# ---- design 1 ----
==> design_1/route_heat.png <==
The die is cut into 32 by 19 equal tiles; black is low, pale yellow is high, scaled to the fullest tile. Values are wire area over tile area, all layers added.
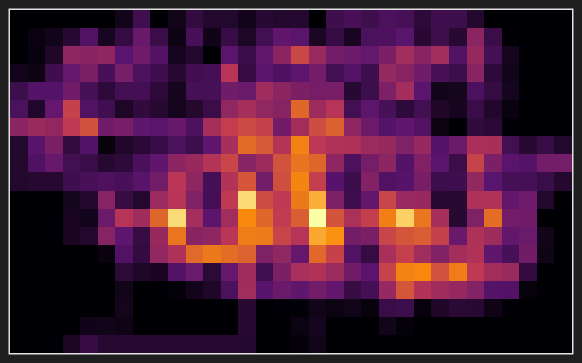

===== config.mk =====
export PLATFORM = sky130hd
export DESIGN_NAME = traffic_monitor
export DESIGN_NICKNAME = d
export VERILOG_FILES = /design/src/rtl/traffic_pkg.sv /design/src/rtl/dwell_checker.sv /design/src/rtl/traffic_monitor.sv
export SDC_FILE = /design/constraint.sdc
export NUM_CORES = 1
export LEC_CHECK = 0
export ABC_CLOCK_PERIOD_IN_PS = 4050
export CAP_MARGIN = 0
export CORE_ASPECT_RATIO = 0.6
export CORE_MARGIN = 2
export CORE_UTILIZATION = 35
export DETAILED_ROUTE_END_ITERATION = 10
export RECOVER_POWER = 100
export SLEW_MARGIN = 20
export SYNTH_ARGS = -nofsm -noshare
export SYNTH_HDL_FRONTEND = slang
export SYNTH_SLANG_ARGS = --single-unit

===== constraint.sdc =====
create_clock -name clk -period 4.05 [get_ports clk]
set_clock_uncertainty 0.15 [all_clocks]
set_input_delay 0.6075 -clock clk [delete_from_list [all_inputs] [get_ports clk]]
set_output_delay 0.6075 -clock clk [all_outputs]
set_load 0.1 [all_outputs]

===== src/rtl/traffic_pkg.sv =====
// Shared definitions for the traffic controller and its output-side monitor:
// light codes, the phase encoding and the phase-order rule.
package traffic_pkg;

  // Street light codes, {r,g,b}
  localparam logic [2:0] RED_LIGHT    = 3'b100;
  localparam logic [2:0] YELLOW_LIGHT = 3'b110;
  localparam logic [2:0] GREEN_LIGHT  = 3'b010;

  typedef enum logic [2:0] {
    PH_NS_G    = 3'd0,
    PH_NS_Y    = 3'd1,
    PH_EW_G    = 3'd2,
    PH_EW_Y    = 3'd3,
    PH_WALK    = 3'd4,
    PH_FLASH   = 3'd5,
    PH_ALL_RED = 3'd6,
    PH_UNSYNC  = 3'd7
  } phase_t;

  // INVALID shares its code with UNSYNC; a separate flag tells them apart.
  localparam phase_t PH_INVALID = PH_UNSYNC;

  // True when a street light shows one of the three legal codes.
  function automatic logic light_valid(input logic [2:0] light);
    return (light == RED_LIGHT) || (light == YELLOW_LIGHT) || (light == GREEN_LIGHT);
  endfunction

  // Legal phase order; any step into or out of INVALID is illegal.
  function automatic logic seq_legal(input phase_t from_ph, input logic from_inv,
                                     input phase_t to_ph,   input logic to_inv);
    logic ok;
    ok = 1'b0;
    if (from_inv || to_inv) begin
      ok = 1'b0;
    end else begin
      case (from_ph)
        PH_NS_G:    ok = (to_ph == PH_NS_Y);
        PH_NS_Y:    ok = (to_ph == PH_EW_G);
        PH_EW_G:    ok = (to_ph == PH_EW_Y);
        PH_EW_Y:    ok = (to_ph == PH_NS_G) || (to_ph == PH_WALK);
        PH_WALK:    ok = (to_ph == PH_FLASH);
        PH_FLASH:   ok = (to_ph == PH_NS_G);
        PH_ALL_RED: ok = 1'b1;
        PH_UNSYNC:  ok = 1'b1;
        default:    ok = 1'b0;
      endcase
    end
    return ok;
  endfunction

endpackage


===== src/rtl/dwell_checker.sv =====
// Dwell counter for the current phase plus the duration window compare.
// err_o is a combinational pulse on the phase-change cycle; the parent registers it.
module dwell_checker
  import traffic_pkg::*;
#(
  parameter int unsigned TOL_CYCLES = 4
) (
  input  logic        clk,
  input  logic        rst_n,
  input  logic        phase_change_i,
  input  logic [31:0] expected_cycles_i,
  input  logic        check_en_i,
  output logic        err_o
);

  localparam logic [32:0] TOL_W = 33'(TOL_CYCLES);

  logic [31:0] cnt_q, cnt_d;
  logic        sat_s;
  logic [32:0] lo_s, hi_s, cnt_w_s;

  assign sat_s   = (cnt_q == 32'hFFFF_FFFF);
  assign cnt_w_s = {1'b0, cnt_q};

  // Next dwell count: restart at 1 on a change, otherwise count up and stick at max
  always_comb begin
    cnt_d = cnt_q;
    if (phase_change_i) begin
      cnt_d = 32'd1;
    end else if (!sat_s) begin
      cnt_d = cnt_q + 32'd1;
    end else begin
      cnt_d = cnt_q;
    end
  end

  // Acceptance window around the expected duration, clamped at zero on the low side
  always_comb begin
    hi_s = {1'b0, expected_cycles_i} + TOL_W;
    if ({1'b0, expected_cycles_i} >= TOL_W) begin
      lo_s = {1'b0, expected_cycles_i} - TOL_W;
    end else begin
      lo_s = 33'd0;
    end
  end

  // Dwell counter register
  always_ff @(posedge clk or negedge rst_n) begin
    if (!rst_n) begin
      cnt_q <= 32'd0;
    end else begin
      cnt_q <= cnt_d;
    end
  end

  assign err_o = check_en_i && phase_change_i &&
                 (sat_s || (cnt_w_s < lo_s) || (cnt_w_s > hi_s));

endmodule


===== src/rtl/traffic_monitor.sv =====
// Passive monitor on the traffic controller outputs: decodes the lights back into a
// phase, checks phase order and phase durations, and counts cycles and crossings.
module traffic_monitor
  import traffic_pkg::*;
#(
  parameter int unsigned CYCLES_PER_SEC = 125000000,
  parameter int unsigned TOL_CYCLES     = 4,
  parameter int unsigned T_NS_G         = 3,
  parameter int unsigned T_NS_Y         = 2,
  parameter int unsigned T_EW_G         = 3,
  parameter int unsigned T_EW_Y         = 2,
  parameter int unsigned T_WALK         = 2,
  parameter int unsigned T_FLASH        = 2
) (
  input  logic        clk,
  input  logic        rst_n,
  input  logic        i_maintenance,
  input  logic [2:0]  i_light_ns,
  input  logic [2:0]  i_light_ew,
  input  logic        i_light_ped,
  input  logic        i_clear,
  output logic [2:0]  o_phase,
  output logic        o_conflict,
  output logic        o_seq_err,
  output logic        o_timing_err,
  output logic [2:0]  o_err_phase,
  output logic [15:0] o_cycle_cnt,
  output logic [15:0] o_ped_cnt
);

  localparam logic [31:0] EXP_NS_G  = 32'(T_NS_G  * CYCLES_PER_SEC);
  localparam logic [31:0] EXP_NS_Y  = 32'(T_NS_Y  * CYCLES_PER_SEC);
  localparam logic [31:0] EXP_EW_G  = 32'(T_EW_G  * CYCLES_PER_SEC);
  localparam logic [31:0] EXP_EW_Y  = 32'(T_EW_Y  * CYCLES_PER_SEC);
  localparam logic [31:0] EXP_WALK  = 32'(T_WALK  * CYCLES_PER_SEC);
  localparam logic [31:0] EXP_FLASH = 32'(T_FLASH * CYCLES_PER_SEC);

  // Registered copies of the inputs
  logic [2:0]  ns_q, ew_q;
  logic        ped_q, maint_q, clear_q;

  // Decoded state and outputs
  phase_t      phase_q, phase_s;
  logic        inv_q, inv_s, conf_s, conflict_q;
  logic        first_q, first_d;
  logic        seq_err_q, seq_err_d, timing_err_q, timing_err_d;
  logic [2:0]  err_phase_q, err_phase_d;
  logic [15:0] cycle_cnt_q, cycle_cnt_d, ped_cnt_q, ped_cnt_d;

  // Event strobes
  logic        ns_red_s, ew_red_s, change_s, tracking_s;
  logic        seq_ev_s, check_en_s, tim_ev_s, cyc_inc_s, ped_inc_s;
  logic [31:0] exp_s;

  // Input stage; maint_q resets high so the cycle before real data arrives is held unsynced
  always_ff @(posedge clk or negedge rst_n) begin
    if (!rst_n) begin
      ns_q    <= RED_LIGHT;
      ew_q    <= RED_LIGHT;
      ped_q   <= 1'b0;
      maint_q <= 1'b1;
      clear_q <= 1'b0;
    end else begin
      ns_q    <= i_light_ns;
      ew_q    <= i_light_ew;
      ped_q   <= i_light_ped;
      maint_q <= i_maintenance;
      clear_q <= i_clear;
    end
  end

  assign ns_red_s = (ns_q == RED_LIGHT);
  assign ew_red_s = (ew_q == RED_LIGHT);

  // Phase decode from the registered lights, in priority order
  always_comb begin
    phase_s = PH_ALL_RED;
    inv_s   = 1'b0;
    conf_s  = 1'b0;
    if (maint_q) begin
      phase_s = PH_UNSYNC;
    end else if (!light_valid(ns_q) || !light_valid(ew_q) ||
                 (!ns_red_s && !ew_red_s) ||
                 (ped_q && (!ns_red_s || !ew_red_s))) begin
      phase_s = PH_INVALID;
      inv_s   = 1'b1;
      conf_s  = 1'b1;
    end else if (ns_q == GREEN_LIGHT) begin
      phase_s = PH_NS_G;
    end else if (ns_q == YELLOW_LIGHT) begin
      phase_s = PH_NS_Y;
    end else if (ew_q == GREEN_LIGHT) begin
      phase_s = PH_EW_G;
    end else if (ew_q == YELLOW_LIGHT) begin
      phase_s = PH_EW_Y;
    end else if (ped_q && (phase_q != PH_FLASH)) begin
      phase_s = PH_WALK;
    end else if ((phase_q == PH_WALK) || (phase_q == PH_FLASH)) begin
      // Ped toggling while flashing stays in FLASH
      phase_s = PH_FLASH;
    end else begin
      phase_s = PH_ALL_RED;
    end
  end

  assign change_s   = (phase_s != phase_q) || (inv_s != inv_q);
  assign tracking_s = change_s && !maint_q;
  assign seq_ev_s   = tracking_s && !seq_legal(phase_q, inv_q, phase_s, inv_s);
  assign check_en_s = tracking_s && !first_q && !inv_q &&
                      (phase_q != PH_ALL_RED) && (phase_q != PH_UNSYNC);
  assign cyc_inc_s  = tracking_s && (phase_s == PH_NS_G) &&
                      ((phase_q == PH_EW_Y) || (phase_q == PH_FLASH));
  assign ped_inc_s  = tracking_s && (phase_q == PH_EW_Y) && (phase_s == PH_WALK);

  // Expected duration of the phase currently being timed
  always_comb begin
    case (phase_q)
      PH_NS_G:  exp_s = EXP_NS_G;
      PH_NS_Y:  exp_s = EXP_NS_Y;
      PH_EW_G:  exp_s = EXP_EW_G;
      PH_EW_Y:  exp_s = EXP_EW_Y;
      PH_WALK:  exp_s = EXP_WALK;
      PH_FLASH: exp_s = EXP_FLASH;
      default:  exp_s = 32'd0;
    endcase
  end

  dwell_checker #(
    .TOL_CYCLES (TOL_CYCLES)
  ) u_dwell (
    .clk               (clk),
    .rst_n             (rst_n),
    .phase_change_i    (change_s),
    .expected_cycles_i (exp_s),
    .check_en_i        (check_en_s),
    .err_o             (tim_ev_s)
  );

  // Next values of the first-phase flag, sticky errors and counters
  always_comb begin
    first_d      = first_q;
    seq_err_d    = seq_err_q;
    timing_err_d = timing_err_q;
    err_phase_d  = err_phase_q;
    cycle_cnt_d  = cycle_cnt_q;
    ped_cnt_d    = ped_cnt_q;

    // The first real phase after sync is partial; its departure clears the flag
    if (maint_q) begin
      first_d = 1'b1;
    end else if (change_s && !((phase_q == PH_UNSYNC) && !inv_q)) begin
      first_d = 1'b0;
    end else begin
      first_d = first_q;
    end

    // Clear first, so an error seen in the same cycle still lands
    if (clear_q) begin
      seq_err_d    = 1'b0;
      timing_err_d = 1'b0;
      err_phase_d  = 3'd0;
    end else begin
      seq_err_d    = seq_err_q;
      timing_err_d = timing_err_q;
      err_phase_d  = err_phase_q;
    end

    if (seq_ev_s) begin
      seq_err_d = 1'b1;
    end else begin
      seq_err_d = seq_err_d;
    end

    if (tim_ev_s) begin
      timing_err_d = 1'b1;
      err_phase_d  = phase_q;
    end else begin
      timing_err_d = timing_err_d;
    end

    if (cyc_inc_s) begin
      cycle_cnt_d = cycle_cnt_q + 16'd1;
    end else begin
      cycle_cnt_d = cycle_cnt_q;
    end

    if (ped_inc_s) begin
      ped_cnt_d = ped_cnt_q + 16'd1;
    end else begin
      ped_cnt_d = ped_cnt_q;
    end
  end

  // Phase, error and counter registers
  always_ff @(posedge clk or negedge rst_n) begin
    if (!rst_n) begin
      phase_q      <= PH_UNSYNC;
      inv_q        <= 1'b0;
      conflict_q   <= 1'b0;
      first_q      <= 1'b1;
      seq_err_q    <= 1'b0;
      timing_err_q <= 1'b0;
      err_phase_q  <= 3'd0;
      cycle_cnt_q  <= 16'd0;
      ped_cnt_q    <= 16'd0;
    end else begin
      phase_q      <= phase_s;
      inv_q        <= inv_s;
      conflict_q   <= conf_s;
      first_q      <= first_d;
      seq_err_q    <= seq_err_d;
      timing_err_q <= timing_err_d;
      err_phase_q  <= err_phase_d;
      cycle_cnt_q  <= cycle_cnt_d;
      ped_cnt_q    <= ped_cnt_d;
    end
  end

  assign o_phase      = phase_q;
  assign o_conflict   = conflict_q;
  assign o_seq_err    = seq_err_q;
  assign o_timing_err = timing_err_q;
  assign o_err_phase  = err_phase_q;
  assign o_cycle_cnt  = cycle_cnt_q;
  assign o_ped_cnt    = ped_cnt_q;

endmodule


# ---- design 2 ----
$ cat src/rtl/axi_wslv_pkg.sv
// ---------------------------------------------------------------------------
// axi_wslv_pkg
// Shared definitions for the AXI4 write-channel responder (axi_write_slave)
// and its burst address generator (axi_burst_addr_gen).
//   - burst type encodings as they appear on axi_awburst
//   - write response encodings driven on axi_bresp
//   - responder FSM state type
//   - default largest legal awsize for a 64-bit data bus
//   - helper that recognises the burst lengths a WRAP burst may use
// ---------------------------------------------------------------------------
package axi_wslv_pkg;

  localparam logic [1:0] BURST_FIXED = 2'b00;
  localparam logic [1:0] BURST_INCR  = 2'b01;
  localparam logic [1:0] BURST_WRAP  = 2'b10;
  localparam logic [1:0] BURST_RSVD  = 2'b11;

  localparam logic [1:0] RESP_OKAY   = 2'b00;
  localparam logic [1:0] RESP_SLVERR = 2'b10;

  localparam int DEF_MAX_SIZE = 3;

  typedef enum logic [1:0] {
    ST_IDLE = 2'd0,
    ST_DATA = 2'd1,
    ST_RESP = 2'd2
  } wslv_state_t;

  // A WRAP burst must cover 2, 4, 8 or 16 beats so that the wrap boundary
  // is a power of two multiple of the beat size.
  function automatic logic wrap_len_ok(input logic [7:0] len);
    return (len == 8'd1) || (len == 8'd3) || (len == 8'd7) || (len == 8'd15);
  endfunction

endpackage

$ cat src/rtl/axi_burst_addr_gen.sv
// ---------------------------------------------------------------------------
// axi_burst_addr_gen
// Purely combinational next-beat address calculation for an AXI4 burst.
//   cur_addr     in   AW  address of the beat being accepted now
//   start_addr   in   AW  captured awaddr (used for the WRAP base)
//   len          in   8   captured awlen (beats minus one)
//   size         in   3   captured awsize, already clamped to the bus width
//   burst        in   2   captured awburst
//   next_addr    out  AW  address of the following beat
//   illegal_wrap out  1   WRAP burst with a length that cannot wrap
// FIXED holds the address, INCR aligns and steps by the beat size (wrapping
// modulo 2^AW), WRAP steps inside the (len+1)*bytes window.  Reserved bursts
// and WRAP bursts with an illegal length fall back to INCR stepping.
// ---------------------------------------------------------------------------
module axi_burst_addr_gen
  import axi_wslv_pkg::*;
#(
  parameter int AW = 32
) (
  input  logic [AW-1:0] cur_addr,
  input  logic [AW-1:0] start_addr,
  input  logic [7:0]    len,
  input  logic [2:0]    size,
  input  logic [1:0]    burst,
  output logic [AW-1:0] next_addr,
  output logic          illegal_wrap
);

  logic [AW-1:0] beat_bytes;
  logic [AW-1:0] aligned_cur;
  logic [AW-1:0] incr_addr;
  logic [AW-1:0] wrap_mask;
  logic [AW-1:0] wrap_base;

  // Step arithmetic shared by every burst type.  Aligning the current
  // address first makes an unaligned first beat land on the next aligned
  // beat, while later beats are already aligned and step unchanged.
  always_comb begin
    beat_bytes  = AW'(1) << size;
    aligned_cur = cur_addr & ~(beat_bytes - AW'(1));
    incr_addr   = aligned_cur + beat_bytes;
    wrap_mask   = ((AW'(len) + AW'(1)) << size) - AW'(1);
    wrap_base   = start_addr & ~wrap_mask;
  end

  // Burst type selection.  A WRAP step that reaches the boundary drops its
  // low bits to zero, which the OR with the window base turns into the wrap.
  always_comb begin
    next_addr    = incr_addr;
    illegal_wrap = 1'b0;
    case (burst)
      BURST_FIXED: next_addr = cur_addr;
      BURST_INCR:  next_addr = incr_addr;
      BURST_WRAP: begin
        if (wrap_len_ok(len)) begin
          next_addr = wrap_base | (incr_addr & wrap_mask);
        end else begin
          illegal_wrap = 1'b1;
        end
      end
      default:     next_addr = incr_addr;
    endcase
  end

endmodule

$ cat src/rtl/axi_write_slave.sv
// ---------------------------------------------------------------------------
// axi_write_slave
// AXI4 write-channel responder.  Accepts one AW burst at a time, takes the W
// beats, presents each beat on a simple memory write port and then returns
// the B response.
//   clk, rst            clock, asynchronous active-high reset
//   axi_aw*             write address channel (addr/len/size/burst/valid/ready)
//   axi_w*              write data channel (data/strb/last/valid/ready)
//   axi_b*              write response channel (resp/valid/ready)
//   mem_we              one-cycle pulse per accepted beat
//   mem_addr/wdata/wstrb beat address, data and strobes
//   proto_err           sticky protocol-violation flag, cleared only by rst
// Optional build macro AXI_WSLV_SLVERR_EN: when defined, a burst that saw any
// protocol error (or a beat with all strobes low) answers SLVERR; otherwise
// bresp is always OKAY.
// ---------------------------------------------------------------------------
module axi_write_slave
  import axi_wslv_pkg::*;
#(
  parameter int AW       = 32,
  parameter int DW       = 64,
  parameter int MAX_SIZE = DEF_MAX_SIZE
) (
  input  logic            clk,
  input  logic            rst,
  input  logic [AW-1:0]   axi_awaddr,
  input  logic [7:0]      axi_awlen,
  input  logic [2:0]      axi_awsize,
  input  logic [1:0]      axi_awburst,
  input  logic            axi_awvalid,
  output logic            axi_awready,
  input  logic [DW-1:0]   axi_wdata,
  input  logic [DW/8-1:0] axi_wstrb,
  input  logic            axi_wlast,
  input  logic            axi_wvalid,
  output logic            axi_wready,
  output logic [1:0]      axi_bresp,
  output logic            axi_bvalid,
  input  logic            axi_bready,
  output logic            mem_we,
  output logic [AW-1:0]   mem_addr,
  output logic [DW-1:0]   mem_wdata,
  output logic [DW/8-1:0] mem_wstrb,
  output logic            proto_err
);

  wslv_state_t   state;
  wslv_state_t   state_nxt;

  logic          awready_nxt;
  logic          wready_nxt;
  logic          bvalid_nxt;

  logic          aw_hs;
  logic          w_hs;
  logic          b_hs;
  logic          last_beat;
  logic          wlast_err;
  logic          size_err;
  logic          cfg_err;
  logic [2:0]    size_clamped;

  logic [AW-1:0] cap_addr;
  logic [7:0]    cap_len;
  logic [2:0]    cap_size;
  logic [1:0]    cap_burst;
  logic [7:0]    beat_cnt;
  logic [AW-1:0] cur_addr;
  logic [AW-1:0] next_addr;
  logic          illegal_wrap;

  // Handshakes use the registered ready/valid outputs, so each one can only
  // fire in the state that owns that channel.  The final beat is decided by
  // the captured length alone; wlast is only compared against it.
  assign aw_hs        = axi_awvalid & axi_awready;
  assign w_hs         = axi_wvalid & axi_wready;
  assign b_hs         = axi_bvalid & axi_bready;
  assign last_beat    = (beat_cnt == cap_len);
  assign wlast_err    = w_hs & (axi_wlast != last_beat);
  assign size_err     = (axi_awsize > 3'(MAX_SIZE));
  assign cfg_err      = size_err | (axi_awburst == BURST_RSVD);
  assign size_clamped = size_err ? 3'(MAX_SIZE) : axi_awsize;

  axi_burst_addr_gen #(
    .AW(AW)
  ) u_addr_gen (
    .cur_addr    (cur_addr),
    .start_addr  (cap_addr),
    .len         (cap_len),
    .size        (cap_size),
    .burst       (cap_burst),
    .next_addr   (next_addr),
    .illegal_wrap(illegal_wrap)
  );

  // State register.  Reset drops straight back to IDLE so an interrupted
  // burst never produces a response or further memory writes.
  always_ff @(posedge clk or posedge rst) begin
    if (rst) begin
      state <= ST_IDLE;
    end else begin
      state <= state_nxt;
    end
  end

  // Next-state logic: one burst in flight, address -> data -> response.
  always_comb begin
    state_nxt = state;
    case (state)
      ST_IDLE: if (aw_hs)             state_nxt = ST_DATA;
      ST_DATA: if (w_hs && last_beat) state_nxt = ST_RESP;
      ST_RESP: if (b_hs)              state_nxt = ST_IDLE;
      default:                        state_nxt = ST_IDLE;
    endcase
  end

  // Output decode from the upcoming state, so the channel handshake signals
  // can be registered and still line up with the state they belong to.
  always_comb begin
    awready_nxt = (state_nxt == ST_IDLE);
    wready_nxt  = (state_nxt == ST_DATA);
    bvalid_nxt  = (state_nxt == ST_RESP);
  end

  // Registered channel handshake outputs.  All are low during reset, and
  // awready comes up on the first edge after reset is released.
  always_ff @(posedge clk or posedge rst) begin
    if (rst) begin
      axi_awready <= 1'b0;
      axi_wready  <= 1'b0;
      axi_bvalid  <= 1'b0;
    end else begin
      axi_awready <= awready_nxt;
      axi_wready  <= wready_nxt;
      axi_bvalid  <= bvalid_nxt;
    end
  end

  // Burst datapath: capture the AW fields, walk the beat address, drive the
  // memory port one cycle after each W handshake, and latch protocol errors.
  // Reserved burst types are stored as-is; the address generator steps them
  // like INCR.  An illegal WRAP length is flagged while the burst is active.
  always_ff @(posedge clk or posedge rst) begin
    if (rst) begin
      cap_addr  <= '0;
      cap_len   <= '0;
      cap_size  <= '0;
      cap_burst <= '0;
      beat_cnt  <= '0;
      cur_addr  <= '0;
      mem_we    <= 1'b0;
      mem_addr  <= '0;
      mem_wdata <= '0;
      mem_wstrb <= '0;
      proto_err <= 1'b0;
    end else begin
      mem_we <= w_hs;
      if (aw_hs) begin
        cap_addr  <= axi_awaddr;
        cap_len   <= axi_awlen;
        cap_size  <= size_clamped;
        cap_burst <= axi_awburst;
        cur_addr  <= axi_awaddr;
        beat_cnt  <= '0;
        if (cfg_err) begin
          proto_err <= 1'b1;
        end
      end
      if (w_hs) begin
        mem_addr  <= cur_addr;
        mem_wdata <= axi_wdata;
        mem_wstrb <= axi_wstrb;
        cur_addr  <= next_addr;
        beat_cnt  <= beat_cnt + 8'd1;
      end
      if (wlast_err || (state == ST_DATA && illegal_wrap)) begin
        proto_err <= 1'b1;
      end
    end
  end

`ifdef AXI_WSLV_SLVERR_EN
  logic burst_err;
  logic strb_err;

  assign strb_err = w_hs & (axi_wstrb == '0);

  // Per-burst error tracking for the SLVERR response.  The bit restarts at
  // each address handshake (seeded with any address-phase error) and the
  // final beat's own errors are folded in when the response is latched.
  always_ff @(posedge clk or posedge rst) begin
    if (rst) begin
      burst_err <= 1'b0;
      axi_bresp <= RESP_OKAY;
    end else begin
      if (aw_hs) begin
        burst_err <= cfg_err;
      end else if (wlast_err || strb_err || (state == ST_DATA && illegal_wrap)) begin
        burst_err <= 1'b1;
      end
      if (w_hs && last_beat) begin
        axi_bresp <= (burst_err || wlast_err || strb_err || illegal_wrap) ?
                     RESP_SLVERR : RESP_OKAY;
      end else if (b_hs) begin
        axi_bresp <= RESP_OKAY;
      end
    end
  end
`else
  assign axi_bresp = RESP_OKAY;
`endif

endmodule
$ cat config.mk
export PLATFORM = sky130hd
export DESIGN_NAME = axi_write_slave
export DESIGN_NICKNAME = d
export VERILOG_FILES = /design/src/rtl/axi_wslv_pkg.sv /design/src/rtl/axi_burst_addr_gen.sv /design/src/rtl/axi_write_slave.sv
export SDC_FILE = /design/constraint.sdc
export NUM_CORES = 1
export LEC_CHECK = 0
export CORE_ASPECT_RATIO = 0.75
export CORE_MARGIN = 8
export CORE_UTILIZATION = 55
export DETAILED_ROUTE_END_ITERATION = 6
export GPL_TIMING_DRIVEN = 0
export PLACE_DENSITY = 0.9
export SKIP_LAST_GASP = 1
export SLEW_MARGIN = 20
export SYNTH_ARGS = -nofsm -noshare
export SYNTH_HDL_FRONTEND = slang
export SYNTH_SLANG_ARGS = --single-unit
$ cat constraint.sdc
create_clock -name clk -period 10.7 [get_ports clk]
set_clock_uncertainty 0.2 [all_clocks]
set_input_delay 2.14 -clock clk [delete_from_list [all_inputs] [get_ports clk]]
set_output_delay 2.14 -clock clk [all_outputs]
set_load 0.02 [all_outputs]
# ---- design 3 ----
[src/rtl/vga_bounce_core_if.sv]
// Video-side bundle of vga_bounce_core: switch inputs plus sync, colour and position outputs.
// master = the video engine, slave = whatever watches the VGA connector and drives the switches.
interface vga_bounce_core_if;
   logic       sw0;
   logic       sw1;
   logic       HSYNC;
   logic       VSYNC;
   logic [4:0] R;
   logic [5:0] G;
   logic [4:0] B;
   logic [9:0] hPos;
   logic [9:0] vPos;
   logic       videoOn;

   modport master (
      input  sw0, sw1,
      output HSYNC, VSYNC, R, G, B, hPos, vPos, videoOn
   );

   modport slave (
      output sw0, sw1,
      input  HSYNC, VSYNC, R, G, B, hPos, vPos, videoOn
   );
endinterface

[src/rtl/vga_bounce_core.sv]
// VGA 640x480@60 timing plus a bouncing square ball on a blue field, RGB565 out.
// CLK_DIV2_EN: pixel tick on every second CLK cycle; undefined: a pixel tick on every cycle.
module vga_bounce_core #(
   parameter int unsigned H_ACTIVE  = 640,
   parameter int unsigned H_FP      = 16,
   parameter int unsigned H_SYNC    = 96,
   parameter int unsigned H_BP      = 48,
   parameter int unsigned V_ACTIVE  = 480,
   parameter int unsigned V_FP      = 10,
   parameter int unsigned V_SYNC    = 2,
   parameter int unsigned V_BP      = 33,
   parameter int unsigned BALL_SIZE = 16
) (
   input  logic              CLK,
   input  logic              rst,
   vga_bounce_core_if.master vga
);

   localparam int unsigned H_TOTAL = H_ACTIVE + H_FP + H_SYNC + H_BP;
   localparam int unsigned V_TOTAL = V_ACTIVE + V_FP + V_SYNC + V_BP;

   localparam logic [9:0]  H_LAST   = 10'(H_TOTAL - 1);
   localparam logic [9:0]  V_LAST   = 10'(V_TOTAL - 1);
   localparam logic [9:0]  H_ACT    = 10'(H_ACTIVE);
   localparam logic [9:0]  V_ACT    = 10'(V_ACTIVE);
   localparam logic [9:0]  HS_FIRST = 10'(H_ACTIVE + H_FP);
   localparam logic [9:0]  HS_LAST  = 10'(H_ACTIVE + H_FP + H_SYNC - 1);
   localparam logic [9:0]  VS_FIRST = 10'(V_ACTIVE + V_FP);
   localparam logic [9:0]  VS_LAST  = 10'(V_ACTIVE + V_FP + V_SYNC - 1);
   localparam logic [9:0]  X_LIM    = 10'(H_ACTIVE - BALL_SIZE);
   localparam logic [9:0]  Y_LIM    = 10'(V_ACTIVE - BALL_SIZE);
   localparam logic [9:0]  X_RST    = 10'((H_ACTIVE - BALL_SIZE) / 2);
   localparam logic [9:0]  Y_RST    = 10'((V_ACTIVE - BALL_SIZE) / 2);
   localparam logic [10:0] BALL_W   = 11'(BALL_SIZE);

   logic pix_en;

`ifdef CLK_DIV2_EN
   logic pix_phase_q;

   always_ff @(posedge CLK or negedge rst) begin
      if (!rst) pix_phase_q <= 1'b0;
      else      pix_phase_q <= ~pix_phase_q;
   end

   assign pix_en = pix_phase_q;
`else
   assign pix_en = 1'b1;
`endif

   logic [1:0] sw0_sync_q, sw1_sync_q;
   logic       pause, fast;

   always_ff @(posedge CLK or negedge rst) begin
      if (!rst) begin
         sw0_sync_q <= 2'b00;
         sw1_sync_q <= 2'b00;
      end else begin
         sw0_sync_q <= {sw0_sync_q[0], vga.sw0};
         sw1_sync_q <= {sw1_sync_q[0], vga.sw1};
      end
   end

   assign pause = sw0_sync_q[1];
   assign fast  = sw1_sync_q[1];

   // One axis of motion; returns {dir, pos}. Clamps at the wall and reverses on contact.
   function automatic logic [10:0] axis_next(input logic [9:0] pos, input logic dir,
                                             input logic [9:0] lim, input logic [1:0] s);
      logic [10:0] sum;
      sum = {1'b0, pos} + {9'd0, s};
      if (dir) begin
         if (sum >= {1'b0, lim}) return {1'b0, lim};
         else                    return {1'b1, sum[9:0]};
      end else begin
         if (pos <= {8'd0, s}) return {1'b1, 10'd0};
         else                  return {1'b0, pos - {8'd0, s}};
      end
   endfunction

   logic [9:0]  h_q, h_d, v_q, v_d;
   logic [9:0]  bx_q, bx_d, by_q, by_d;
   logic        dx_q, dx_d, dy_q, dy_d;
   logic        hs_q, hs_d, vs_q, vs_d, von_q, von_d;
   logic [4:0]  r_q, r_d, b_q, b_d;
   logic [5:0]  g_q, g_d;
   logic        active, in_ball, frame_tick;
   logic [1:0]  step;
   logic [10:0] nx, ny;

   assign active  = (h_q < H_ACT) && (v_q < V_ACT);
   assign in_ball = (h_q >= bx_q) && ({1'b0, h_q} < ({1'b0, bx_q} + BALL_W)) &&
                    (v_q >= by_q) && ({1'b0, v_q} < ({1'b0, by_q} + BALL_W));
   // First tick of vertical blanking: the ball moves here so a frame never tears.
   assign frame_tick = pix_en && (h_q == '0) && (v_q == V_ACT) && !pause;
   assign step       = fast ? 2'd2 : 2'd1;
   assign nx         = axis_next(bx_q, dx_q, X_LIM, step);
   assign ny         = axis_next(by_q, dy_q, Y_LIM, step);

   always_comb begin
      h_d   = h_q;
      v_d   = v_q;
      hs_d  = hs_q;
      vs_d  = vs_q;
      von_d = von_q;
      r_d   = r_q;
      g_d   = g_q;
      b_d   = b_q;
      bx_d  = bx_q;
      by_d  = by_q;
      dx_d  = dx_q;
      dy_d  = dy_q;
      if (pix_en) begin
         h_d = (h_q == H_LAST) ? '0 : h_q + 10'd1;
         if (h_q == H_LAST) v_d = (v_q == V_LAST) ? '0 : v_q + 10'd1;
         hs_d  = !((h_q >= HS_FIRST) && (h_q <= HS_LAST));
         vs_d  = !((v_q >= VS_FIRST) && (v_q <= VS_LAST));
         von_d = active;
         if (!active)     {r_d, g_d, b_d} = 16'h0000;
         else if (in_ball) {r_d, g_d, b_d} = 16'hFFFF;
         else              {r_d, g_d, b_d} = 16'h0010;
      end
      if (frame_tick) begin
         {dx_d, bx_d} = nx;
         {dy_d, by_d} = ny;
      end
   end

   always_ff @(posedge CLK or negedge rst) begin
      if (!rst) begin
         h_q   <= '0;
         v_q   <= '0;
         hs_q  <= 1'b1;
         vs_q  <= 1'b1;
         von_q <= 1'b0;
         r_q   <= '0;
         g_q   <= '0;
         b_q   <= '0;
         bx_q  <= X_RST;
         by_q  <= Y_RST;
         dx_q  <= 1'b1;
         dy_q  <= 1'b1;
      end else begin
         h_q   <= h_d;
         v_q   <= v_d;
         hs_q  <= hs_d;
         vs_q  <= vs_d;
         von_q <= von_d;
         r_q   <= r_d;
         g_q   <= g_d;
         b_q   <= b_d;
         bx_q  <= bx_d;
         by_q  <= by_d;
         dx_q  <= dx_d;
         dy_q  <= dy_d;
      end
   end

   assign vga.hPos    = h_q;
   assign vga.vPos    = v_q;
   assign vga.HSYNC   = hs_q;
   assign vga.VSYNC   = vs_q;
   assign vga.videoOn = von_q;
   assign vga.R       = r_q;
   assign vga.G       = g_q;
   assign vga.B       = b_q;

endmodule

[src/flat_wrapper.sv]
// flat-port wrapper written by rule: the top's interface ports become plain ports
module vga_bounce_core_flat 
#(
   parameter int unsigned H_ACTIVE  = 640,
   parameter int unsigned H_FP      = 16,
   parameter int unsigned H_SYNC    = 96,
   parameter int unsigned H_BP      = 48,
   parameter int unsigned V_ACTIVE  = 480,
   parameter int unsigned V_FP      = 10,
   parameter int unsigned V_SYNC    = 2,
   parameter int unsigned V_BP      = 33,
   parameter int unsigned BALL_SIZE = 16
)
  (CLK, rst, vga_sw0, vga_sw1, vga_HSYNC, vga_VSYNC, vga_R, vga_G, vga_B, vga_hPos, vga_vPos, vga_videoOn);
  vga_bounce_core_if vga_i ();
  input  logic CLK;
  input  logic rst;
  input wire logic [$bits(vga_i.sw0)-1:0] vga_sw0;
  input wire logic [$bits(vga_i.sw1)-1:0] vga_sw1;
  output wire logic [$bits(vga_i.HSYNC)-1:0] vga_HSYNC;
  output wire logic [$bits(vga_i.VSYNC)-1:0] vga_VSYNC;
  output wire logic [$bits(vga_i.R)-1:0] vga_R;
  output wire logic [$bits(vga_i.G)-1:0] vga_G;
  output wire logic [$bits(vga_i.B)-1:0] vga_B;
  output wire logic [$bits(vga_i.hPos)-1:0] vga_hPos;
  output wire logic [$bits(vga_i.vPos)-1:0] vga_vPos;
  output wire logic [$bits(vga_i.videoOn)-1:0] vga_videoOn;
  assign vga_i.sw0 = vga_sw0;
  assign vga_i.sw1 = vga_sw1;
  assign vga_HSYNC = vga_i.HSYNC;
  assign vga_VSYNC = vga_i.VSYNC;
  assign vga_R = vga_i.R;
  assign vga_G = vga_i.G;
  assign vga_B = vga_i.B;
  assign vga_hPos = vga_i.hPos;
  assign vga_vPos = vga_i.vPos;
  assign vga_videoOn = vga_i.videoOn;
  vga_bounce_core #(.H_ACTIVE(H_ACTIVE), .H_FP(H_FP), .H_SYNC(H_SYNC), .H_BP(H_BP), .V_ACTIVE(V_ACTIVE), .V_FP(V_FP), .V_SYNC(V_SYNC), .V_BP(V_BP), .BALL_SIZE(BALL_SIZE)) u_core (.CLK(CLK), .rst(rst), .vga(vga_i));
endmodule
[config.mk]
export PLATFORM = sky130hd
export DESIGN_NAME = vga_bounce_core_flat
export DESIGN_NICKNAME = d
export VERILOG_FILES = /design/src/rtl/vga_bounce_core_if.sv /design/src/rtl/vga_bounce_core.sv /design/src/flat_wrapper.sv
export SDC_FILE = /design/constraint.sdc
export NUM_CORES = 1
export LEC_CHECK = 0
export CORE_MARGIN = 2
export CORE_UTILIZATION = 55
export CTS_CLUSTER_DIAMETER = 200
export DETAILED_ROUTE_END_ITERATION = 16
export GPL_TIMING_DRIVEN = 0
export PLACE_DENSITY = 0.77
export SYNTH_ARGS = -nofsm -noshare
export SYNTH_HDL_FRONTEND = slang
export SYNTH_SLANG_ARGS = --single-unit
export TNS_END_PERCENT = 20
[constraint.sdc]
create_clock -name CLK -period 3.8 [get_ports CLK]
set_input_delay 0.76 -clock CLK [delete_from_list [all_inputs] [get_ports CLK]]
set_output_delay 0.76 -clock CLK [all_outputs]
set_load 0.05 [all_outputs]
==> design_2/class_map.png <==
Scale bar: 50 um. Fill, decap, tap and diode cells in grey.
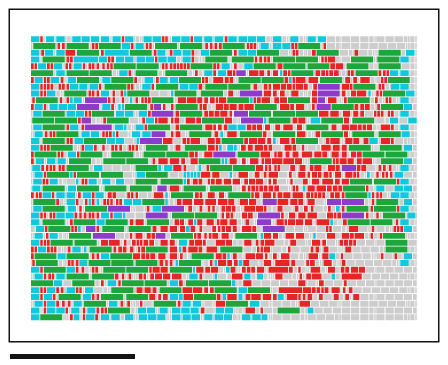
legend:
  red:
    class: remaining logic cells
    cells: 832
  cyan:
    class: remaining buffers and delay cells
    cells: 303
  purple:
    class: clock drivers and dummy loads
    cells: 32
  green:
    class: registers
    cells: 196
floorplan core area: 0.0177 sq mm
Cell Rows: 42
register fraction of the total cell area: 0.368
core occupancy in the finished layout: 0.752

==> out/notes.md, design 2 <==
The run finished with clean final reports. The chip area in the Yosys report was 0.0100 sq mm. The stage logs contain a warning count of 27. Fraction of cell area in non-clock buffers: 0.202.

Per the placement log, port buffering inserted 231 buffers. Overall power consumption after layout is estimated at 4.00 mW. The logs give 78 for the count of cell types in the netlist and 17 for the number of clock-tree buffers in the layout. For this run, the top clock speed supported by timing is 214 MHz. In the per-layer breakdown of the detailed-route log, met1 shows 13.1 mm. With the worst slack after detailed placement at 5.67 ns, the buffer depth of the longest clock path is 2. The transition time recorded at the tightest slew-check pin is 0.850 ns. The run gives 1097 for the count of instantiated cells in the yosys netlist. Counting both buffers and inverters, the worst setup path holds a total of 4. The global placement routability congestion is 0.955. The insertion delay of the later-clocked pin in the worst-skew pair was 0.44 ns.

The most repeated library cell on the critical path is sky130_fd_sc_hd__clkbuf_1. Hold timing on the final database bottoms out at a slack of 0.274 ns. The worst setup path is launched from an input pin. For this run the detailed placement stage logged an HPWL of 24.3 mm. The tools report the met1 demand-to-capacity share in global routing as 0.374. Sorting the Yosys area breakdown by cell type puts at the top sky130_fd_sc_hd__dfrtp_1. The synthesis-to-finish area growth works out to 33.3%. Number of buffers inserted during clock tree synthesis: 17.

The number of clock sinks came to 196.
design 2: registers in the layout (all words and copies together), names as in the netlist:
signal / flops
cap_len: 8
cap_addr: 32
beat_cnt: 8
axi_bvalid: 1
cap_size: 3
mem_wdata: 64
mem_wstrb: 8
axi_awready: 1
proto_err: 1
axi_wready: 1
state: 2
cap_burst: 2
mem_we: 1
mem_addr: 32
cur_addr: 32
design 2: worst paths after layout:
| check | from | to | slack [ns] | cells past startpoint |
|---|---|---|---|---|
| max in group asynchronous | rst | mem_addr[6] | 7.65 | 3 |
| hold / removal | mem_addr[14] | mem_addr[14] | 0.27 | 2 |
| min in group asynchronous | rst | mem_wdata[12] | 1.92 | 2 |
| setup / recovery | axi_wvalid | cur_addr[17] | 6.04 | 8 |
| setup reg to reg | cap_size[0] | cur_addr[18] | 6.39 | 16 |
| hold reg to reg | mem_addr[14] | mem_addr[14] | 0.27 | 2 |
design 2: report_power, final:
group	leakage (nW)	internal, mW	switching, mW
combinational	3.27	0.870	1.16
clock	0.312	0.347	0.344
sequential	2.31	1.04	0.237
total	5.90	2.26	1.74
==> design_1/class_map.png <==
Scale bar: 50 um. Fill, decap, tap and diode cells in grey.
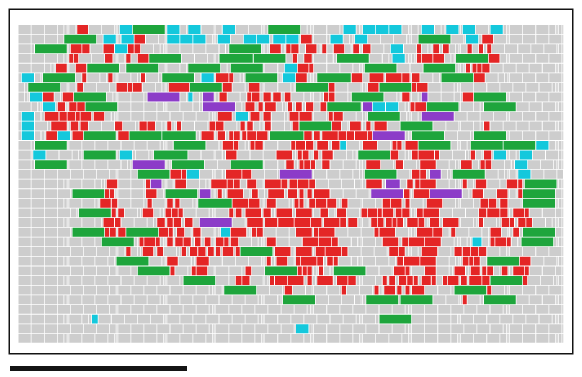
legend:
  cyan:
    class: remaining buffers and delay cells
    cells: 55
  red:
    class: remaining logic cells
    cells: 421
  purple:
    class: clock drivers and dummy loads
    cells: 16
  green:
    class: registers
    cells: 83
register fraction of the total cell area: 0.349
Final Cell Area: 0.00598 sq mm

## Picture notes: design_1/route_heat.png
densest ninth of the die: centre
emptiest ninth of the die: south-west
nearly empty tiles: 24%
fullest tile: 0.57
via count: 3958
routed len/inst: 15.9 um
overall global routing resource usage: 0.172
routed wire length: 12.2 mm

==> out/notes.md, design 1 <==
Setup repair after global routing left no endpoint under its margin. The antenna diode instance count was 1; the wire length on met3 was 798 um. The run gives 869 uW as the power of the sequential group. The top cell class by occupied area is combinational gates. The synthesized netlist has a Yosys-reported chip area of 0.00500 sq mm. The run gives 52 for the I/O pin total. The power spent charging and discharging nets is 516 uW, and the total number of multi-input combinational cells is 399. Counting along the longest clock path gives a buffer depth of 2. The number of max-cap violations was 1. TritonCTS built the clock tree. The largest total area in the synthesized netlist belongs to sky130_fd_sc_hd__dfrtp_1. The synthesis report names the predominant flop master as sky130_fd_sc_hd__dfrtp_1. The final reports fail on max-capacitance violations, max-slew violations. Category of cells accounting for the largest share of critical-path delay: simple AND/OR/NAND/NOR gates. The HPWL after detailed placement was 9.17 mm; the first-pass iteration count of the detailed router was 4.

OpenSTA lists the critical path endpoint as o_err_phase[2]. The run gives 0.894 as the global placement routability congestion. Sorting the synthesized cells by how often they occur yields sky130_fd_sc_hd__dfrtp_1, sky130_fd_sc_hd__nor2_1, sky130_fd_sc_hd__ha_1, sky130_fd_sc_hd__nand2_1, sky130_fd_sc_hd__xnor2_1.

The run gives 20.9 mm for the first-pass GRT wire length. The run gives 5.15 for the routed via count divided by cell count. The minimum setup slack in the final design is 0.419 ns, and the cell row count is 33.

The run gives 0 as the aggregate global routing overflow. The count of nets left with antenna violations once routing finished came out at 0. In the finished design the tool counted flip-flops and latches totalling 83.

The number of tap cells inserted was 192. For reference, the critical path is launched at o_phase[2]. The multi-input combinational cells in the finished layout cover a total of 0.00276 sq mm. Per the final report, max-transition violations number 60.

The count of cells along the worst hold path was 1. The run gives 1.85 mW as the overall power after layout. The run finished, with violations left. For the total standard cell area after synthesis, the log shows 0.00500 sq mm. The net switching share of the total power came out at 0.280.
[design 1: worst register-to-register path, cell delays in order (launching register included)]
cell and delay (ns):
sky130_fd_sc_hd__dfstp_2 0.68, sky130_fd_sc_hd__or2_2 0.21, sky130_fd_sc_hd__nand2_1 0.35, sky130_fd_sc_hd__ha_1 0.47, sky130_fd_sc_hd__nor4bb_1 0.40, sky130_fd_sc_hd__o221ai_1 0.21, sky130_fd_sc_hd__a21boi_0 0.22, sky130_fd_sc_hd__nor3_1 0.08
sky130_fd_sc_hd__a211oi_1 0.26, sky130_fd_sc_hd__o211ai_2 0.18, sky130_fd_sc_hd__mux2_2 0.31
[design 1: cell families after synthesis]
group                    Yosys count  share of synthesized area
AND-OR/OR-AND                     83                      0.112
other                              1                   0.000750
AND/OR/NAND/NOR                  205                      0.217
flip-flops                        83                      0.417
adder cells (fa/ha/maj)           43                      0.108
buffers and inverters             36                     0.0288
multiplexers                       8                     0.0170
XOR/XNOR                          56                     0.0996
[design 1: state kept, by name, summed over array words and instances (netlist names), 3 cells and up]
register and count:
u_dwell.cnt_q 32, o_cycle_cnt 16, o_ped_cnt 16, ew_q 3, ns_q 3, o_err_phase 3
o_phase 3
==> design_3/m1.png <==
Supply wires on this layer in grey.
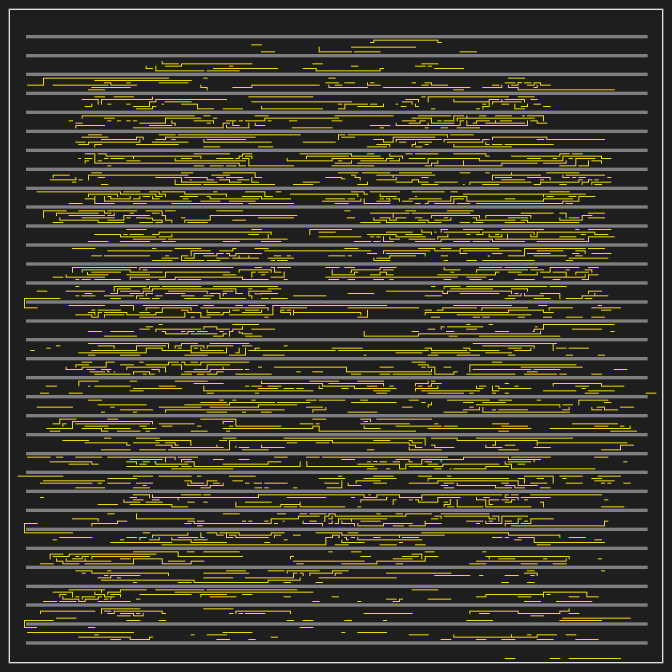
main direction: horizontal
share of all routed wire: 44%
wire length on this layer: 5330 um
nets with wire on the layer: 580
routed wire length: 12.0 mm
via count: 4224
met1 track demand over resource: 0.375

==> design_3/class_map.png <==
Scale bar: 20 um. Fill, decap, tap and diode cells in grey.
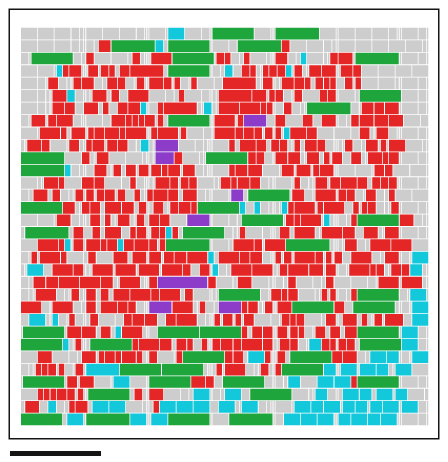
legend:
  red:
    class: remaining logic cells
    cells: 437
  purple:
    class: clock drivers and dummy loads
    cells: 8
  cyan:
    class: remaining buffers and delay cells
    cells: 81
  green:
    class: registers
    cells: 50
register fraction of the total cell area: 0.249
Final Cell Area: 0.00509 sq mm
core occupancy in the finished layout: 0.656
Cell Rows: 32
floorplan core area: 0.00777 sq mm

==> out/notes.md, design 3 <==
The synthesized design spends more area on one cell type than any other, namely sky130_fd_sc_hd__dfrtp_1. The element type at the critical path end was a flip-flop. The stage logs contain a warning count of 38. The post-synthesis async set-or-reset flop share was 1.00; the internal power was 754 uW.

At the end of the flow, the number of nets in the layout was 633. The number of nets handed over by synthesis was 583. The power density over cell area came out at 196 mW/mm^2. Clock slew at the register clock pins of the worst setup and hold paths: 0.11 ns. Broken down by cell family, the worst path's largest delay share belongs to AND-OR/OR-AND gates. In the final report, the number of endpoints failing setup comes to 0. The delay of the slowest cell on the worst path works out to 0.58 ns.

After synthesis, the cell types taking the most area are sky130_fd_sc_hd__dfrtp_1, sky130_fd_sc_hd__ha_1, sky130_fd_sc_hd__dfstp_2, sky130_fd_sc_hd__o21ai_0, sky130_fd_sc_hd__xnor2_1. The clock passes through at most 2 buffers. The critical path maximum fanout is 9.

The most heavily used metal layer in global routing is met2. The run gives 3.54 ns for the final critical-path required period. The capture point of the critical path was reported as u_core.bx_q[5].

Net switching share of the total power: 0.246. The first-pass GRT wire length is 19.6 mm, and the area fraction in full adders, half adders and majority gates is 0.160. The run finished with clean final reports. The worst register-to-register path has a setup slack of 0.26 ns.

STA lists the startpoint of the worst register-to-register path as u_core.sw1_sync_q[1]. Max-slew check failures listed in the final report amount to 0. The most common cell in the netlist was sky130_fd_sc_hd__ha_1. The routed via count divided by cell count was 6.23; the cts-stage hold buffer count was 0.
[design 3: final cells by class]
| class | instances | area (sq um) | share of cell area |
|---|---|---|---|
| buffer | 38 | 205 | 0.0403 |
| clock buffer | 5 | 68.8 | 0.0135 |
| clock inverter | 3 | 48.8 | 0.00958 |
| inverter | 36 | 135 | 0.0265 |
| multi-input combinational | 401 | 2810 | 0.551 |
| sequential | 50 | 1270 | 0.249 |
| tap | 102 | 128 | 0.0251 |
| timing repair buffer | 43 | 435 | 0.0855 |
[design 3: power groups by stage]
stage          Combinational (mW)  Sequential (mW)  Clock, mW
2_1_floorplan              0.0273            0.546          0
3_3_place_gp               0.0476            0.546          0
3_5_place_dp               0.0506            0.546          0
4_1_cts                    0.0508            0.536      0.420
5_1_grt                    0.0570            0.536      0.444
6_report                   0.0511            0.536      0.412
[design 3: state kept, by name, summed over array words and instances (netlist names), 2 cells and up]
| signal | cells |
|---|---|
| u_core.vga.hPos | 10 |
| u_core.sw1_sync_q | 2 |
| u_core.by_q | 10 |
| u_core.bx_q | 10 |
| u_core.sw0_sync_q | 2 |
| u_core.vga.vPos | 10 |

# ---- design 4 ----
**config.mk**
```make
export PLATFORM = sky130hd
export DESIGN_NAME = regfile_mp
export DESIGN_NICKNAME = d
export VERILOG_FILES = /design/src/rtl/regfile_mp.sv
export SDC_FILE = /design/constraint.sdc
export NUM_CORES = 2
export LEC_CHECK = 0
export CAP_MARGIN = 20
export CORE_MARGIN = 3
export CORE_UTILIZATION = 41
export DETAILED_ROUTE_END_ITERATION = 6
export MAX_ROUTING_LAYER = met4
export SLEW_MARGIN = 20
export SYNTH_ARGS = -nofsm -noshare
export SYNTH_HDL_FRONTEND = slang
export SYNTH_SLANG_ARGS = --single-unit
```
**constraint.sdc**
```tcl
create_clock -name clk -period 3.3 [get_ports clk]
set_clock_uncertainty 0.1 [all_clocks]
set_input_delay 0.66 -clock clk [delete_from_list [all_inputs] [get_ports clk]]
set_output_delay 0.66 -clock clk [all_outputs]
set_load 0.1 [all_outputs]
```
**src/rtl/regfile_mp.sv**
```systemverilog
// Multi-read-port register file with synchronous clear, write-to-read bypass
// and a per-register busy scoreboard for pending-write detection.
module regfile_mp #(
    parameter int DATA_W   = 32,
    parameter int ADDR_W   = 5,
    parameter int NUM_RD   = 2,
    parameter int ZERO_REG = 1,
    parameter int BYPASS   = 1
) (
    input  logic                     clk,
    input  logic                     rst_n,
    input  logic                     we,
    input  logic [ADDR_W-1:0]        wa,
    input  logic [DATA_W-1:0]        wd,
    input  logic                     rsv_en,
    input  logic [ADDR_W-1:0]        rsv_addr,
    input  logic [NUM_RD-1:0]        re,
    input  logic [NUM_RD*ADDR_W-1:0] ra,
    output logic [NUM_RD*DATA_W-1:0] rd,
    output logic [NUM_RD-1:0]        rd_valid,
    output logic [NUM_RD-1:0]        rd_busy
);
    localparam int DEPTH = 1 << ADDR_W;

    logic [DATA_W-1:0]        regs_q [DEPTH];
    logic [DATA_W-1:0]        regs_d [DEPTH];
    logic [DEPTH-1:0]         busy_q, busy_d;
    logic [NUM_RD*DATA_W-1:0] rd_q, rd_d;
    logic [NUM_RD-1:0]        rd_valid_q, rd_valid_d;
    logic [NUM_RD-1:0]        rd_busy_q, rd_busy_d;
    logic [ADDR_W-1:0]        rd_addr [NUM_RD];
    logic                     wr_ok;
    logic                     rsv_ok;

    // Register 0 swallows writes and reserves when it is hardwired to zero.
    always_comb begin
        wr_ok  = we && !((ZERO_REG != 0) && (wa == '0));
        rsv_ok = rsv_en && !((ZERO_REG != 0) && (rsv_addr == '0));
        for (int i = 0; i < NUM_RD; i++) begin
            rd_addr[i] = ra[i*ADDR_W +: ADDR_W];
        end
    end

    // Reserve is applied after the write so a same-cycle reserve leaves busy set.
    always_comb begin
        regs_d = regs_q;
        busy_d = busy_q;
        if (wr_ok) begin
            regs_d[wa] = wd;
            busy_d[wa] = 1'b0;
        end
        if (rsv_ok) begin
            busy_d[rsv_addr] = 1'b1;
        end
    end

    // rd_valid is a one-cycle strobe with no back-pressure: the consumer must
    // take rd in the cycle rd_valid is high; rd itself holds until the next read.
    always_comb begin
        rd_d       = rd_q;
        rd_valid_d = '0;
        rd_busy_d  = '0;
        for (int i = 0; i < NUM_RD; i++) begin
            if (re[i]) begin
                rd_valid_d[i] = 1'b1;
                if ((ZERO_REG != 0) && (rd_addr[i] == '0)) begin
                    rd_d[i*DATA_W +: DATA_W] = '0;
                    rd_busy_d[i]             = 1'b0;
                end else if ((BYPASS != 0) && wr_ok && (rd_addr[i] == wa)) begin
                    rd_d[i*DATA_W +: DATA_W] = wd;
                    rd_busy_d[i]             = 1'b0;
                end else begin
                    rd_d[i*DATA_W +: DATA_W] = regs_q[rd_addr[i]];
                    rd_busy_d[i]             = busy_q[rd_addr[i]];
                end
            end
        end
    end

    always_ff @(posedge clk) begin
        if (!rst_n) begin
            for (int k = 0; k < DEPTH; k++) begin
                regs_q[k] <= '0;
            end
            busy_q     <= '0;
            rd_q       <= '0;
            rd_valid_q <= '0;
            rd_busy_q  <= '0;
        end else begin
            regs_q     <= regs_d;
            busy_q     <= busy_d;
            rd_q       <= rd_d;
            rd_valid_q <= rd_valid_d;
            rd_busy_q  <= rd_busy_d;
        end
    end

    assign rd       = rd_q;
    assign rd_valid = rd_valid_q;
    assign rd_busy  = rd_busy_q;

endmodule

```
# ---- design 5 ----
File: src/rtl/full_adder.sv
// rtl/full_adder.sv - 1-bit full-adder cell
module full_adder (
  input  logic a,
  input  logic b,
  input  logic ci,
  output logic s,
  output logic c0
);

  assign s  = a ^ b ^ ci;
  assign c0 = (a & b) | (a & ci) | (b & ci);

endmodule

File: src/rtl/serial_addsub.sv
// rtl/serial_addsub.sv - bit-serial adder/subtractor built around one full-adder cell
module serial_addsub #(
  parameter int WIDTH = 8
) (
  input  logic             clk,
  input  logic             rst_n,
  input  logic             start,
  input  logic             sub,
  input  logic [WIDTH-1:0] a,
  input  logic [WIDTH-1:0] b,
  output logic             busy,
  output logic             done,
  output logic [WIDTH-1:0] result,
  output logic             cout,
  output logic             overflow
);

  // One extra bit so the counter can never wrap while bits remain.
  localparam int CW = $clog2(WIDTH) + 1;

  typedef enum logic [1:0] {
    IDLE = 2'd0,
    RUN  = 2'd1,
    DONE = 2'd2
  } state_t;

  state_t           state;
  logic [WIDTH-1:0] sa;
  logic [WIDTH-1:0] sb;
  logic [WIDTH-1:0] acc;
  logic             c;
  logic             c_msb_in;
  logic [CW-1:0]    cnt;
  logic             fa_s;
  logic             fa_c0;
  logic             last_bit;

  // The single adder cell sees the current LSBs and the registered carry.
  full_adder u_fa (
    .a  (sa[0]),
    .b  (sb[0]),
    .ci (c),
    .s  (fa_s),
    .c0 (fa_c0)
  );

  assign last_bit = (cnt == CW'(WIDTH - 1));

  // Signed overflow: carry into the MSB differs from carry out of it.
  assign overflow = c_msb_in ^ cout;

  // Control FSM plus the serial datapath; outputs are registered here.
  always_ff @(posedge clk or negedge rst_n) begin
    if (!rst_n) begin
      state    <= IDLE;
      sa       <= '0;
      sb       <= '0;
      acc      <= '0;
      c        <= 1'b0;
      c_msb_in <= 1'b0;
      cnt      <= '0;
      busy     <= 1'b0;
      done     <= 1'b0;
      result   <= '0;
      cout     <= 1'b0;
    end else begin
      case (state)
        IDLE: begin
          done <= 1'b0;
          if (start) begin
            sa    <= a;
            // Subtraction is A + ~B + 1: invert B and seed the carry with 1.
            sb    <= sub ? ~b : b;
            c     <= sub;
            cnt   <= '0;
            busy  <= 1'b1;
            state <= RUN;
          end
        end
        RUN: begin
          acc <= {fa_s, acc[WIDTH-1:1]};
          c   <= fa_c0;
          sa  <= sa >> 1;
          sb  <= sb >> 1;
          cnt <= cnt + 1'b1;
          if (last_bit) begin
            // Publish the finished word and flags only now; result stays
            // at its old value for the whole run.
            result   <= {fa_s, acc[WIDTH-1:1]};
            cout     <= fa_c0;
            c_msb_in <= c;
            busy     <= 1'b0;
            done     <= 1'b1;
            state    <= DONE;
          end
        end
        DONE: begin
          done  <= 1'b0;
          state <= IDLE;
        end
        default: begin
          busy  <= 1'b0;
          done  <= 1'b0;
          state <= IDLE;
        end
      endcase
    end
  end

endmodule

File: config.mk
export PLATFORM = sky130hd
export DESIGN_NAME = serial_addsub
export DESIGN_NICKNAME = d
export VERILOG_FILES = /design/src/rtl/full_adder.sv /design/src/rtl/serial_addsub.sv
export SDC_FILE = /design/constraint.sdc
export NUM_CORES = 1
export LEC_CHECK = 0
export ABC_CLOCK_PERIOD_IN_PS = 1910
export CORE_MARGIN = 2
export CORE_UTILIZATION = 55
export CTS_BUF_LIST = sky130_fd_sc_hd__clkbuf_4
export DETAILED_ROUTE_END_ITERATION = 10
export PLACE_DENSITY = 0.85
export SLEW_MARGIN = 20
export SYNTH_ARGS = -nofsm -noshare
export SYNTH_HDL_FRONTEND = slang
export SYNTH_HIERARCHICAL = 1
export SYNTH_SLANG_ARGS = --single-unit
File: constraint.sdc
create_clock -name clk -period 1.91 [get_ports clk]
set_input_delay 0.2865 -clock clk [delete_from_list [all_inputs] [get_ports clk]]
set_output_delay 0.2865 -clock clk [all_outputs]
set_load 0.01 [all_outputs]
# ---- design 6 ----
==> config.mk <==
export PLATFORM = sky130hd
export DESIGN_NAME = moving_average
export DESIGN_NICKNAME = d
export VERILOG_FILES = /design/src/rtl/moving_average_pkg.sv /design/src/rtl/ma_history.sv /design/src/rtl/moving_average.sv
export SDC_FILE = /design/constraint.sdc
export NUM_CORES = 1
export LEC_CHECK = 0
export CORE_ASPECT_RATIO = 1.4
export CORE_MARGIN = 4
export CORE_UTILIZATION = 45
export CTS_CLUSTER_DIAMETER = 200
export CTS_CLUSTER_SIZE = 25
export DETAILED_ROUTE_END_ITERATION = 12
export SETUP_SLACK_MARGIN = 0.3
export SLEW_MARGIN = 20
export SYNTH_ARGS = -nofsm -noshare
export SYNTH_HDL_FRONTEND = slang
export SYNTH_SLANG_ARGS = --single-unit
==> constraint.sdc <==
create_clock -name clk -period 14.5 [get_ports clk]
set_input_delay 2.9 -clock clk [delete_from_list [all_inputs] [get_ports clk]]
set_output_delay 2.9 -clock clk [all_outputs]
set_load 0.01 [all_outputs]
==> src/rtl/moving_average_pkg.sv <==
// Shared definitions for the moving_average filter: mode encodings, accumulator
// width and the per-mode decimation factor.
package moving_average_pkg;

    localparam int ACC_W = 20;
    localparam int CNT_W = 5;

    localparam logic [2:0] MODE_PASS  = 3'd0;
    localparam logic [2:0] MODE_AVG2  = 3'd1;
    localparam logic [2:0] MODE_WGT3  = 3'd2;
    localparam logic [2:0] MODE_AVG4  = 3'd3;
    localparam logic [2:0] MODE_AVG16 = 3'd4;

    // Number of accepted samples per output update when decimating.
    function automatic logic [CNT_W-1:0] decim_factor(input logic [2:0] m);
        logic [CNT_W-1:0] d;
        d = CNT_W'(1);
        case (m)
            MODE_AVG2:  d = CNT_W'(2);
            MODE_WGT3:  d = CNT_W'(4);
            MODE_AVG4:  d = CNT_W'(4);
            MODE_AVG16: d = CNT_W'(16);
            default:    d = CNT_W'(1);
        endcase
        return d;
    endfunction

endpackage

==> src/rtl/ma_history.sv <==
// Sample history shift register; taps[0] is the newest sample, taps[DEPTH-1]
// the oldest.
module ma_history #(
    parameter int DW    = 16,
    parameter int DEPTH = 16
) (
    input  logic                      clk,
    input  logic                      rst_n,
    input  logic                      accept,
    input  logic [DW-1:0]             din,
    output logic [DEPTH-1:0][DW-1:0]  taps
);

    always_ff @(posedge clk or negedge rst_n) begin
        if (!rst_n) begin
            taps <= '0;
        end else if (accept) begin
            taps <= {taps[DEPTH-2:0], din};
        end
    end

endmodule

==> src/rtl/moving_average.sv <==
// Selectable-window moving-average filter with optional decimated output.
// Define MOVING_AVERAGE_ROUND_EN to round half up instead of truncating.
module moving_average
    import moving_average_pkg::*;
#(
    parameter int DW    = 16,
    parameter int DEPTH = 16
) (
    input  logic          clk,
    input  logic          rst_n,
    input  logic          enable,
    input  logic          data_refresh,
    input  logic          output_refresh_mode,
    input  logic [DW-1:0] din,
    input  logic [2:0]    mode,
    output logic [DW-1:0] dout,
    output logic          output_pulse
);

`ifdef MOVING_AVERAGE_ROUND_EN
    localparam logic [ACC_W-1:0] RND1 = ACC_W'(1);
    localparam logic [ACC_W-1:0] RND2 = ACC_W'(2);
    localparam logic [ACC_W-1:0] RND4 = ACC_W'(8);
`else
    localparam logic [ACC_W-1:0] RND1 = '0;
    localparam logic [ACC_W-1:0] RND2 = '0;
    localparam logic [ACC_W-1:0] RND4 = '0;
`endif

    logic [DEPTH-1:0][DW-1:0] taps;
    logic                     accept;
    logic [ACC_W-1:0]         sum2;
    logic [ACC_W-1:0]         sum4;
    logic [ACC_W-1:0]         wgt3;
    logic [ACC_W-1:0]         sum16;
    logic [DW-1:0]            result;

    logic [CNT_W-1:0]         cnt;
    logic [CNT_W-1:0]         cnt_base;
    logic [CNT_W-1:0]         cnt_inc;
    logic                     hit;
    logic                     pending;
    logic                     track_valid;
    logic [2:0]               mode_prev;
    logic                     refresh_prev;
    logic                     cfg_change;

    assign accept = enable & data_refresh;

    ma_history #(
        .DW    (DW),
        .DEPTH (DEPTH)
    ) u_history (
        .clk    (clk),
        .rst_n  (rst_n),
        .accept (accept),
        .din    (din),
        .taps   (taps)
    );

    always_comb begin
        sum2  = ACC_W'(taps[0]) + ACC_W'(taps[1]);
        sum4  = sum2 + ACC_W'(taps[2]) + ACC_W'(taps[3]);
        wgt3  = ACC_W'(taps[2]) + ACC_W'(taps[1]) + (ACC_W'(taps[0]) << 1);
        sum16 = '0;
        for (int i = 0; i < DEPTH; i++) begin
            sum16 = sum16 + ACC_W'(taps[i]);
        end
    end

    // Modes 101..111 deliberately fall through to pass-through.
    always_comb begin
        result = taps[0];
        case (mode)
            MODE_AVG2:  result = DW'((sum2  + RND1) >> 1);
            MODE_WGT3:  result = DW'((wgt3  + RND2) >> 2);
            MODE_AVG4:  result = DW'((sum4  + RND2) >> 2);
            MODE_AVG16: result = DW'((sum16 + RND4) >> 4);
            default:    result = taps[0];
        endcase
    end

    // A config change restarts the decimation window; the same edge's accept
    // then counts as the first sample of the new window.
    assign cfg_change = track_valid &&
                        ((mode != mode_prev) || (output_refresh_mode != refresh_prev));
    assign cnt_base   = cfg_change ? '0 : cnt;
    assign cnt_inc    = cnt_base + CNT_W'(1);
    assign hit        = output_refresh_mode || (cnt_inc >= decim_factor(mode));

    always_ff @(posedge clk or negedge rst_n) begin
        if (!rst_n) begin
            cnt          <= '0;
            pending      <= 1'b0;
            dout         <= '0;
            output_pulse <= 1'b0;
            track_valid  <= 1'b0;
            mode_prev    <= '0;
            refresh_prev <= 1'b0;
        end else if (enable) begin
            track_valid  <= 1'b1;
            mode_prev    <= mode;
            refresh_prev <= output_refresh_mode;
            output_pulse <= pending;
            if (pending) begin
                dout <= result;
            end
            if (accept) begin
                cnt     <= hit ? '0 : cnt_inc;
                pending <= hit;
            end else begin
                cnt     <= cnt_base;
                pending <= 1'b0;
            end
        end else begin
            // Disabling drops any compute cycle still in flight.
            output_pulse <= 1'b0;
            pending      <= 1'b0;
        end
    end

endmodule

# ---- design 7 ----
--- config.mk ---
export PLATFORM = sky130hd
export DESIGN_NAME = gmii_frame_tx
export DESIGN_NICKNAME = d
export VERILOG_FILES = /design/src/rtl/gmii_frame_tx.sv
export SDC_FILE = /design/constraint.sdc
export NUM_CORES = 1
export LEC_CHECK = 0
export ABC_AREA = 1
export ABC_CLOCK_PERIOD_IN_PS = 3200
export CORE_AREA = 2 2 131 133
export CTS_CLUSTER_SIZE = 12
export DETAILED_ROUTE_END_ITERATION = 10
export DIE_AREA = 0 0 133 135
export GPL_TIMING_DRIVEN = 0
export PLACE_DENSITY_LB_ADDON = 0.25
export SLEW_MARGIN = 0
export SYNTH_ARGS = -nofsm -noshare
export SYNTH_HDL_FRONTEND = slang
export SYNTH_SLANG_ARGS = --single-unit
--- constraint.sdc ---
create_clock -name clock -period 3.2 [get_ports clock]
set_clock_uncertainty 0.05 [all_clocks]
set_input_delay 0.96 -clock clock [delete_from_list [all_inputs] [get_ports clock]]
set_output_delay 0.96 -clock clock [all_outputs]
set_load 0.05 [all_outputs]
--- src/rtl/gmii_frame_tx.sv ---
// GMII transmit framer: preamble, SFD, payload, optional zero pad, CRC-32 FCS, IFG.
// Define GMII_TX_PAD_EN to zero-pad short frames up to MIN_PAYLOAD bytes before the FCS.
module gmii_frame_tx #(
  parameter int PREAMBLE_LEN = 7,
  parameter int IFG_BYTES    = 12,
  parameter int MIN_PAYLOAD  = 60
) (
  input  logic        clock,
  input  logic        reset,
  input  logic [7:0]  s_data,
  input  logic        s_valid,
  input  logic        s_last,
  output logic        s_ready,
  output logic [7:0]  gmii_txd,
  output logic        gmii_tx_en,
  output logic        gmii_tx_er,
  output logic        busy,
  output logic        frame_done,
  output logic        frame_abort,
  output logic [15:0] frames_sent
);

  // state    | meaning
  // IDLE     | waiting for s_valid to start a frame
  // PREAMBLE | driving 0x55 bytes
  // SFD      | driving 0xD5, s_ready already high
  // DATA     | driving an accepted payload byte
  // PAD      | driving a 0x00 pad byte
  // FCS      | driving one of the four FCS bytes
  // IFG      | inter-frame gap, tx_en low
  // ABORT    | single error cycle after an underrun
  // DRAIN    | discarding the rest of an aborted frame
  localparam logic [3:0] ST_IDLE     = 4'd0;
  localparam logic [3:0] ST_PREAMBLE = 4'd1;
  localparam logic [3:0] ST_SFD      = 4'd2;
  localparam logic [3:0] ST_DATA     = 4'd3;
  localparam logic [3:0] ST_PAD      = 4'd4;
  localparam logic [3:0] ST_FCS      = 4'd5;
  localparam logic [3:0] ST_IFG      = 4'd6;
  localparam logic [3:0] ST_ABORT    = 4'd7;
  localparam logic [3:0] ST_DRAIN    = 4'd8;

  localparam logic [31:0] CRC_INIT = 32'hFFFF_FFFF;
  localparam logic [31:0] CRC_POLY = 32'hEDB8_8320;

`ifdef GMII_TX_PAD_EN
  localparam bit PAD_EN = 1'b1;
`else
  localparam bit PAD_EN = 1'b0;
`endif

  logic [3:0]  state;
  logic [7:0]  cnt;
  logic [15:0] byte_cnt;
  logic [31:0] crc;
  logic        pad_needed;

  function automatic logic [31:0] crc_byte(input logic [31:0] c, input logic [7:0] d);
    logic [31:0] r;
    r = c ^ {24'h0, d};
    for (int i = 0; i < 8; i++) begin
      r = r[0] ? ((r >> 1) ^ CRC_POLY) : (r >> 1);
    end
    return r;
  endfunction

  function automatic logic [7:0] fcs_byte(input logic [31:0] c, input logic [1:0] idx);
    logic [31:0] f;
    logic [7:0]  b;
    f = ~c;
    case (idx)
      2'd0:    b = f[7:0];
      2'd1:    b = f[15:8];
      2'd2:    b = f[23:16];
      default: b = f[31:24];
    endcase
    return b;
  endfunction

  // With padding compiled out this is constant low and PAD is never entered.
  assign pad_needed = PAD_EN && (byte_cnt < 16'(MIN_PAYLOAD));
  assign busy       = (state != ST_IDLE);

  always_ff @(posedge clock or posedge reset) begin
    if (reset) begin
      state       <= ST_IDLE;
      cnt         <= 8'd0;
      byte_cnt    <= 16'd0;
      crc         <= CRC_INIT;
      s_ready     <= 1'b0;
      gmii_txd    <= 8'h00;
      gmii_tx_en  <= 1'b0;
      gmii_tx_er  <= 1'b0;
      frame_done  <= 1'b0;
      frame_abort <= 1'b0;
      frames_sent <= 16'd0;
    end else begin
      frame_done  <= 1'b0;
      frame_abort <= 1'b0;
      case (state)
        ST_IDLE: begin
          if (s_valid) begin
            state      <= ST_PREAMBLE;
            cnt        <= 8'(PREAMBLE_LEN - 1);
            byte_cnt   <= 16'd0;
            crc        <= CRC_INIT;
            gmii_txd   <= 8'h55;
            gmii_tx_en <= 1'b1;
          end
        end

        ST_PREAMBLE: begin
          if (cnt == 8'd0) begin
            state    <= ST_SFD;
            gmii_txd <= 8'hD5;
            s_ready  <= 1'b1;
          end else begin
            cnt      <= cnt - 8'd1;
            gmii_txd <= 8'h55;
          end
        end

        // s_ready high here means this edge is a handshake edge; low means
        // the last payload byte is on the wire and the tail must be chosen.
        ST_SFD, ST_DATA: begin
          if (s_ready) begin
            if (s_valid) begin
              state    <= ST_DATA;
              gmii_txd <= s_data;
              crc      <= crc_byte(crc, s_data);
              if (byte_cnt != 16'hFFFF) byte_cnt <= byte_cnt + 16'd1;
              if (s_last) s_ready <= 1'b0;
            end else begin
              state       <= ST_ABORT;
              gmii_txd    <= 8'h00;
              gmii_tx_er  <= 1'b1;
              frame_abort <= 1'b1;
              s_ready     <= 1'b0;
            end
          end else if (pad_needed) begin
            state    <= ST_PAD;
            gmii_txd <= 8'h00;
            crc      <= crc_byte(crc, 8'h00);
            byte_cnt <= byte_cnt + 16'd1;
          end else begin
            state    <= ST_FCS;
            cnt      <= 8'd0;
            gmii_txd <= fcs_byte(crc, 2'd0);
          end
        end

        ST_PAD: begin
          if (pad_needed) begin
            gmii_txd <= 8'h00;
            crc      <= crc_byte(crc, 8'h00);
            byte_cnt <= byte_cnt + 16'd1;
          end else begin
            state    <= ST_FCS;
            cnt      <= 8'd0;
            gmii_txd <= fcs_byte(crc, 2'd0);
          end
        end

        ST_FCS: begin
          if (cnt == 8'd3) begin
            state      <= ST_IFG;
            cnt        <= 8'(IFG_BYTES - 1);
            gmii_txd   <= 8'h00;
            gmii_tx_en <= 1'b0;
          end else begin
            cnt      <= cnt + 8'd1;
            gmii_txd <= fcs_byte(crc, cnt[1:0] + 2'd1);
            if (cnt == 8'd2) begin
              frame_done  <= 1'b1;
              frames_sent <= frames_sent + 16'd1;
            end
          end
        end

        ST_ABORT: begin
          state      <= ST_DRAIN;
          gmii_txd   <= 8'h00;
          gmii_tx_en <= 1'b0;
          gmii_tx_er <= 1'b0;
          s_ready    <= 1'b1;
        end

        ST_DRAIN: begin
          if (s_valid && s_last) begin
            state   <= ST_IFG;
            cnt     <= 8'(IFG_BYTES - 1);
            s_ready <= 1'b0;
          end
        end

        ST_IFG: begin
          if (cnt == 8'd0) begin
            state <= ST_IDLE;
          end else begin
            cnt <= cnt - 8'd1;
          end
        end

        default: begin
          state      <= ST_IDLE;
          cnt        <= 8'd0;
          s_ready    <= 1'b0;
          gmii_txd   <= 8'h00;
          gmii_tx_en <= 1'b0;
          gmii_tx_er <= 1'b0;
        end
      endcase
    end
  end

endmodule

# ---- design 8 ----
--- config.mk ---
export PLATFORM = sky130hd
export DESIGN_NAME = dual_request_dispatcher
export DESIGN_NICKNAME = d
export VERILOG_FILES = /design/src/rtl/dispatch_pkg.sv /design/src/rtl/dual_priority_encoder.sv /design/src/rtl/dual_request_dispatcher.sv
export SDC_FILE = /design/constraint.sdc
export NUM_CORES = 1
export LEC_CHECK = 0
export ABC_AREA = 1
export CORE_MARGIN = 3
export CORE_UTILIZATION = 49
export DETAILED_ROUTE_END_ITERATION = 8
export GPL_TIMING_DRIVEN = 0
export PLACE_DENSITY = 0.8
export SLEW_MARGIN = 5
export SYNTH_ARGS = -nofsm -noshare
export SYNTH_HDL_FRONTEND = slang
export SYNTH_SLANG_ARGS = --single-unit
--- constraint.sdc ---
create_clock -name clk -period 3.28 [get_ports clk]
set_clock_uncertainty 0.1 [all_clocks]
set_input_delay 0.328 -clock clk [delete_from_list [all_inputs] [get_ports clk]]
set_output_delay 0.328 -clock clk [all_outputs]
set_load 0.01 [all_outputs]
--- src/rtl/dispatch_pkg.sv ---
// Shared helpers for the request dispatcher.
package dispatch_pkg;

  // Widest request vector the helper below can inspect; callers zero-extend.
  localparam int MAX_N = 64;

  // True when two or more bits of v are set. Clearing the lowest set bit
  // leaves something behind only if a second bit was present.
  function automatic logic at_least_two(input logic [MAX_N-1:0] v);
    return |(v & (v - 64'd1));
  endfunction

endpackage

--- src/rtl/dual_priority_encoder.sv ---
// Highest and next-highest set bit of a request vector.
// There is no valid output: with fewer than two bits set, the unused
// result(s) read as zero and the caller must qualify them.
module dual_priority_encoder #(
  parameter int N = 12,
  localparam int IW = $clog2(N)
) (
  input  logic [N-1:0]  req_i,
  output logic [IW-1:0] first_idx_o,
  output logic [IW-1:0] second_idx_o
);

  logic [IW-1:0] first_idx;
  logic [IW-1:0] second_idx;

  // Ascending scans: the last hit is the highest index. The second scan
  // skips the winner of the first.
  always_comb begin
    first_idx  = '0;
    second_idx = '0;
    for (int i = 0; i < N; i++) begin
      if (req_i[i]) first_idx = IW'(i);
    end
    for (int i = 0; i < N; i++) begin
      if (req_i[i] && (IW'(i) != first_idx)) second_idx = IW'(i);
    end
  end

  assign first_idx_o  = first_idx;
  assign second_idx_o = second_idx;

endmodule

--- src/rtl/dual_request_dispatcher.sv ---
// Sticky request collector draining up to two grants per cycle onto two
// independent valid/ready grant channels.
module dual_request_dispatcher
  import dispatch_pkg::*;
#(
  parameter int N = 12,
  localparam int IW = $clog2(N)
) (
  input  logic          clk,
  input  logic          rst,
  input  logic [N-1:0]  req_set_i,
  output logic [N-1:0]  pend_o,
  output logic          g0_valid_o,
  output logic [IW-1:0] g0_idx_o,
  input  logic          g0_ready_i,
  output logic          g1_valid_o,
  output logic [IW-1:0] g1_idx_o,
  input  logic          g1_ready_i,
  output logic          merged_o
);

  localparam logic [N-1:0] ONE = {{(N-1){1'b0}}, 1'b1};

  logic [N-1:0]  pend_q, pend_d;
  logic          g0_valid_q, g0_valid_d;
  logic [IW-1:0] g0_idx_q, g0_idx_d;
  logic          g1_valid_q, g1_valid_d;
  logic [IW-1:0] g1_idx_q, g1_idx_d;
  logic          merged_q, merged_d;

  logic [IW-1:0] first_idx, second_idx;
  logic          have_first, have_second;
  logic          ch0_free, ch1_free;
  logic          load0, load1;
  logic [IW-1:0] g1_load_idx;
  logic [N-1:0]  loaded_mask;

  dual_priority_encoder #(.N(N)) u_enc (
    .req_i        (pend_q),
    .first_idx_o  (first_idx),
    .second_idx_o (second_idx)
  );

  assign have_first  = |pend_q;
  assign have_second = at_least_two(MAX_N'(pend_q));
  assign ch0_free    = !g0_valid_q || g0_ready_i;
  assign ch1_free    = !g1_valid_q || g1_ready_i;

  // Hand candidates to free channels in order: ch0 takes the top request,
  // ch1 takes the runner-up when ch0 also loads, else the top request.
  always_comb begin
    load0       = ch0_free && have_first;
    load1       = ch1_free && (ch0_free ? have_second : have_first);
    g1_load_idx = ch0_free ? second_idx : first_idx;
    loaded_mask = '0;
    if (load0) loaded_mask = loaded_mask | (ONE << first_idx);
    if (load1) loaded_mask = loaded_mask | (ONE << g1_load_idx);
  end

  // Next state: a free channel either loads or empties; a stalled one holds.
  // A same-cycle set re-arms a bit even if it is being loaded right now.
  always_comb begin
    g0_valid_d = ch0_free ? load0 : g0_valid_q;
    g0_idx_d   = load0 ? first_idx : g0_idx_q;
    g1_valid_d = ch1_free ? load1 : g1_valid_q;
    g1_idx_d   = load1 ? g1_load_idx : g1_idx_q;
    pend_d     = (pend_q & ~loaded_mask) | req_set_i;
    merged_d   = |(req_set_i & pend_q & ~loaded_mask);
  end

  // State registers; reset discards pending and in-flight grants.
  always_ff @(posedge clk) begin
    if (rst) begin
      pend_q     <= '0;
      g0_valid_q <= 1'b0;
      g0_idx_q   <= '0;
      g1_valid_q <= 1'b0;
      g1_idx_q   <= '0;
      merged_q   <= 1'b0;
    end else begin
      pend_q     <= pend_d;
      g0_valid_q <= g0_valid_d;
      g0_idx_q   <= g0_idx_d;
      g1_valid_q <= g1_valid_d;
      g1_idx_q   <= g1_idx_d;
      merged_q   <= merged_d;
    end
  end

  assign pend_o     = pend_q;
  assign g0_valid_o = g0_valid_q;
  assign g0_idx_o   = g0_idx_q;
  assign g1_valid_o = g1_valid_q;
  assign g1_idx_o   = g1_idx_q;
  assign merged_o   = merged_q;

endmodule


==> notes/layouts.md <==
Pictures saved along the way, in no particular order.

Routed metal, one colour a layer.
panel A
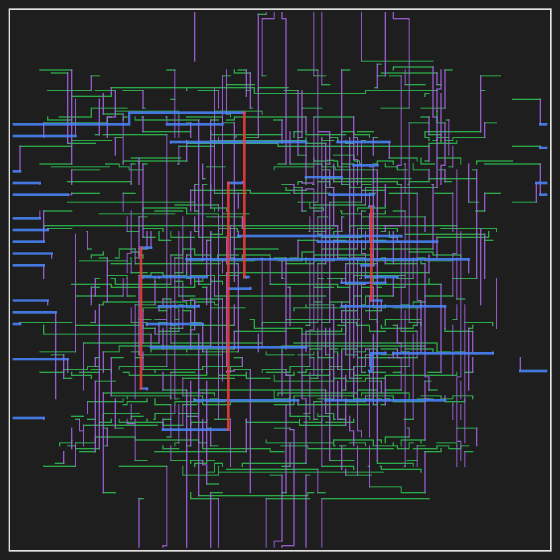
panel B
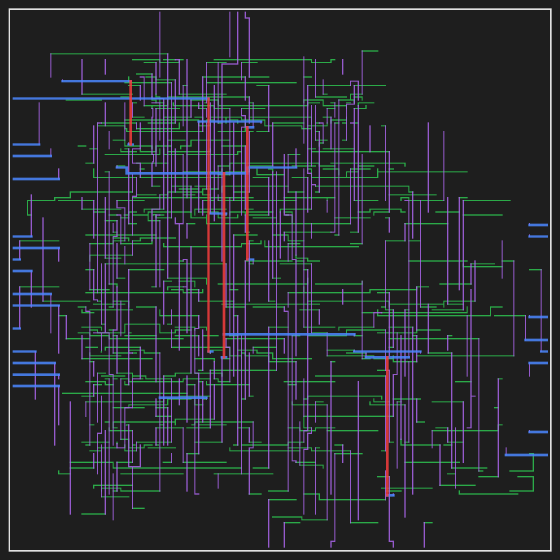
panel C
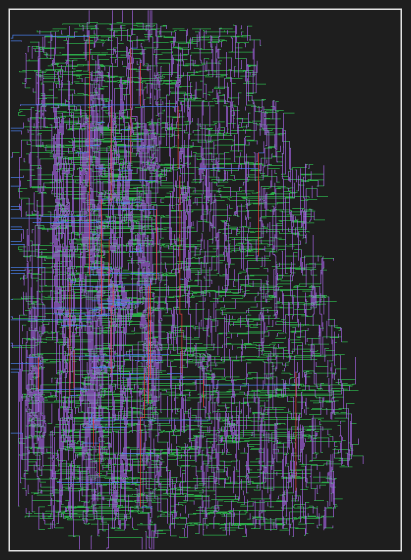
panel D
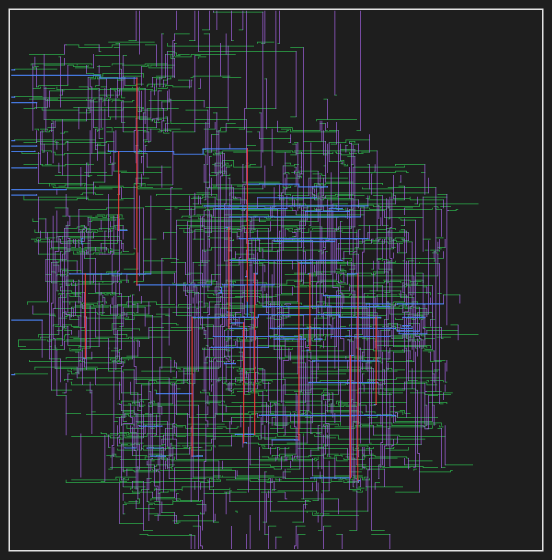
panel E
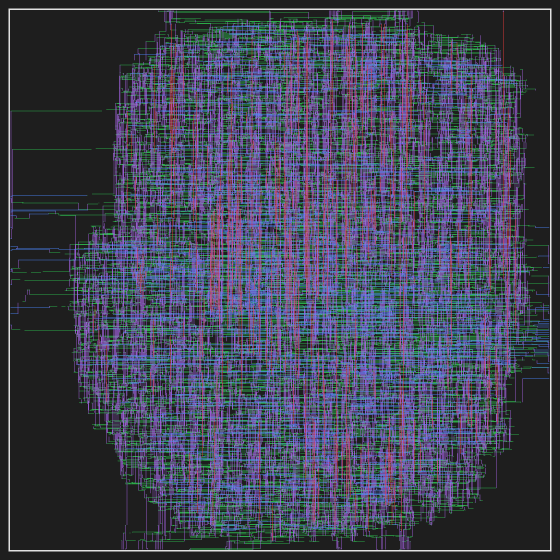
- panel D = design 7
- panel C = design 6
- panel E = design 4
- panel A = design 8
- panel B = design 5
- most wire: panel E

==> design_7/class_map.png <==
Scale bar: 50 um. Fill, decap, tap and diode cells in grey.
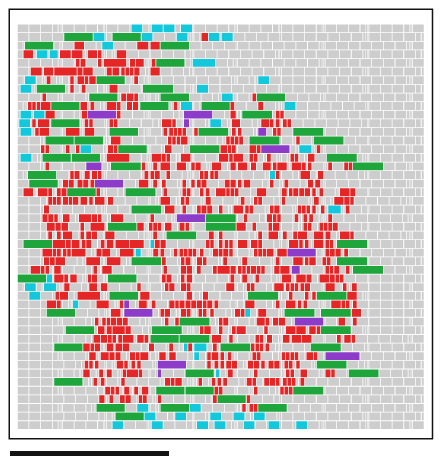
legend:
  green:
    class: registers
    cells: 73
  purple:
    class: clock drivers and dummy loads
    cells: 16
  red:
    class: remaining logic cells
    cells: 649
  cyan:
    class: remaining buffers and delay cells
    cells: 56
floorplan core area: 0.0164 sq mm
register fraction of the total cell area: 0.294

==> out/notes.md, design 7 <==
The flow ran to the end, and the final reports show no timing, DRC or antenna violations. In the final routing, the length of wire on met1 measures 7.06 mm. The worst slack after detailed placement is 0.230 ns.

The main area contributors are sky130_fd_sc_hd__dfrtp_1, sky130_fd_sc_hd__nand2_1, sky130_fd_sc_hd__dfstp_2, sky130_fd_sc_hd__xor2_1, sky130_fd_sc_hd__nand3_1. Per STA, the worst path is made up of nor2_2 > nand2_2 > nor2_2 > inv_2 > clkdlybuf4s50_1. TritonCTS reports the number of clock sinks as 73. With the hold violation count in the final report at 0, the required arrival time at the worst endpoint is 2.19 ns. The largest net degree at the start of global routing is 39, and the top cell type's share of synthesized area is 0.192. The count of instantiated cells in the yosys netlist is 736.

For the via total after detailed routing, the log shows 4957. The number of placed instances, taps included, is 998.
## design 7: cell type report
| cell class | count | area (sq um) |
|---|---|---|
| fill | 1729 | 10100 |
| multi-input combinational | 552 | 3010 |
| sequential | 73 | 1870 |
| timing repair buffer | 42 | 430 |
| inverter | 97 | 367 |
| tap | 220 | 275 |
| clock buffer | 11 | 243 |
| buffer | 14 | 93.8 |
| clock inverter | 5 | 55.1 |
## design 7: kinds of logic (layout without fill, tap and decap cells)
family / after synthesis / in the layout / synth area share
DFF: 73 / 73 / 0.350
xor gates and xnor gates: 52 / 52 / 0.0854
AOI/OAI and AO/OA: 110 / 110 / 0.129
and+or+nand+nor: 383 / 383 / 0.333
adders and majority gates: 7 / 7 / 0.0164
buffers and inverters: 111 / 169 / 0.0859
## design 7: tightest hold or removal path, stage by stage, from the launching register on
cell	delay, ns
sky130_fd_sc_hd__dfstp_2	0.37
sky130_fd_sc_hd__nand2_1	0.05
sky130_fd_sc_hd__nand2_1	0.05
## design 7: sequential cells by signal (all words and copies together), names as in the netlist, 4 cells and up
register,count
crc,32
frames_sent,16
cnt,8
gmii_txd,8
state,4
==> design_6/class_map.png <==
Scale bar: 50 um. Fill, decap, tap and diode cells in grey.
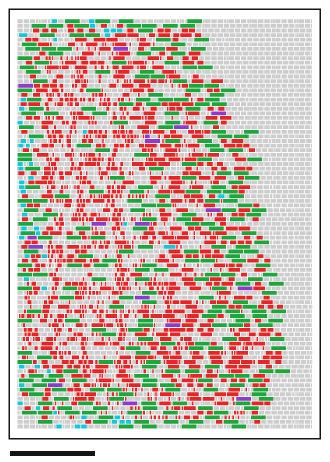
legend:
  cyan:
    class: remaining buffers and delay cells
    cells: 52
  green:
    class: registers
    cells: 284
  purple:
    class: clock drivers and dummy loads
    cells: 17
  red:
    class: remaining logic cells
    cells: 1343
Cell Rows: 89
core occupancy in the finished layout: 0.490
Final Cell Area: 0.0207 sq mm
register fraction of the total cell area: 0.344

==> design_6/placed.png <==
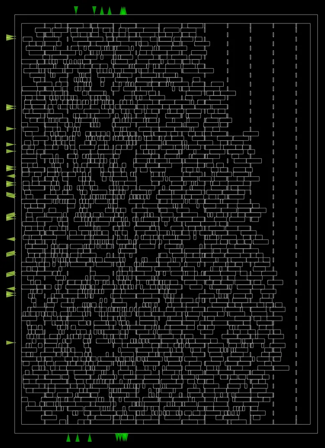
Well Taps: 546
fillers: 3797
number of standard cells in the final layout excluding fillers: 2242
floorplan core area: 0.0422 sq mm
FFs & Latches: 284

==> out/notes.md, design 6 <==
The commonest cells after synthesis are sky130_fd_sc_hd__dfrtp_1, sky130_fd_sc_hd__inv_1, sky130_fd_sc_hd__mux2_2, sky130_fd_sc_hd__fa_1, sky130_fd_sc_hd__nand2_1. Prior to clock tree synthesis, the placed netlist has a worst setup slack of 6.08 ns. The flow ran to the end, and the final reports show no timing, DRC or antenna violations. Class of the most critical hold timing path: reg2reg. The basic-gate share of the synthesized area counting and, or, nand and nor cells works out to 0.0598. The cell that appears most often on the critical path is sky130_fd_sc_hd__fa_1. The run gives 0 as the antenna diode instance count. Measured along the x axis, the die boundary spans 183 um. The library cell contributing the largest single delay on the critical path is sky130_fd_sc_hd__fa_1. The first global-routing pass estimated 67.2 mm of wire. The run gives 5.27 for the routed via count divided by cell count. The synthesis-to-finish area growth came out at 7.31%. The clock slew at the register clock pins of the worst setup and hold paths was 0.10 ns.

The timing report gives the biggest stage delay along the critical path as 0.57 ns. The net count after synthesis is 1985.
## design 6: path summary, 6_finish.rpt
path                       cells past startpoint             endpoint  slack, ns
max                                           30             dout[14]       6.02
min                                            2   u_history.taps[65]       0.49
max reg2reg                                   30             dout[14]       6.02
min reg2reg                                    2   u_history.taps[65]       0.49
max in group asynchronous                      3  u_history.taps[102]      10.23
min in group asynchronous                      1   u_history.taps[26]       2.29
## design 6: metal layers
| layer | part of all wire | global-route usage | up-vias |
|---|---|---|---|
| li1 | - | - | 5592 |
| met5 | 0 | 0 | - |
| met1 | 0.43 | 0.240 | 6005 |
| met3 | 0.029 | 0.0144 | 51 |
| met2 | 0.52 | 0.321 | 167 |
| met4 | 0.023 | 0.0437 | 0 |
## design 6: flip-flops by register name, summed over array words and instances, names as in the netlist
register,cells
u_history.taps,256
dout,16
cnt,5
mode_prev,3
output_pulse,1
pending,1
refresh_prev,1
track_valid,1
## design 6: through the flow
stage	area [sq um]
CTS	20700
global placement	20300
global route	20700
finish	20700
detailed placement	20300
floorplan	19300
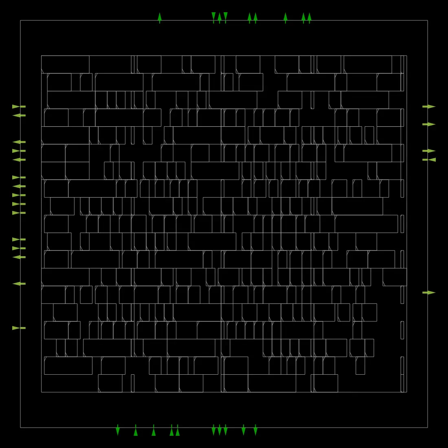
(design_8/placed.png)
floorplan core area: 0.00290 sq mm
FFs & Latches: 23
core occupancy in the finished layout: 0.699
Cell Rows: 19

==> design_8/m1.png <==
Supply wires on this layer in grey.
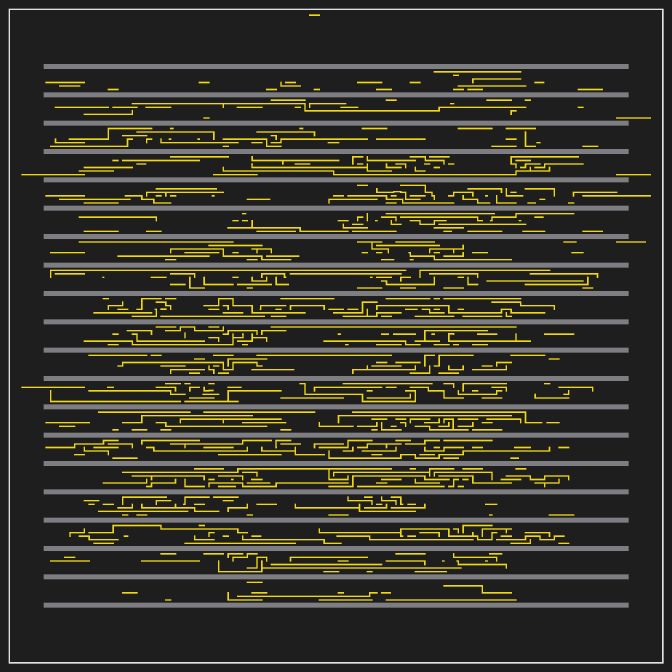
main direction: horizontal
share of all routed wire: 47%
longest straight run: 34.0 um
routed wire length: 4.14 mm
met1 track demand over resource: 0.315
via count: 1687

==> out/notes.md, design 8 <==
Pin placement for this block handled 39 I/O pins. The flow ran to the end, and the final reports show no timing, DRC or antenna violations. The hold violation count in the final report is 0. Across the run, the number of max-cap violations was 0. The count of input and output buffers was 38; the normalized max-slew margin was 0.609. The number of buffers inserted during clock tree synthesis is 3. Per the layout area report, the register area comes to 460 sq um. With the first-pass GRT wire length at 7.12 mm, the parity-gate share of the synthesized area counting xor and xnor cells is 0. The run gives 0.223 as the global-route usage over all layers. Basic-gate share of the synthesized area counting and, or, nand and nor cells: 0.370.

Worst slack after detailed placement: 0.0419 ns. The timing report lists the critical path depth as 17 cells. Among the non-sequential cells, simple AND/OR/NAND/NOR gates take the most area. STA classifies the critical path endpoint as a flip-flop. The routed via count divided by cell count came out at 5.14. Broken down by cell family, the worst path's largest delay share belongs to simple AND/OR/NAND/NOR gates. The capturing instance or port of the critical path is merged_o. The fraction of area in clock buffers and inverters is 0.0136, and the post-CTS repair timing setup buffer count is 0. The sequential share of the synthesized area came out at 0.294. Per the OpenROAD floorplan log, the area of the die is 0.00391 sq mm.

The cell accounting for the most synthesized area is sky130_fd_sc_hd__dfxtp_1. The finished cells cover 0.00203 sq mm. The level count of the clock H-tree was 1; the post-synthesis async set-or-reset flop share was 0.

Sorting the synthesized cells by area gives the leading types as sky130_fd_sc_hd__dfxtp_1, sky130_fd_sc_hd__nand2_1, sky130_fd_sc_hd__inv_1, sky130_fd_sc_hd__a21oi_1, sky130_fd_sc_hd__nor2_1. With the number of global-route vias before repair at 1544, the total number of multi-input combinational cells is 177. The run gives 0.973 as the global placement routability congestion.
-- design 8: registers in the layout (all words and copies together), names as in the netlist --
| signal | flops |
|---|---|
| pend_o | 12 |
| g1_valid_o | 1 |
| g1_idx_o | 4 |
| merged_o | 1 |
| g0_valid_o | 1 |
| g0_idx_o | 4 |
-- design 8: metal layers --
layer  track usage  up-vias  wire length, um
met3        0.0288        9              308
met5             0        -                0
li1              -      875                -
met1         0.315      729             1930
met4        0.0799        0               74
met2         0.346       74             1820
-- design 8: cell families after synthesis --
| family | Yosys count |
|---|---|
| flip-flops | 23 |
| AND-OR/OR-AND | 54 |
| AND/OR/NAND/NOR | 121 |
| buffers and inverters | 44 |
| adder cells (fa/ha/maj) | 2 |
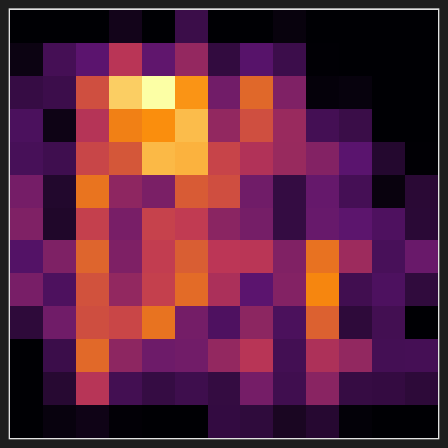
(design_5/route_heat.png)
The die is cut into 13 by 13 equal tiles; black is low, pale yellow is high, scaled to the fullest tile. Values are wire area over tile area, all layers added.
nearly empty tiles: 18%
emptiest ninth of the die: north-east
fullest tile: 0.53
densest ninth of the die: centre
routed len/inst: 15.4 um
via count: 1363
routed wire length: 3.82 mm

==> out/notes.md, design 5 <==
Setup slack on the critical path of the routed design comes to 0.130 ns. Per the OpenROAD timing report, the critical path contains 2 cells. Leaving out fill and tap cells, the most frequent cells in the layout are sky130_fd_sc_hd__dfrtp_1, sky130_fd_sc_hd__clkdlybuf4s50_1, sky130_fd_sc_hd__a21oi_1, sky130_fd_sc_hd__nor2b_1, sky130_fd_sc_hd__a22oi_1. The number of global-route vias before repair was 1437.

The total standard cell area after synthesis was 0.00197 sq mm. The most common cell after layout, fill and taps aside was sky130_fd_sc_hd__dfrtp_1. The starting utilization of the core area was 0.581; the clock slew at the register clock pins of the worst setup and hold paths was 0.13 ns. According to the report, the first pass of detailed routing completed in 4 iterations. According to the floorplan report, the die width is 63.8 um. The logs give 240 for the post-placement cell count and 562 MHz for the achievable clock frequency. The die area was 0.00408 sq mm. The OpenROAD report gives the critical path a data arrival time of 1.49 ns. Dominant combinational cell family by area after synthesis: AND-OR/OR-AND gates.

The number of nets produced by synthesis is 187. The final net count is 224, and the layout cell share with drive strength beyond 1 is 0.172. Endpoints with negative setup slack in the final report add up to 0.

Setup repair after global routing left no endpoint under its margin. Yosys reports a chip area of 0.00197 sq mm.

The tree is rooted in a sky130_fd_sc_hd__clkbuf_4. The violation tally from detailed-route iteration zero came out at 72. The flow ran to the end, and the final reports show no timing, DRC or antenna violations. The buffers plus inverters on the worst setup path is 1, and the count of input and output buffers is 31. Per the synth stats, the flop cell with the highest instance count is sky130_fd_sc_hd__dfrtp_1.

The count of nets left with antenna violations once routing finished came out at 0.
[design 5: final cells by class]
class | count | area [sq um] | area share
multi-input combinational | 109 | 833 | 0.345
inverter | 2 | 7.51 | 0.00311
timing repair buffer | 42 | 390 | 0.161
tap | 46 | 57.6 | 0.0238
clock buffer | 5 | 37.5 | 0.0155
clock inverter | 3 | 40.0 | 0.0166
sequential | 42 | 1050 | 0.435
[design 5: per-layer routing]
layer | vias up | wire [um] | share of wire | GRT usage
met5 | - | 0 | 0 | 0
met3 | 11 | 168 | 0.044 | 0.0511
met4 | 0 | 91 | 0.024 | 0.106
met2 | 42 | 1950 | 0.51 | 0.339
met1 | 647 | 1610 | 0.42 | 0.271
li1 | 663 | - | - | -
[design 5: how the worst min path moves through the flow]
stage,end,cells past startpoint,start
global placement,result[2],2,rst_n
global route,result[3],1,result[3]
CTS,sb[1],2,sb[1]
detailed placement,acc[3],2,rst_n
finish,acc[3],3,rst_n
floorplan,acc[1],0,rst_n
[design 5: state kept, by name, indices dropped and copies added, names as in the netlist]
register  count
acc           7
busy          1
c             1
c_msb_in      1
cnt           4
cout          1
done          1
result        8
sa            8
sb            8
state         2
==> design_4/placed.png <==
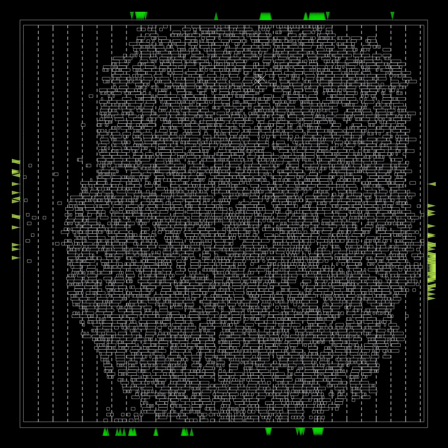
Cell Rows: 137
FFs & Latches: 1124
fillers: 12.9k
core occupancy in the finished layout: 0.484

==> out/notes.md, design 4 <==
The met1 demand-to-capacity share in global routing came out at 0.429. The final reports fail on design-rule violations. The number of warnings reported in the stage logs is 42. The run gives 1.02 ns for the delay of the slowest cell on the worst path.

The post-placement cell count came out at 7787. The cell sitting at the root of the clock tree is a sky130_fd_sc_hd__clkbuf_16. The flow ran to the end, but the final reports show violations. The normalized max-slew margin came out at 0.201. The buffers plus inverters on the worst setup path was 3. The sequential share of the synthesized area is 0.386.

The worst slack after detailed placement was -0.0118 ns; the number of cells on the worst reg-to-reg path was 5. Final net count: 6091. The setup path with the least slack is of type in2reg. The tools report the die area as 0.147 sq mm. The layout stage reports a final design area of 0.0679 sq mm.

Cell accounting for the most synthesized area: sky130_fd_sc_hd__dfxtp_1. The script logs the mean routed wire length per placed instance as 29.3 um. The insertion delay of the later-clocked pin in the worst-skew pair was 0.77 ns; the slew at the pin closest to its max-slew limit was 1.19 ns. The layout cell share with drive strength beyond 1 was 0.222. Per the OpenROAD floorplan log, the area of the core is 0.140 sq mm. In this run the tool buffered the top-level ports with 125 buffer cells.

In the routed design, unresolved DRC markers number 2.
-- design 4: layout by cell type (no fill, tap or decap), types with 73 or more instances in the layout --
cell type	count
sky130_fd_sc_hd__buf_4	341
sky130_fd_sc_hd__clkbuf_16	123
sky130_fd_sc_hd__nand2b_1	75
sky130_fd_sc_hd__buf_12	118
sky130_fd_sc_hd__mux2i_1	79
sky130_fd_sc_hd__a22oi_1	73
sky130_fd_sc_hd__nand2_1	2042
sky130_fd_sc_hd__mux4_2	598
sky130_fd_sc_hd__dfxtp_1	1124
sky130_fd_sc_hd__a21boi_0	993
-- design 4: cell type report --
cell class,instances,area [sq um],share of cell area
Antenna cell,7,17.5,0.000258
Clock buffer,178,3560,0.0525
Clock inverter,46,531,0.00781
Inverter,7,26.3,0.000387
Multi-Input combinational cell,4265,33400,0.492
Sequential cell,1124,22500,0.331
Tap cell,1876,2350,0.0346
Timing Repair Buffer,515,5510,0.0811
-- design 4: routing by layer --
layer / share of wire / wire, um
met5: 0 / 0
met4: 0.048 / 11200
met3: 0.12 / 28100
met2: 0.44 / 104000
met1: 0.39 / 92300
-- design 4: registers in the layout (all words and copies together) (netlist names) --
register  flops
regs_q     1024
rd_valid      2
rd_busy       2
busy_q       32
rd           64

# ---- design 9 ----
==> design_9/placed.png <==
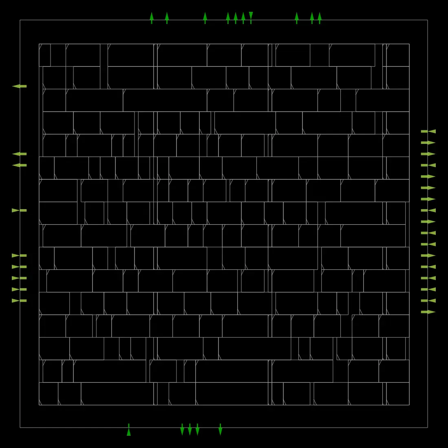

--- src/rtl/multicycle_ctrl_if.sv ---
// rtl/multicycle_ctrl_if.sv - instruction/flag inputs and datapath control outputs of the multicycle controller
interface multicycle_ctrl_if;
  logic [5:0] opcode;
  logic [5:0] funct;
  logic       zero;
  logic       overflow;
  logic       mem_ready;
  logic [3:0] alu_control;
  logic       alu_src_a;
  logic [1:0] alu_src_b;
  logic [1:0] pc_src;
  logic       pc_en;
  logic       ir_write;
  logic       i_or_d;
  logic       mem_read;
  logic       mem_write;
  logic       reg_write;
  logic       reg_dst;
  logic       mem_to_reg;
  logic       exc;
  logic [1:0] exc_cause;
  logic [3:0] state;

  modport master (
    input  opcode, funct, zero, overflow, mem_ready,
    output alu_control, alu_src_a, alu_src_b, pc_src, pc_en, ir_write, i_or_d,
           mem_read, mem_write, reg_write, reg_dst, mem_to_reg, exc, exc_cause, state
  );

  modport slave (
    output opcode, funct, zero, overflow, mem_ready,
    input  alu_control, alu_src_a, alu_src_b, pc_src, pc_en, ir_write, i_or_d,
           mem_read, mem_write, reg_write, reg_dst, mem_to_reg, exc, exc_cause, state
  );
endinterface

--- src/rtl/multicycle_ctrl.sv ---
// rtl/multicycle_ctrl.sv - multicycle MIPS-subset control FSM with illegal-instruction and overflow exceptions
module multicycle_ctrl #(
  parameter bit EXC_ON_OVF = 1'b1
) (
  input logic             clk,
  input logic             rst,
  multicycle_ctrl_if.master bus
);
  localparam logic [3:0] FETCH   = 4'd0;
  localparam logic [3:0] DECODE  = 4'd1;
  localparam logic [3:0] MEMADR  = 4'd2;
  localparam logic [3:0] MEMRD   = 4'd3;
  localparam logic [3:0] MEMWB   = 4'd4;
  localparam logic [3:0] MEMWR   = 4'd5;
  localparam logic [3:0] EXEC    = 4'd6;
  localparam logic [3:0] ALUWB   = 4'd7;
  localparam logic [3:0] BRANCH  = 4'd8;
  localparam logic [3:0] ADDIEX  = 4'd9;
  localparam logic [3:0] ADDIWB  = 4'd10;
  localparam logic [3:0] JUMP    = 4'd11;
  localparam logic [3:0] ILLEGAL = 4'd12;

  localparam logic [5:0] OP_RTYPE = 6'b000000;
  localparam logic [5:0] OP_LW    = 6'b100011;
  localparam logic [5:0] OP_SW    = 6'b101011;
  localparam logic [5:0] OP_BEQ   = 6'b000100;
  localparam logic [5:0] OP_ADDI  = 6'b001000;
  localparam logic [5:0] OP_J     = 6'b000010;

  localparam logic [3:0] ALU_AND = 4'b0000;
  localparam logic [3:0] ALU_OR  = 4'b0001;
  localparam logic [3:0] ALU_ADD = 4'b0010;
  localparam logic [3:0] ALU_SUB = 4'b0110;
  localparam logic [3:0] ALU_SLT = 4'b0111;

  logic [3:0] state_q, state_d;
  logic       ovf_q, ovf_d;
  logic [3:0] cur;
  logic [3:0] r_alu;
  logic       r_valid;
  logic       r_addsub;
  logic       wb_ovf;

  logic [3:0] alu_control;
  logic       alu_src_a;
  logic [1:0] alu_src_b;
  logic [1:0] pc_src;
  logic       pc_en, ir_write, i_or_d, mem_read, mem_write;
  logic       reg_write, reg_dst, mem_to_reg, exc;
  logic [1:0] exc_cause;

  // Strobes decode from FETCH while reset is held so nothing stale leaks out.
  assign cur    = rst ? FETCH : state_q;
  assign wb_ovf = ovf_q && EXC_ON_OVF;

  always_comb begin
    r_alu    = ALU_ADD;
    r_valid  = 1'b1;
    r_addsub = 1'b0;
    case (bus.funct)
      6'b100000: r_addsub = 1'b1;
      6'b100010: begin r_alu = ALU_SUB; r_addsub = 1'b1; end
      6'b100100: r_alu = ALU_AND;
      6'b100101: r_alu = ALU_OR;
      6'b101010: r_alu = ALU_SLT;
      default:   r_valid = 1'b0;
    endcase
  end

  always_comb begin
    alu_control = ALU_ADD;
    alu_src_a   = 1'b0;
    alu_src_b   = 2'b00;
    pc_src      = 2'b00;
    pc_en       = 1'b0;
    ir_write    = 1'b0;
    i_or_d      = 1'b0;
    mem_read    = 1'b0;
    mem_write   = 1'b0;
    reg_write   = 1'b0;
    reg_dst     = 1'b0;
    mem_to_reg  = 1'b0;
    exc         = 1'b0;
    exc_cause   = 2'b00;
    state_d     = FETCH;
    ovf_d       = ovf_q;
    case (cur)
      FETCH: begin
        mem_read  = 1'b1;
        alu_src_b = 2'b01;
        ir_write  = bus.mem_ready;
        pc_en     = bus.mem_ready;
        state_d   = bus.mem_ready ? DECODE : FETCH;
      end
      DECODE: begin
        alu_src_b = 2'b11;
        case (bus.opcode)
          OP_LW, OP_SW: state_d = MEMADR;
          OP_RTYPE:     state_d = EXEC;
          OP_BEQ:       state_d = BRANCH;
          OP_ADDI:      state_d = ADDIEX;
          OP_J:         state_d = JUMP;
          default:      state_d = ILLEGAL;
        endcase
      end
      MEMADR: begin
        alu_src_a = 1'b1;
        alu_src_b = 2'b10;
        state_d   = (bus.opcode == OP_SW) ? MEMWR : MEMRD;
      end
      MEMRD: begin
        i_or_d   = 1'b1;
        mem_read = 1'b1;
        state_d  = bus.mem_ready ? MEMWB : MEMRD;
      end
      MEMWB: begin
        reg_write  = 1'b1;
        mem_to_reg = 1'b1;
      end
      MEMWR: begin
        i_or_d    = 1'b1;
        mem_write = 1'b1;
        state_d   = bus.mem_ready ? FETCH : MEMWR;
      end
      EXEC: begin
        alu_src_a   = 1'b1;
        alu_control = r_alu;
        ovf_d       = bus.overflow & r_addsub;
        state_d     = r_valid ? ALUWB : ILLEGAL;
      end
      ALUWB, ADDIWB: begin
        reg_dst = (cur == ALUWB);
        if (wb_ovf) begin
          exc       = 1'b1;
          exc_cause = 2'b10;
        end else begin
          reg_write = 1'b1;
        end
      end
      BRANCH: begin
        alu_src_a   = 1'b1;
        alu_control = ALU_SUB;
        pc_src      = 2'b01;
        pc_en       = bus.zero;
      end
      ADDIEX: begin
        alu_src_a = 1'b1;
        alu_src_b = 2'b10;
        ovf_d     = bus.overflow;
        state_d   = ADDIWB;
      end
      JUMP: begin
        pc_src = 2'b10;
        pc_en  = 1'b1;
      end
      ILLEGAL: begin
        exc       = 1'b1;
        exc_cause = 2'b01;
      end
      default: state_d = FETCH;
    endcase
  end

  always_ff @(posedge clk) begin
    if (rst) begin
      state_q <= FETCH;
      ovf_q   <= 1'b0;
    end else begin
      state_q <= state_d;
      ovf_q   <= ovf_d;
    end
  end

  assign bus.alu_control = alu_control;
  assign bus.alu_src_a   = alu_src_a;
  assign bus.alu_src_b   = alu_src_b;
  assign bus.pc_src      = pc_src;
  assign bus.pc_en       = pc_en;
  assign bus.ir_write    = ir_write;
  assign bus.i_or_d      = i_or_d;
  assign bus.mem_read    = mem_read;
  assign bus.mem_write   = mem_write;
  assign bus.reg_write   = reg_write;
  assign bus.reg_dst     = reg_dst;
  assign bus.mem_to_reg  = mem_to_reg;
  assign bus.exc         = exc;
  assign bus.exc_cause   = exc_cause;
  assign bus.state       = state_q;
endmodule

--- src/flat_wrapper.sv ---
// flat-port wrapper written by rule: the top's interface ports become plain ports
module multicycle_ctrl_flat 
#(
  parameter bit EXC_ON_OVF = 1'b1
)
  (clk, rst, bus_opcode, bus_funct, bus_zero, bus_overflow, bus_mem_ready, bus_alu_control, bus_alu_src_a, bus_alu_src_b, bus_pc_src, bus_pc_en, bus_ir_write, bus_i_or_d, bus_mem_read, bus_mem_write, bus_reg_write, bus_reg_dst, bus_mem_to_reg, bus_exc, bus_exc_cause, bus_state);
  multicycle_ctrl_if bus_i ();
  input logic clk;
  input logic rst;
  input wire logic [$bits(bus_i.opcode)-1:0] bus_opcode;
  input wire logic [$bits(bus_i.funct)-1:0] bus_funct;
  input wire logic [$bits(bus_i.zero)-1:0] bus_zero;
  input wire logic [$bits(bus_i.overflow)-1:0] bus_overflow;
  input wire logic [$bits(bus_i.mem_ready)-1:0] bus_mem_ready;
  output wire logic [$bits(bus_i.alu_control)-1:0] bus_alu_control;
  output wire logic [$bits(bus_i.alu_src_a)-1:0] bus_alu_src_a;
  output wire logic [$bits(bus_i.alu_src_b)-1:0] bus_alu_src_b;
  output wire logic [$bits(bus_i.pc_src)-1:0] bus_pc_src;
  output wire logic [$bits(bus_i.pc_en)-1:0] bus_pc_en;
  output wire logic [$bits(bus_i.ir_write)-1:0] bus_ir_write;
  output wire logic [$bits(bus_i.i_or_d)-1:0] bus_i_or_d;
  output wire logic [$bits(bus_i.mem_read)-1:0] bus_mem_read;
  output wire logic [$bits(bus_i.mem_write)-1:0] bus_mem_write;
  output wire logic [$bits(bus_i.reg_write)-1:0] bus_reg_write;
  output wire logic [$bits(bus_i.reg_dst)-1:0] bus_reg_dst;
  output wire logic [$bits(bus_i.mem_to_reg)-1:0] bus_mem_to_reg;
  output wire logic [$bits(bus_i.exc)-1:0] bus_exc;
  output wire logic [$bits(bus_i.exc_cause)-1:0] bus_exc_cause;
  output wire logic [$bits(bus_i.state)-1:0] bus_state;
  assign bus_i.opcode = bus_opcode;
  assign bus_i.funct = bus_funct;
  assign bus_i.zero = bus_zero;
  assign bus_i.overflow = bus_overflow;
  assign bus_i.mem_ready = bus_mem_ready;
  assign bus_alu_control = bus_i.alu_control;
  assign bus_alu_src_a = bus_i.alu_src_a;
  assign bus_alu_src_b = bus_i.alu_src_b;
  assign bus_pc_src = bus_i.pc_src;
  assign bus_pc_en = bus_i.pc_en;
  assign bus_ir_write = bus_i.ir_write;
  assign bus_i_or_d = bus_i.i_or_d;
  assign bus_mem_read = bus_i.mem_read;
  assign bus_mem_write = bus_i.mem_write;
  assign bus_reg_write = bus_i.reg_write;
  assign bus_reg_dst = bus_i.reg_dst;
  assign bus_mem_to_reg = bus_i.mem_to_reg;
  assign bus_exc = bus_i.exc;
  assign bus_exc_cause = bus_i.exc_cause;
  assign bus_state = bus_i.state;
  multicycle_ctrl #(.EXC_ON_OVF(EXC_ON_OVF)) u_core (.clk(clk), .rst(rst), .bus(bus_i));
endmodule
--- config.mk ---
export PLATFORM = sky130hd
export DESIGN_NAME = multicycle_ctrl_flat
export DESIGN_NICKNAME = d
export VERILOG_FILES = /design/src/rtl/multicycle_ctrl_if.sv /design/src/rtl/multicycle_ctrl.sv /design/src/flat_wrapper.sv
export SDC_FILE = /design/constraint.sdc
export NUM_CORES = 1
export LEC_CHECK = 0
export CAP_MARGIN = 20
export CORE_MARGIN = 2
export CORE_UTILIZATION = 40
export DETAILED_ROUTE_END_ITERATION = 10
export GPL_TIMING_DRIVEN = 0
export MAX_ROUTING_LAYER = met4
export PLACE_DENSITY = 0.8
export SYNTH_ARGS = -nofsm -noshare
export SYNTH_HDL_FRONTEND = slang
export SYNTH_SLANG_ARGS = --single-unit
--- constraint.sdc ---
create_clock -name clk -period 1.8 [get_ports clk]
set_input_delay 0.45 -clock clk [delete_from_list [all_inputs] [get_ports clk]]
set_output_delay 0.45 -clock clk [all_outputs]
set_load 0.05 [all_outputs]
# ---- design 10 ----
==> config.mk <==
export PLATFORM = sky130hd
export DESIGN_NAME = seg7_scan_ctrl
export DESIGN_NICKNAME = d
export VERILOG_FILES = /design/src/rtl/seg7_scan_ctrl.sv
export SDC_FILE = /design/constraint.sdc
export NUM_CORES = 1
export LEC_CHECK = 0
export ABC_CLOCK_PERIOD_IN_PS = 2900
export CAP_MARGIN = 20
export CORE_UTILIZATION = 30
export CTS_BUF_LIST = sky130_fd_sc_hd__clkbuf_16
export CTS_CLUSTER_DIAMETER = 100
export DETAILED_ROUTE_END_ITERATION = 8
export PLACE_DENSITY = 0.6
export SLEW_MARGIN = 20
export SYNTH_ARGS = -nofsm -noshare
export SYNTH_HDL_FRONTEND = slang
export SYNTH_SLANG_ARGS = --single-unit
==> constraint.sdc <==
create_clock -name clk -period 2.9 [get_ports clk]
set_clock_uncertainty 0.05 [all_clocks]
set_input_delay 0.58 -clock clk [delete_from_list [all_inputs] [get_ports clk]]
set_output_delay 0.58 -clock clk [all_outputs]
set_load 0.02 [all_outputs]
==> src/rtl/seg7_scan_ctrl.sv <==
// Multiplexed N-digit seven-segment scanner with PWM brightness and double-buffered content.
// Optional leading-zero suppression when SEG7_LZ_SUPPRESS_EN is defined.
module seg7_scan_ctrl #(
  parameter int unsigned N_DIGITS = 8,
  parameter int unsigned SCAN_DIV = 131072,
  parameter int unsigned PWM_BITS = 4
) (
  input  logic                  clk,
  input  logic                  rst_n,
  input  logic [4*N_DIGITS-1:0] data,
  input  logic [N_DIGITS-1:0]   dp,
  input  logic [N_DIGITS-1:0]   blank,
  input  logic                  upd_req,
  input  logic                  enable,
  input  logic [PWM_BITS-1:0]   brightness,
  output logic                  busy,
  output logic                  frame_done,
  output logic [N_DIGITS-1:0]   an,
  output logic [7:0]            seg
);

  localparam int unsigned DIV_W = (SCAN_DIV > 1) ? $clog2(SCAN_DIV) : 1;
  localparam int unsigned SEL_W = $clog2(N_DIGITS);
  localparam logic [DIV_W-1:0] DIV_LAST = DIV_W'(SCAN_DIV - 1);
  localparam logic [SEL_W-1:0] SEL_LAST = SEL_W'(N_DIGITS - 1);

  logic [DIV_W-1:0]      div_cnt_q, div_cnt_d;
  logic [SEL_W-1:0]      sel_q, sel_d;
  logic [4*N_DIGITS-1:0] pend_data_q, pend_data_d, act_data_q, act_data_d;
  logic [N_DIGITS-1:0]   pend_dp_q, pend_dp_d, act_dp_q, act_dp_d;
  logic [N_DIGITS-1:0]   pend_blank_q, pend_blank_d, act_blank_q, act_blank_d;
  logic                  busy_q, busy_d;
  logic                  frame_done_q, frame_done_d;
  logic [N_DIGITS-1:0]   an_q, an_d;
  logic [7:0]            seg_q, seg_d;
  logic                  slot_end, frame_end, digit_on;
  logic [3:0]            nib;

  function automatic logic [6:0] hex_glyph(input logic [3:0] v);
    case (v)
      4'h0: hex_glyph = 7'h40;  4'h1: hex_glyph = 7'h79;
      4'h2: hex_glyph = 7'h24;  4'h3: hex_glyph = 7'h30;
      4'h4: hex_glyph = 7'h19;  4'h5: hex_glyph = 7'h12;
      4'h6: hex_glyph = 7'h02;  4'h7: hex_glyph = 7'h78;
      4'h8: hex_glyph = 7'h00;  4'h9: hex_glyph = 7'h10;
      4'hA: hex_glyph = 7'h08;  4'hB: hex_glyph = 7'h03;
      4'hC: hex_glyph = 7'h46;  4'hD: hex_glyph = 7'h21;
      4'hE: hex_glyph = 7'h06;  default: hex_glyph = 7'h0E;
    endcase
  endfunction

  always_comb begin
    slot_end     = (div_cnt_q == DIV_LAST);
    frame_end    = slot_end && (sel_q == SEL_LAST);
    div_cnt_d    = slot_end ? '0 : div_cnt_q + 1'b1;
    sel_d        = sel_q;
    if (slot_end) sel_d = (sel_q == SEL_LAST) ? '0 : sel_q + 1'b1;
    pend_data_d  = pend_data_q;
    pend_dp_d    = pend_dp_q;
    pend_blank_d = pend_blank_q;
    act_data_d   = act_data_q;
    act_dp_d     = act_dp_q;
    act_blank_d  = act_blank_q;
    busy_d       = busy_q;
    frame_done_d = 1'b0;
    // A request landing on the wrap cycle goes straight to active and discards pending.
    if (upd_req && frame_end) begin
      act_data_d   = data;
      act_dp_d     = dp;
      act_blank_d  = blank;
      busy_d       = 1'b0;
      frame_done_d = 1'b1;
    end else if (upd_req) begin
      pend_data_d  = data;
      pend_dp_d    = dp;
      pend_blank_d = blank;
      busy_d       = 1'b1;
    end else if (frame_end && busy_q) begin
      act_data_d   = pend_data_q;
      act_dp_d     = pend_dp_q;
      act_blank_d  = pend_blank_q;
      busy_d       = 1'b0;
      frame_done_d = 1'b1;
    end
  end

`ifdef SEG7_LZ_SUPPRESS_EN
  logic [N_DIGITS-1:0] lz_mask;
  logic                lz_run;

  always_comb begin
    lz_mask = '0;
    lz_run  = 1'b1;
    for (int unsigned k = 0; k < N_DIGITS; k++) begin
      lz_run = lz_run && (act_data_q[4*(N_DIGITS-1-k) +: 4] == 4'h0);
      if (k != N_DIGITS - 1) lz_mask[N_DIGITS-1-k] = lz_run;
    end
  end
`endif

  always_comb begin
    nib      = act_data_q[{sel_q, 2'b00} +: 4];
    digit_on = enable && !act_blank_q[sel_q] &&
               (div_cnt_q[PWM_BITS-1:0] <= brightness);
    an_d     = '1;
    seg_d    = 8'hFF;
    if (digit_on) begin
      an_d[sel_q] = 1'b0;
      seg_d       = {~act_dp_q[sel_q], hex_glyph(nib)};
`ifdef SEG7_LZ_SUPPRESS_EN
      if (lz_mask[sel_q]) seg_d[6:0] = '1;
`endif
    end
  end

  always_ff @(posedge clk) begin
    if (!rst_n) begin
      div_cnt_q    <= '0;
      sel_q        <= '0;
      pend_data_q  <= '0;
      pend_dp_q    <= '0;
      pend_blank_q <= '0;
      act_data_q   <= '0;
      act_dp_q     <= '0;
      act_blank_q  <= '0;
      busy_q       <= 1'b0;
      frame_done_q <= 1'b0;
      an_q         <= '1;
      seg_q        <= 8'hFF;
    end else begin
      div_cnt_q    <= div_cnt_d;
      sel_q        <= sel_d;
      pend_data_q  <= pend_data_d;
      pend_dp_q    <= pend_dp_d;
      pend_blank_q <= pend_blank_d;
      act_data_q   <= act_data_d;
      act_dp_q     <= act_dp_d;
      act_blank_q  <= act_blank_d;
      busy_q       <= busy_d;
      frame_done_q <= frame_done_d;
      an_q         <= an_d;
      seg_q        <= seg_d;
    end
  end

  assign busy       = busy_q;
  assign frame_done = frame_done_q;
  assign an         = an_q;
  assign seg        = seg_q;

endmodule
==> design_10/placed.png <==
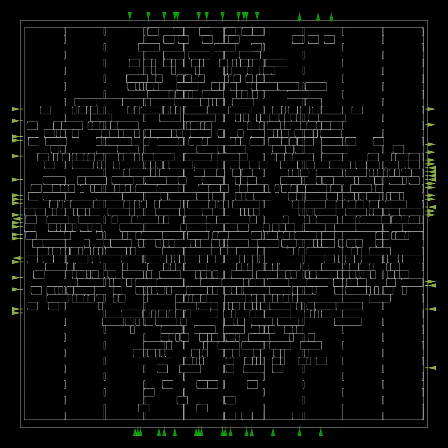
core occupancy in the finished layout: 0.390
floorplan core area: 0.0188 sq mm
number of standard cells in the final layout excluding fillers: 997
fillers: 1894

==> design_10/class_map.png <==
Scale bar: 50 um. Fill, decap, tap and diode cells in grey.
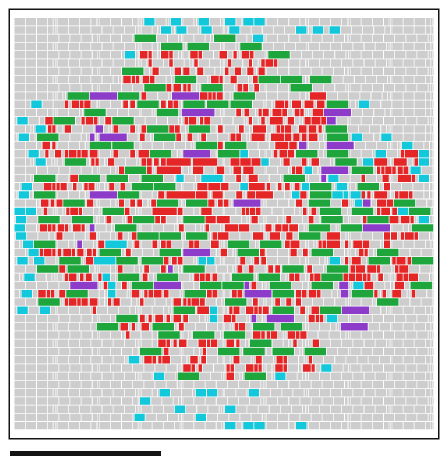
legend:
  cyan:
    class: remaining buffers and delay cells
    cells: 91
  red:
    class: remaining logic cells
    cells: 481
  purple:
    class: clock drivers and dummy loads
    cells: 31
  green:
    class: registers
    cells: 134
register fraction of the total cell area: 0.365
Final Cell Area: 0.00735 sq mm
Cell Rows: 50

==> out/notes.md, design 10 <==
Looking at the cell usage after synthesis, the top flip-flop cell is sky130_fd_sc_hd__dfxtp_1. The area fraction in full adders, half adders and majority gates was 0.0301. Category of cells accounting for the largest share of critical-path delay: simple AND/OR/NAND/NOR gates. The startpoint type of the worst setup path was a flip-flop. Setup repair after global routing left no endpoint under its margin.

The detailed router reported a total wirelength of 14.4 mm. The run gives 4.21 mW as the overall power after layout. The logs give 3.20 ns for the required arrival time at the worst endpoint and 23.7 mm for the first-pass GRT wire length.

The top cell type's share of synthesized area was 0.461; the normalized max-slew margin was 0.544. The run finished with clean final reports. The script extracted a total leakage power of 2.74 nW.

The chip width is 141 um. The final critical-path required period was 2.53 ns.
==> design 10: layer usage <==
layer / wire length, um / global-route usage / vias up
li1: - / - / 2480
met1: 7170 / 0.209 / 2212
met2: 6470 / 0.231 / 105
met3: 586 / 0.0358 / 14
met4: 179 / 0.0566 / 0
met5: 0 / 0 / -
==> design 10: layout by cell type, fill, tap and decap left out, types with 15 or more instances in the layout <==
master                            instances
sky130_fd_sc_hd__a21oi_1                 52
sky130_fd_sc_hd__o21ai_0                 59
sky130_fd_sc_hd__a21boi_0                49
sky130_fd_sc_hd__clkdlybuf4s50_1         72
sky130_fd_sc_hd__buf_4                   15
sky130_fd_sc_hd__clkbuf_16               17
sky130_fd_sc_hd__o22ai_1                 46
sky130_fd_sc_hd__nand2_1                105
sky130_fd_sc_hd__dfxtp_1                134
sky130_fd_sc_hd__nor2_1                  24
==> design 10: where the power goes <==
group / internal [mW] / switching, mW
clock: 1.16 / 0.814
sequential: 1.89 / 0.0262
combinational: 0.159 / 0.162
total: 3.21 / 1.00
==> design_9/route_heat.png <==
The die is cut into 10 by 10 equal tiles; black is low, pale yellow is high, scaled to the fullest tile. Values are wire area over tile area, all layers added.
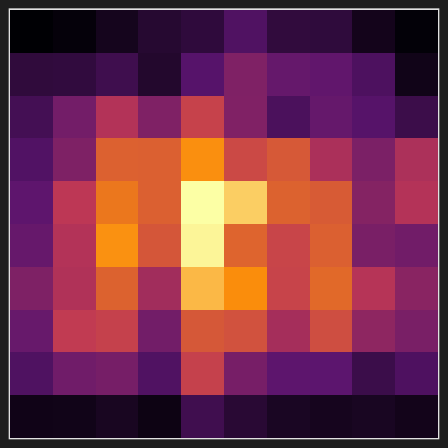
mean over tiles: 0.35
tiles over half the peak: 29%
fullest tile: 0.96
densest ninth of the die: centre
nearly empty tiles: 3.0%
overall global routing resource usage: 0.341
routed wire length: 4.80 mm
via count: 1422
routed len/inst: 22.2 um

==> design_9/class_map.png <==
Scale bar: 10 um. Fill, decap, tap and diode cells in grey.
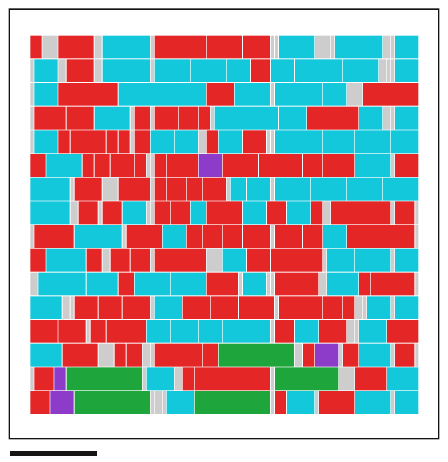
legend:
  purple:
    class: clock drivers and dummy loads
    cells: 4
  cyan:
    class: remaining buffers and delay cells
    cells: 77
  red:
    class: remaining logic cells
    cells: 103
  green:
    class: registers
    cells: 5
floorplan core area: 0.00194 sq mm
Final Cell Area: 0.00181 sq mm

About design_9/placed.png:
Well Taps: 27
number of standard cells in the final layout excluding fillers: 216

==> out/notes.md, design 9 <==
The tools report the level count of the clock H-tree as 1. The final-report setup violation count is 18, and the total routed wire length on the met1 layer is 1.82 mm. The final max-slew violation count recorded for this run is 0.

With the worst slack after detailed placement at -1.03 ns, the count of cells along the worst hold path is 4. The run gives 0.00241 sq mm for the die area. The final reports fail on negative setup slack.

The count of input and output buffers was 38; the count of fill cells added during filler insertion was 62. The run gives -0.307 ns as the minimum setup slack in the final design. Starting utilization of the core area: 0.419. The run finished, with violations left. Looking at the clock tree report, the maximum root-to-sink buffer count equals 2. The hold path startpoint is rst.
-- design 9: sequential cells by signal, indices dropped and copies added (netlist names) --
register	count
u_core.ovf_q	1
u_core.bus.state	4
-- design 9: cell usage after synthesis, types with 3 or more instances --
library cell | count | area (sq um)
sky130_fd_sc_hd__nor2_1 | 15 | 56.3
sky130_fd_sc_hd__inv_1 | 3 | 11.3
sky130_fd_sc_hd__buf_4 | 4 | 30.0
sky130_fd_sc_hd__nor2b_1 | 5 | 31.3
sky130_fd_sc_hd__nand3_1 | 6 | 30.0
sky130_fd_sc_hd__nor3_1 | 7 | 35.0
sky130_fd_sc_hd__a21oi_1 | 8 | 40.0
sky130_fd_sc_hd__nand2_1 | 8 | 30.0
sky130_fd_sc_hd__dfxtp_1 | 5 | 100
sky130_fd_sc_hd__nand2b_1 | 4 | 25.0
sky130_fd_sc_hd__buf_2 | 5 | 25.0
sky130_fd_sc_hd__nor4_1 | 3 | 18.8
-- design 9: kinds of logic (layout without fill, tap and decap cells) --
logic type	Yosys count	in the layout
simple gates	69	69
buf+inv	14	84
other cells	1	1
flops	5	5
xor+xnor	2	2
compound gates	28	28

## Gallery

Routed metal, one colour a layer.
shot_01.png
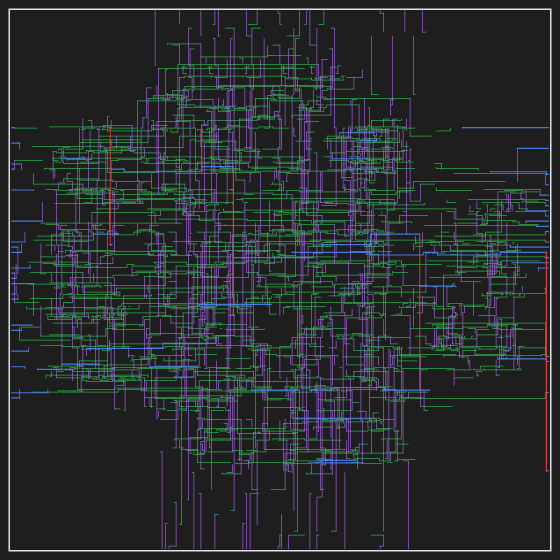
shot_02.png
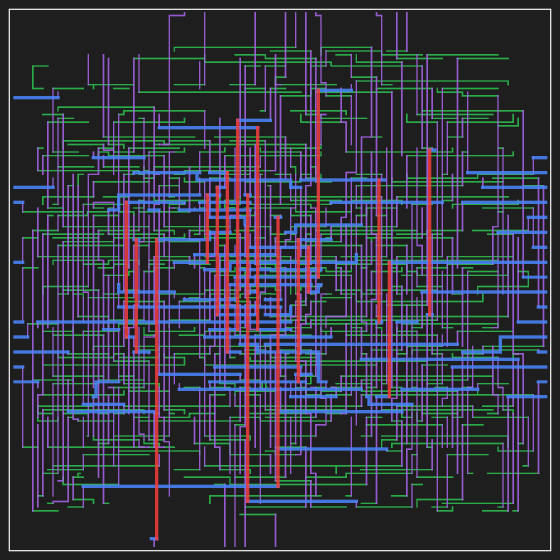
design 10 -> shot_01.png
design 9 -> shot_02.png
Of these, most wire: shot_01.png

Key to shot_02.png:
legend:
  purple:
    layer: M2
    wire_length: 2230 um
  red:
    layer: M4
    wire_length: 248 um
  blue:
    layer: M3
    wire_length: 507 um
  green:
    layer: M1
    wire_length: 1820 um



==> screenshots <==
Signal metal coverage by tile.
Plate I
The die is cut into 34 by 27 equal tiles; black is low, pale yellow is high, scaled to the fullest tile. Values are wire area over tile area, all layers added.
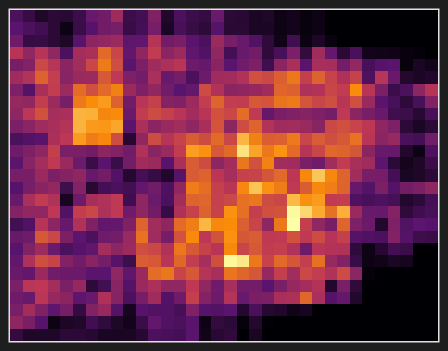
Plate II
The die is cut into 28 by 28 equal tiles; black is low, pale yellow is high, scaled to the fullest tile. Values are wire area over tile area, all layers added.
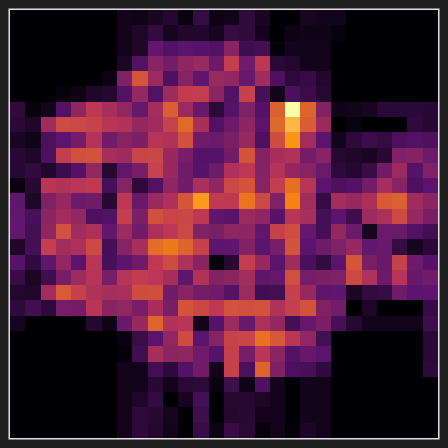
Plate III
The die is cut into 19 by 19 equal tiles; black is low, pale yellow is high, scaled to the fullest tile. Values are wire area over tile area, all layers added.
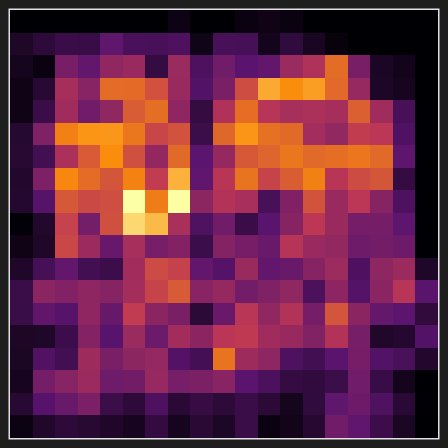
Plate IV
The die is cut into 18 by 25 equal tiles; black is low, pale yellow is high, scaled to the fullest tile. Values are wire area over tile area, all layers added.
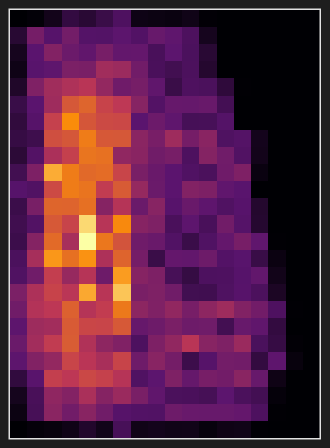
Plate V
The die is cut into 38 by 38 equal tiles; black is low, pale yellow is high, scaled to the fullest tile. Values are wire area over tile area, all layers added.
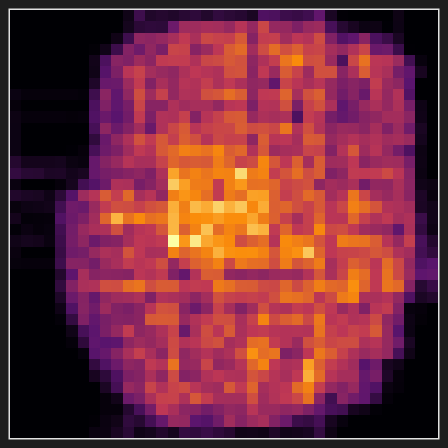
Plate VI
The die is cut into 27 by 27 equal tiles; black is low, pale yellow is high, scaled to the fullest tile. Values are wire area over tile area, all layers added.
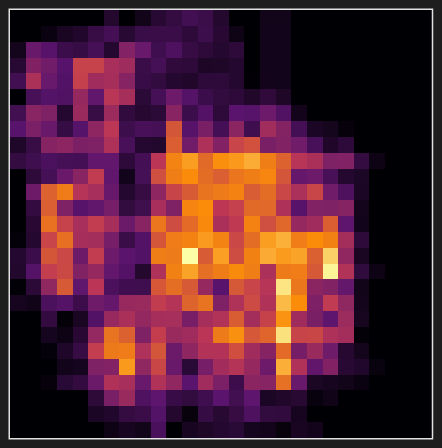
For design 6, see Plate IV.
For design 3, see Plate III.
For design 7, see Plate VI.
For design 10, see Plate II.
For design 2, see Plate I.
For design 4, see Plate V.

Key to Plate III:
nearly empty tiles: 9.1%
tiles over half the peak: 19%
fullest tile: 0.71
mean over tiles: 0.22


==> screenshots <==
Placed standard cells.
picture 1
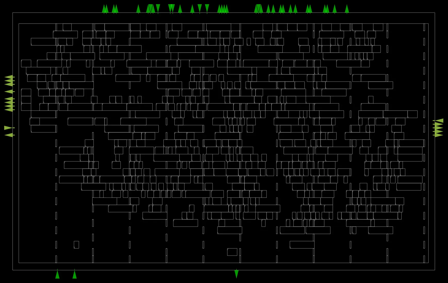
picture 2
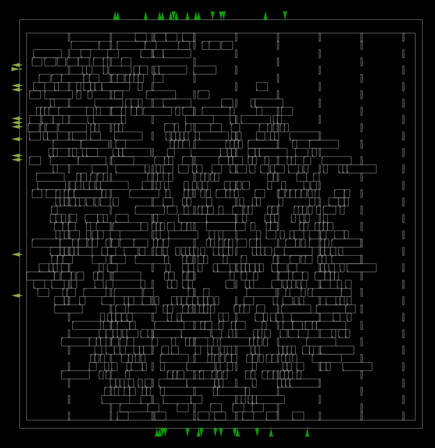
picture 3
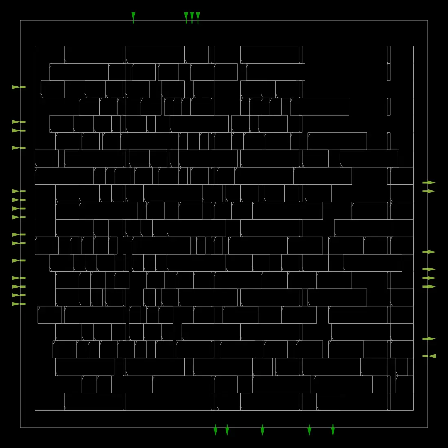
picture 4
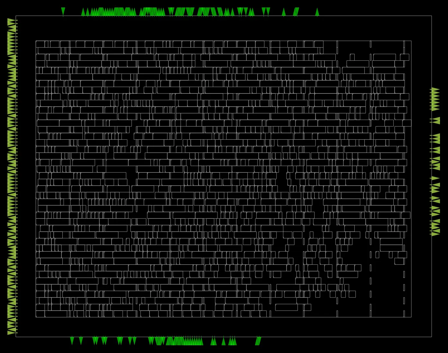
picture 5
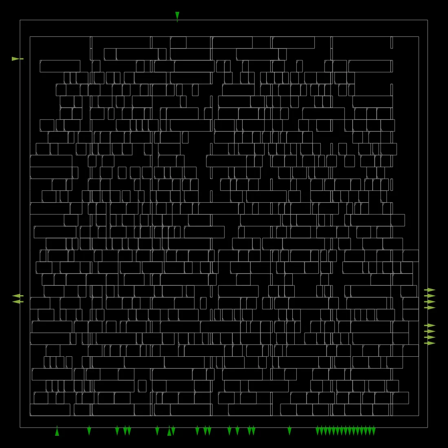
picture 1 -> design 1
picture 4 -> design 2
picture 3 -> design 5
picture 2 -> design 7
picture 5 -> design 3

Power is estimated from default activity; no workload was simulated.
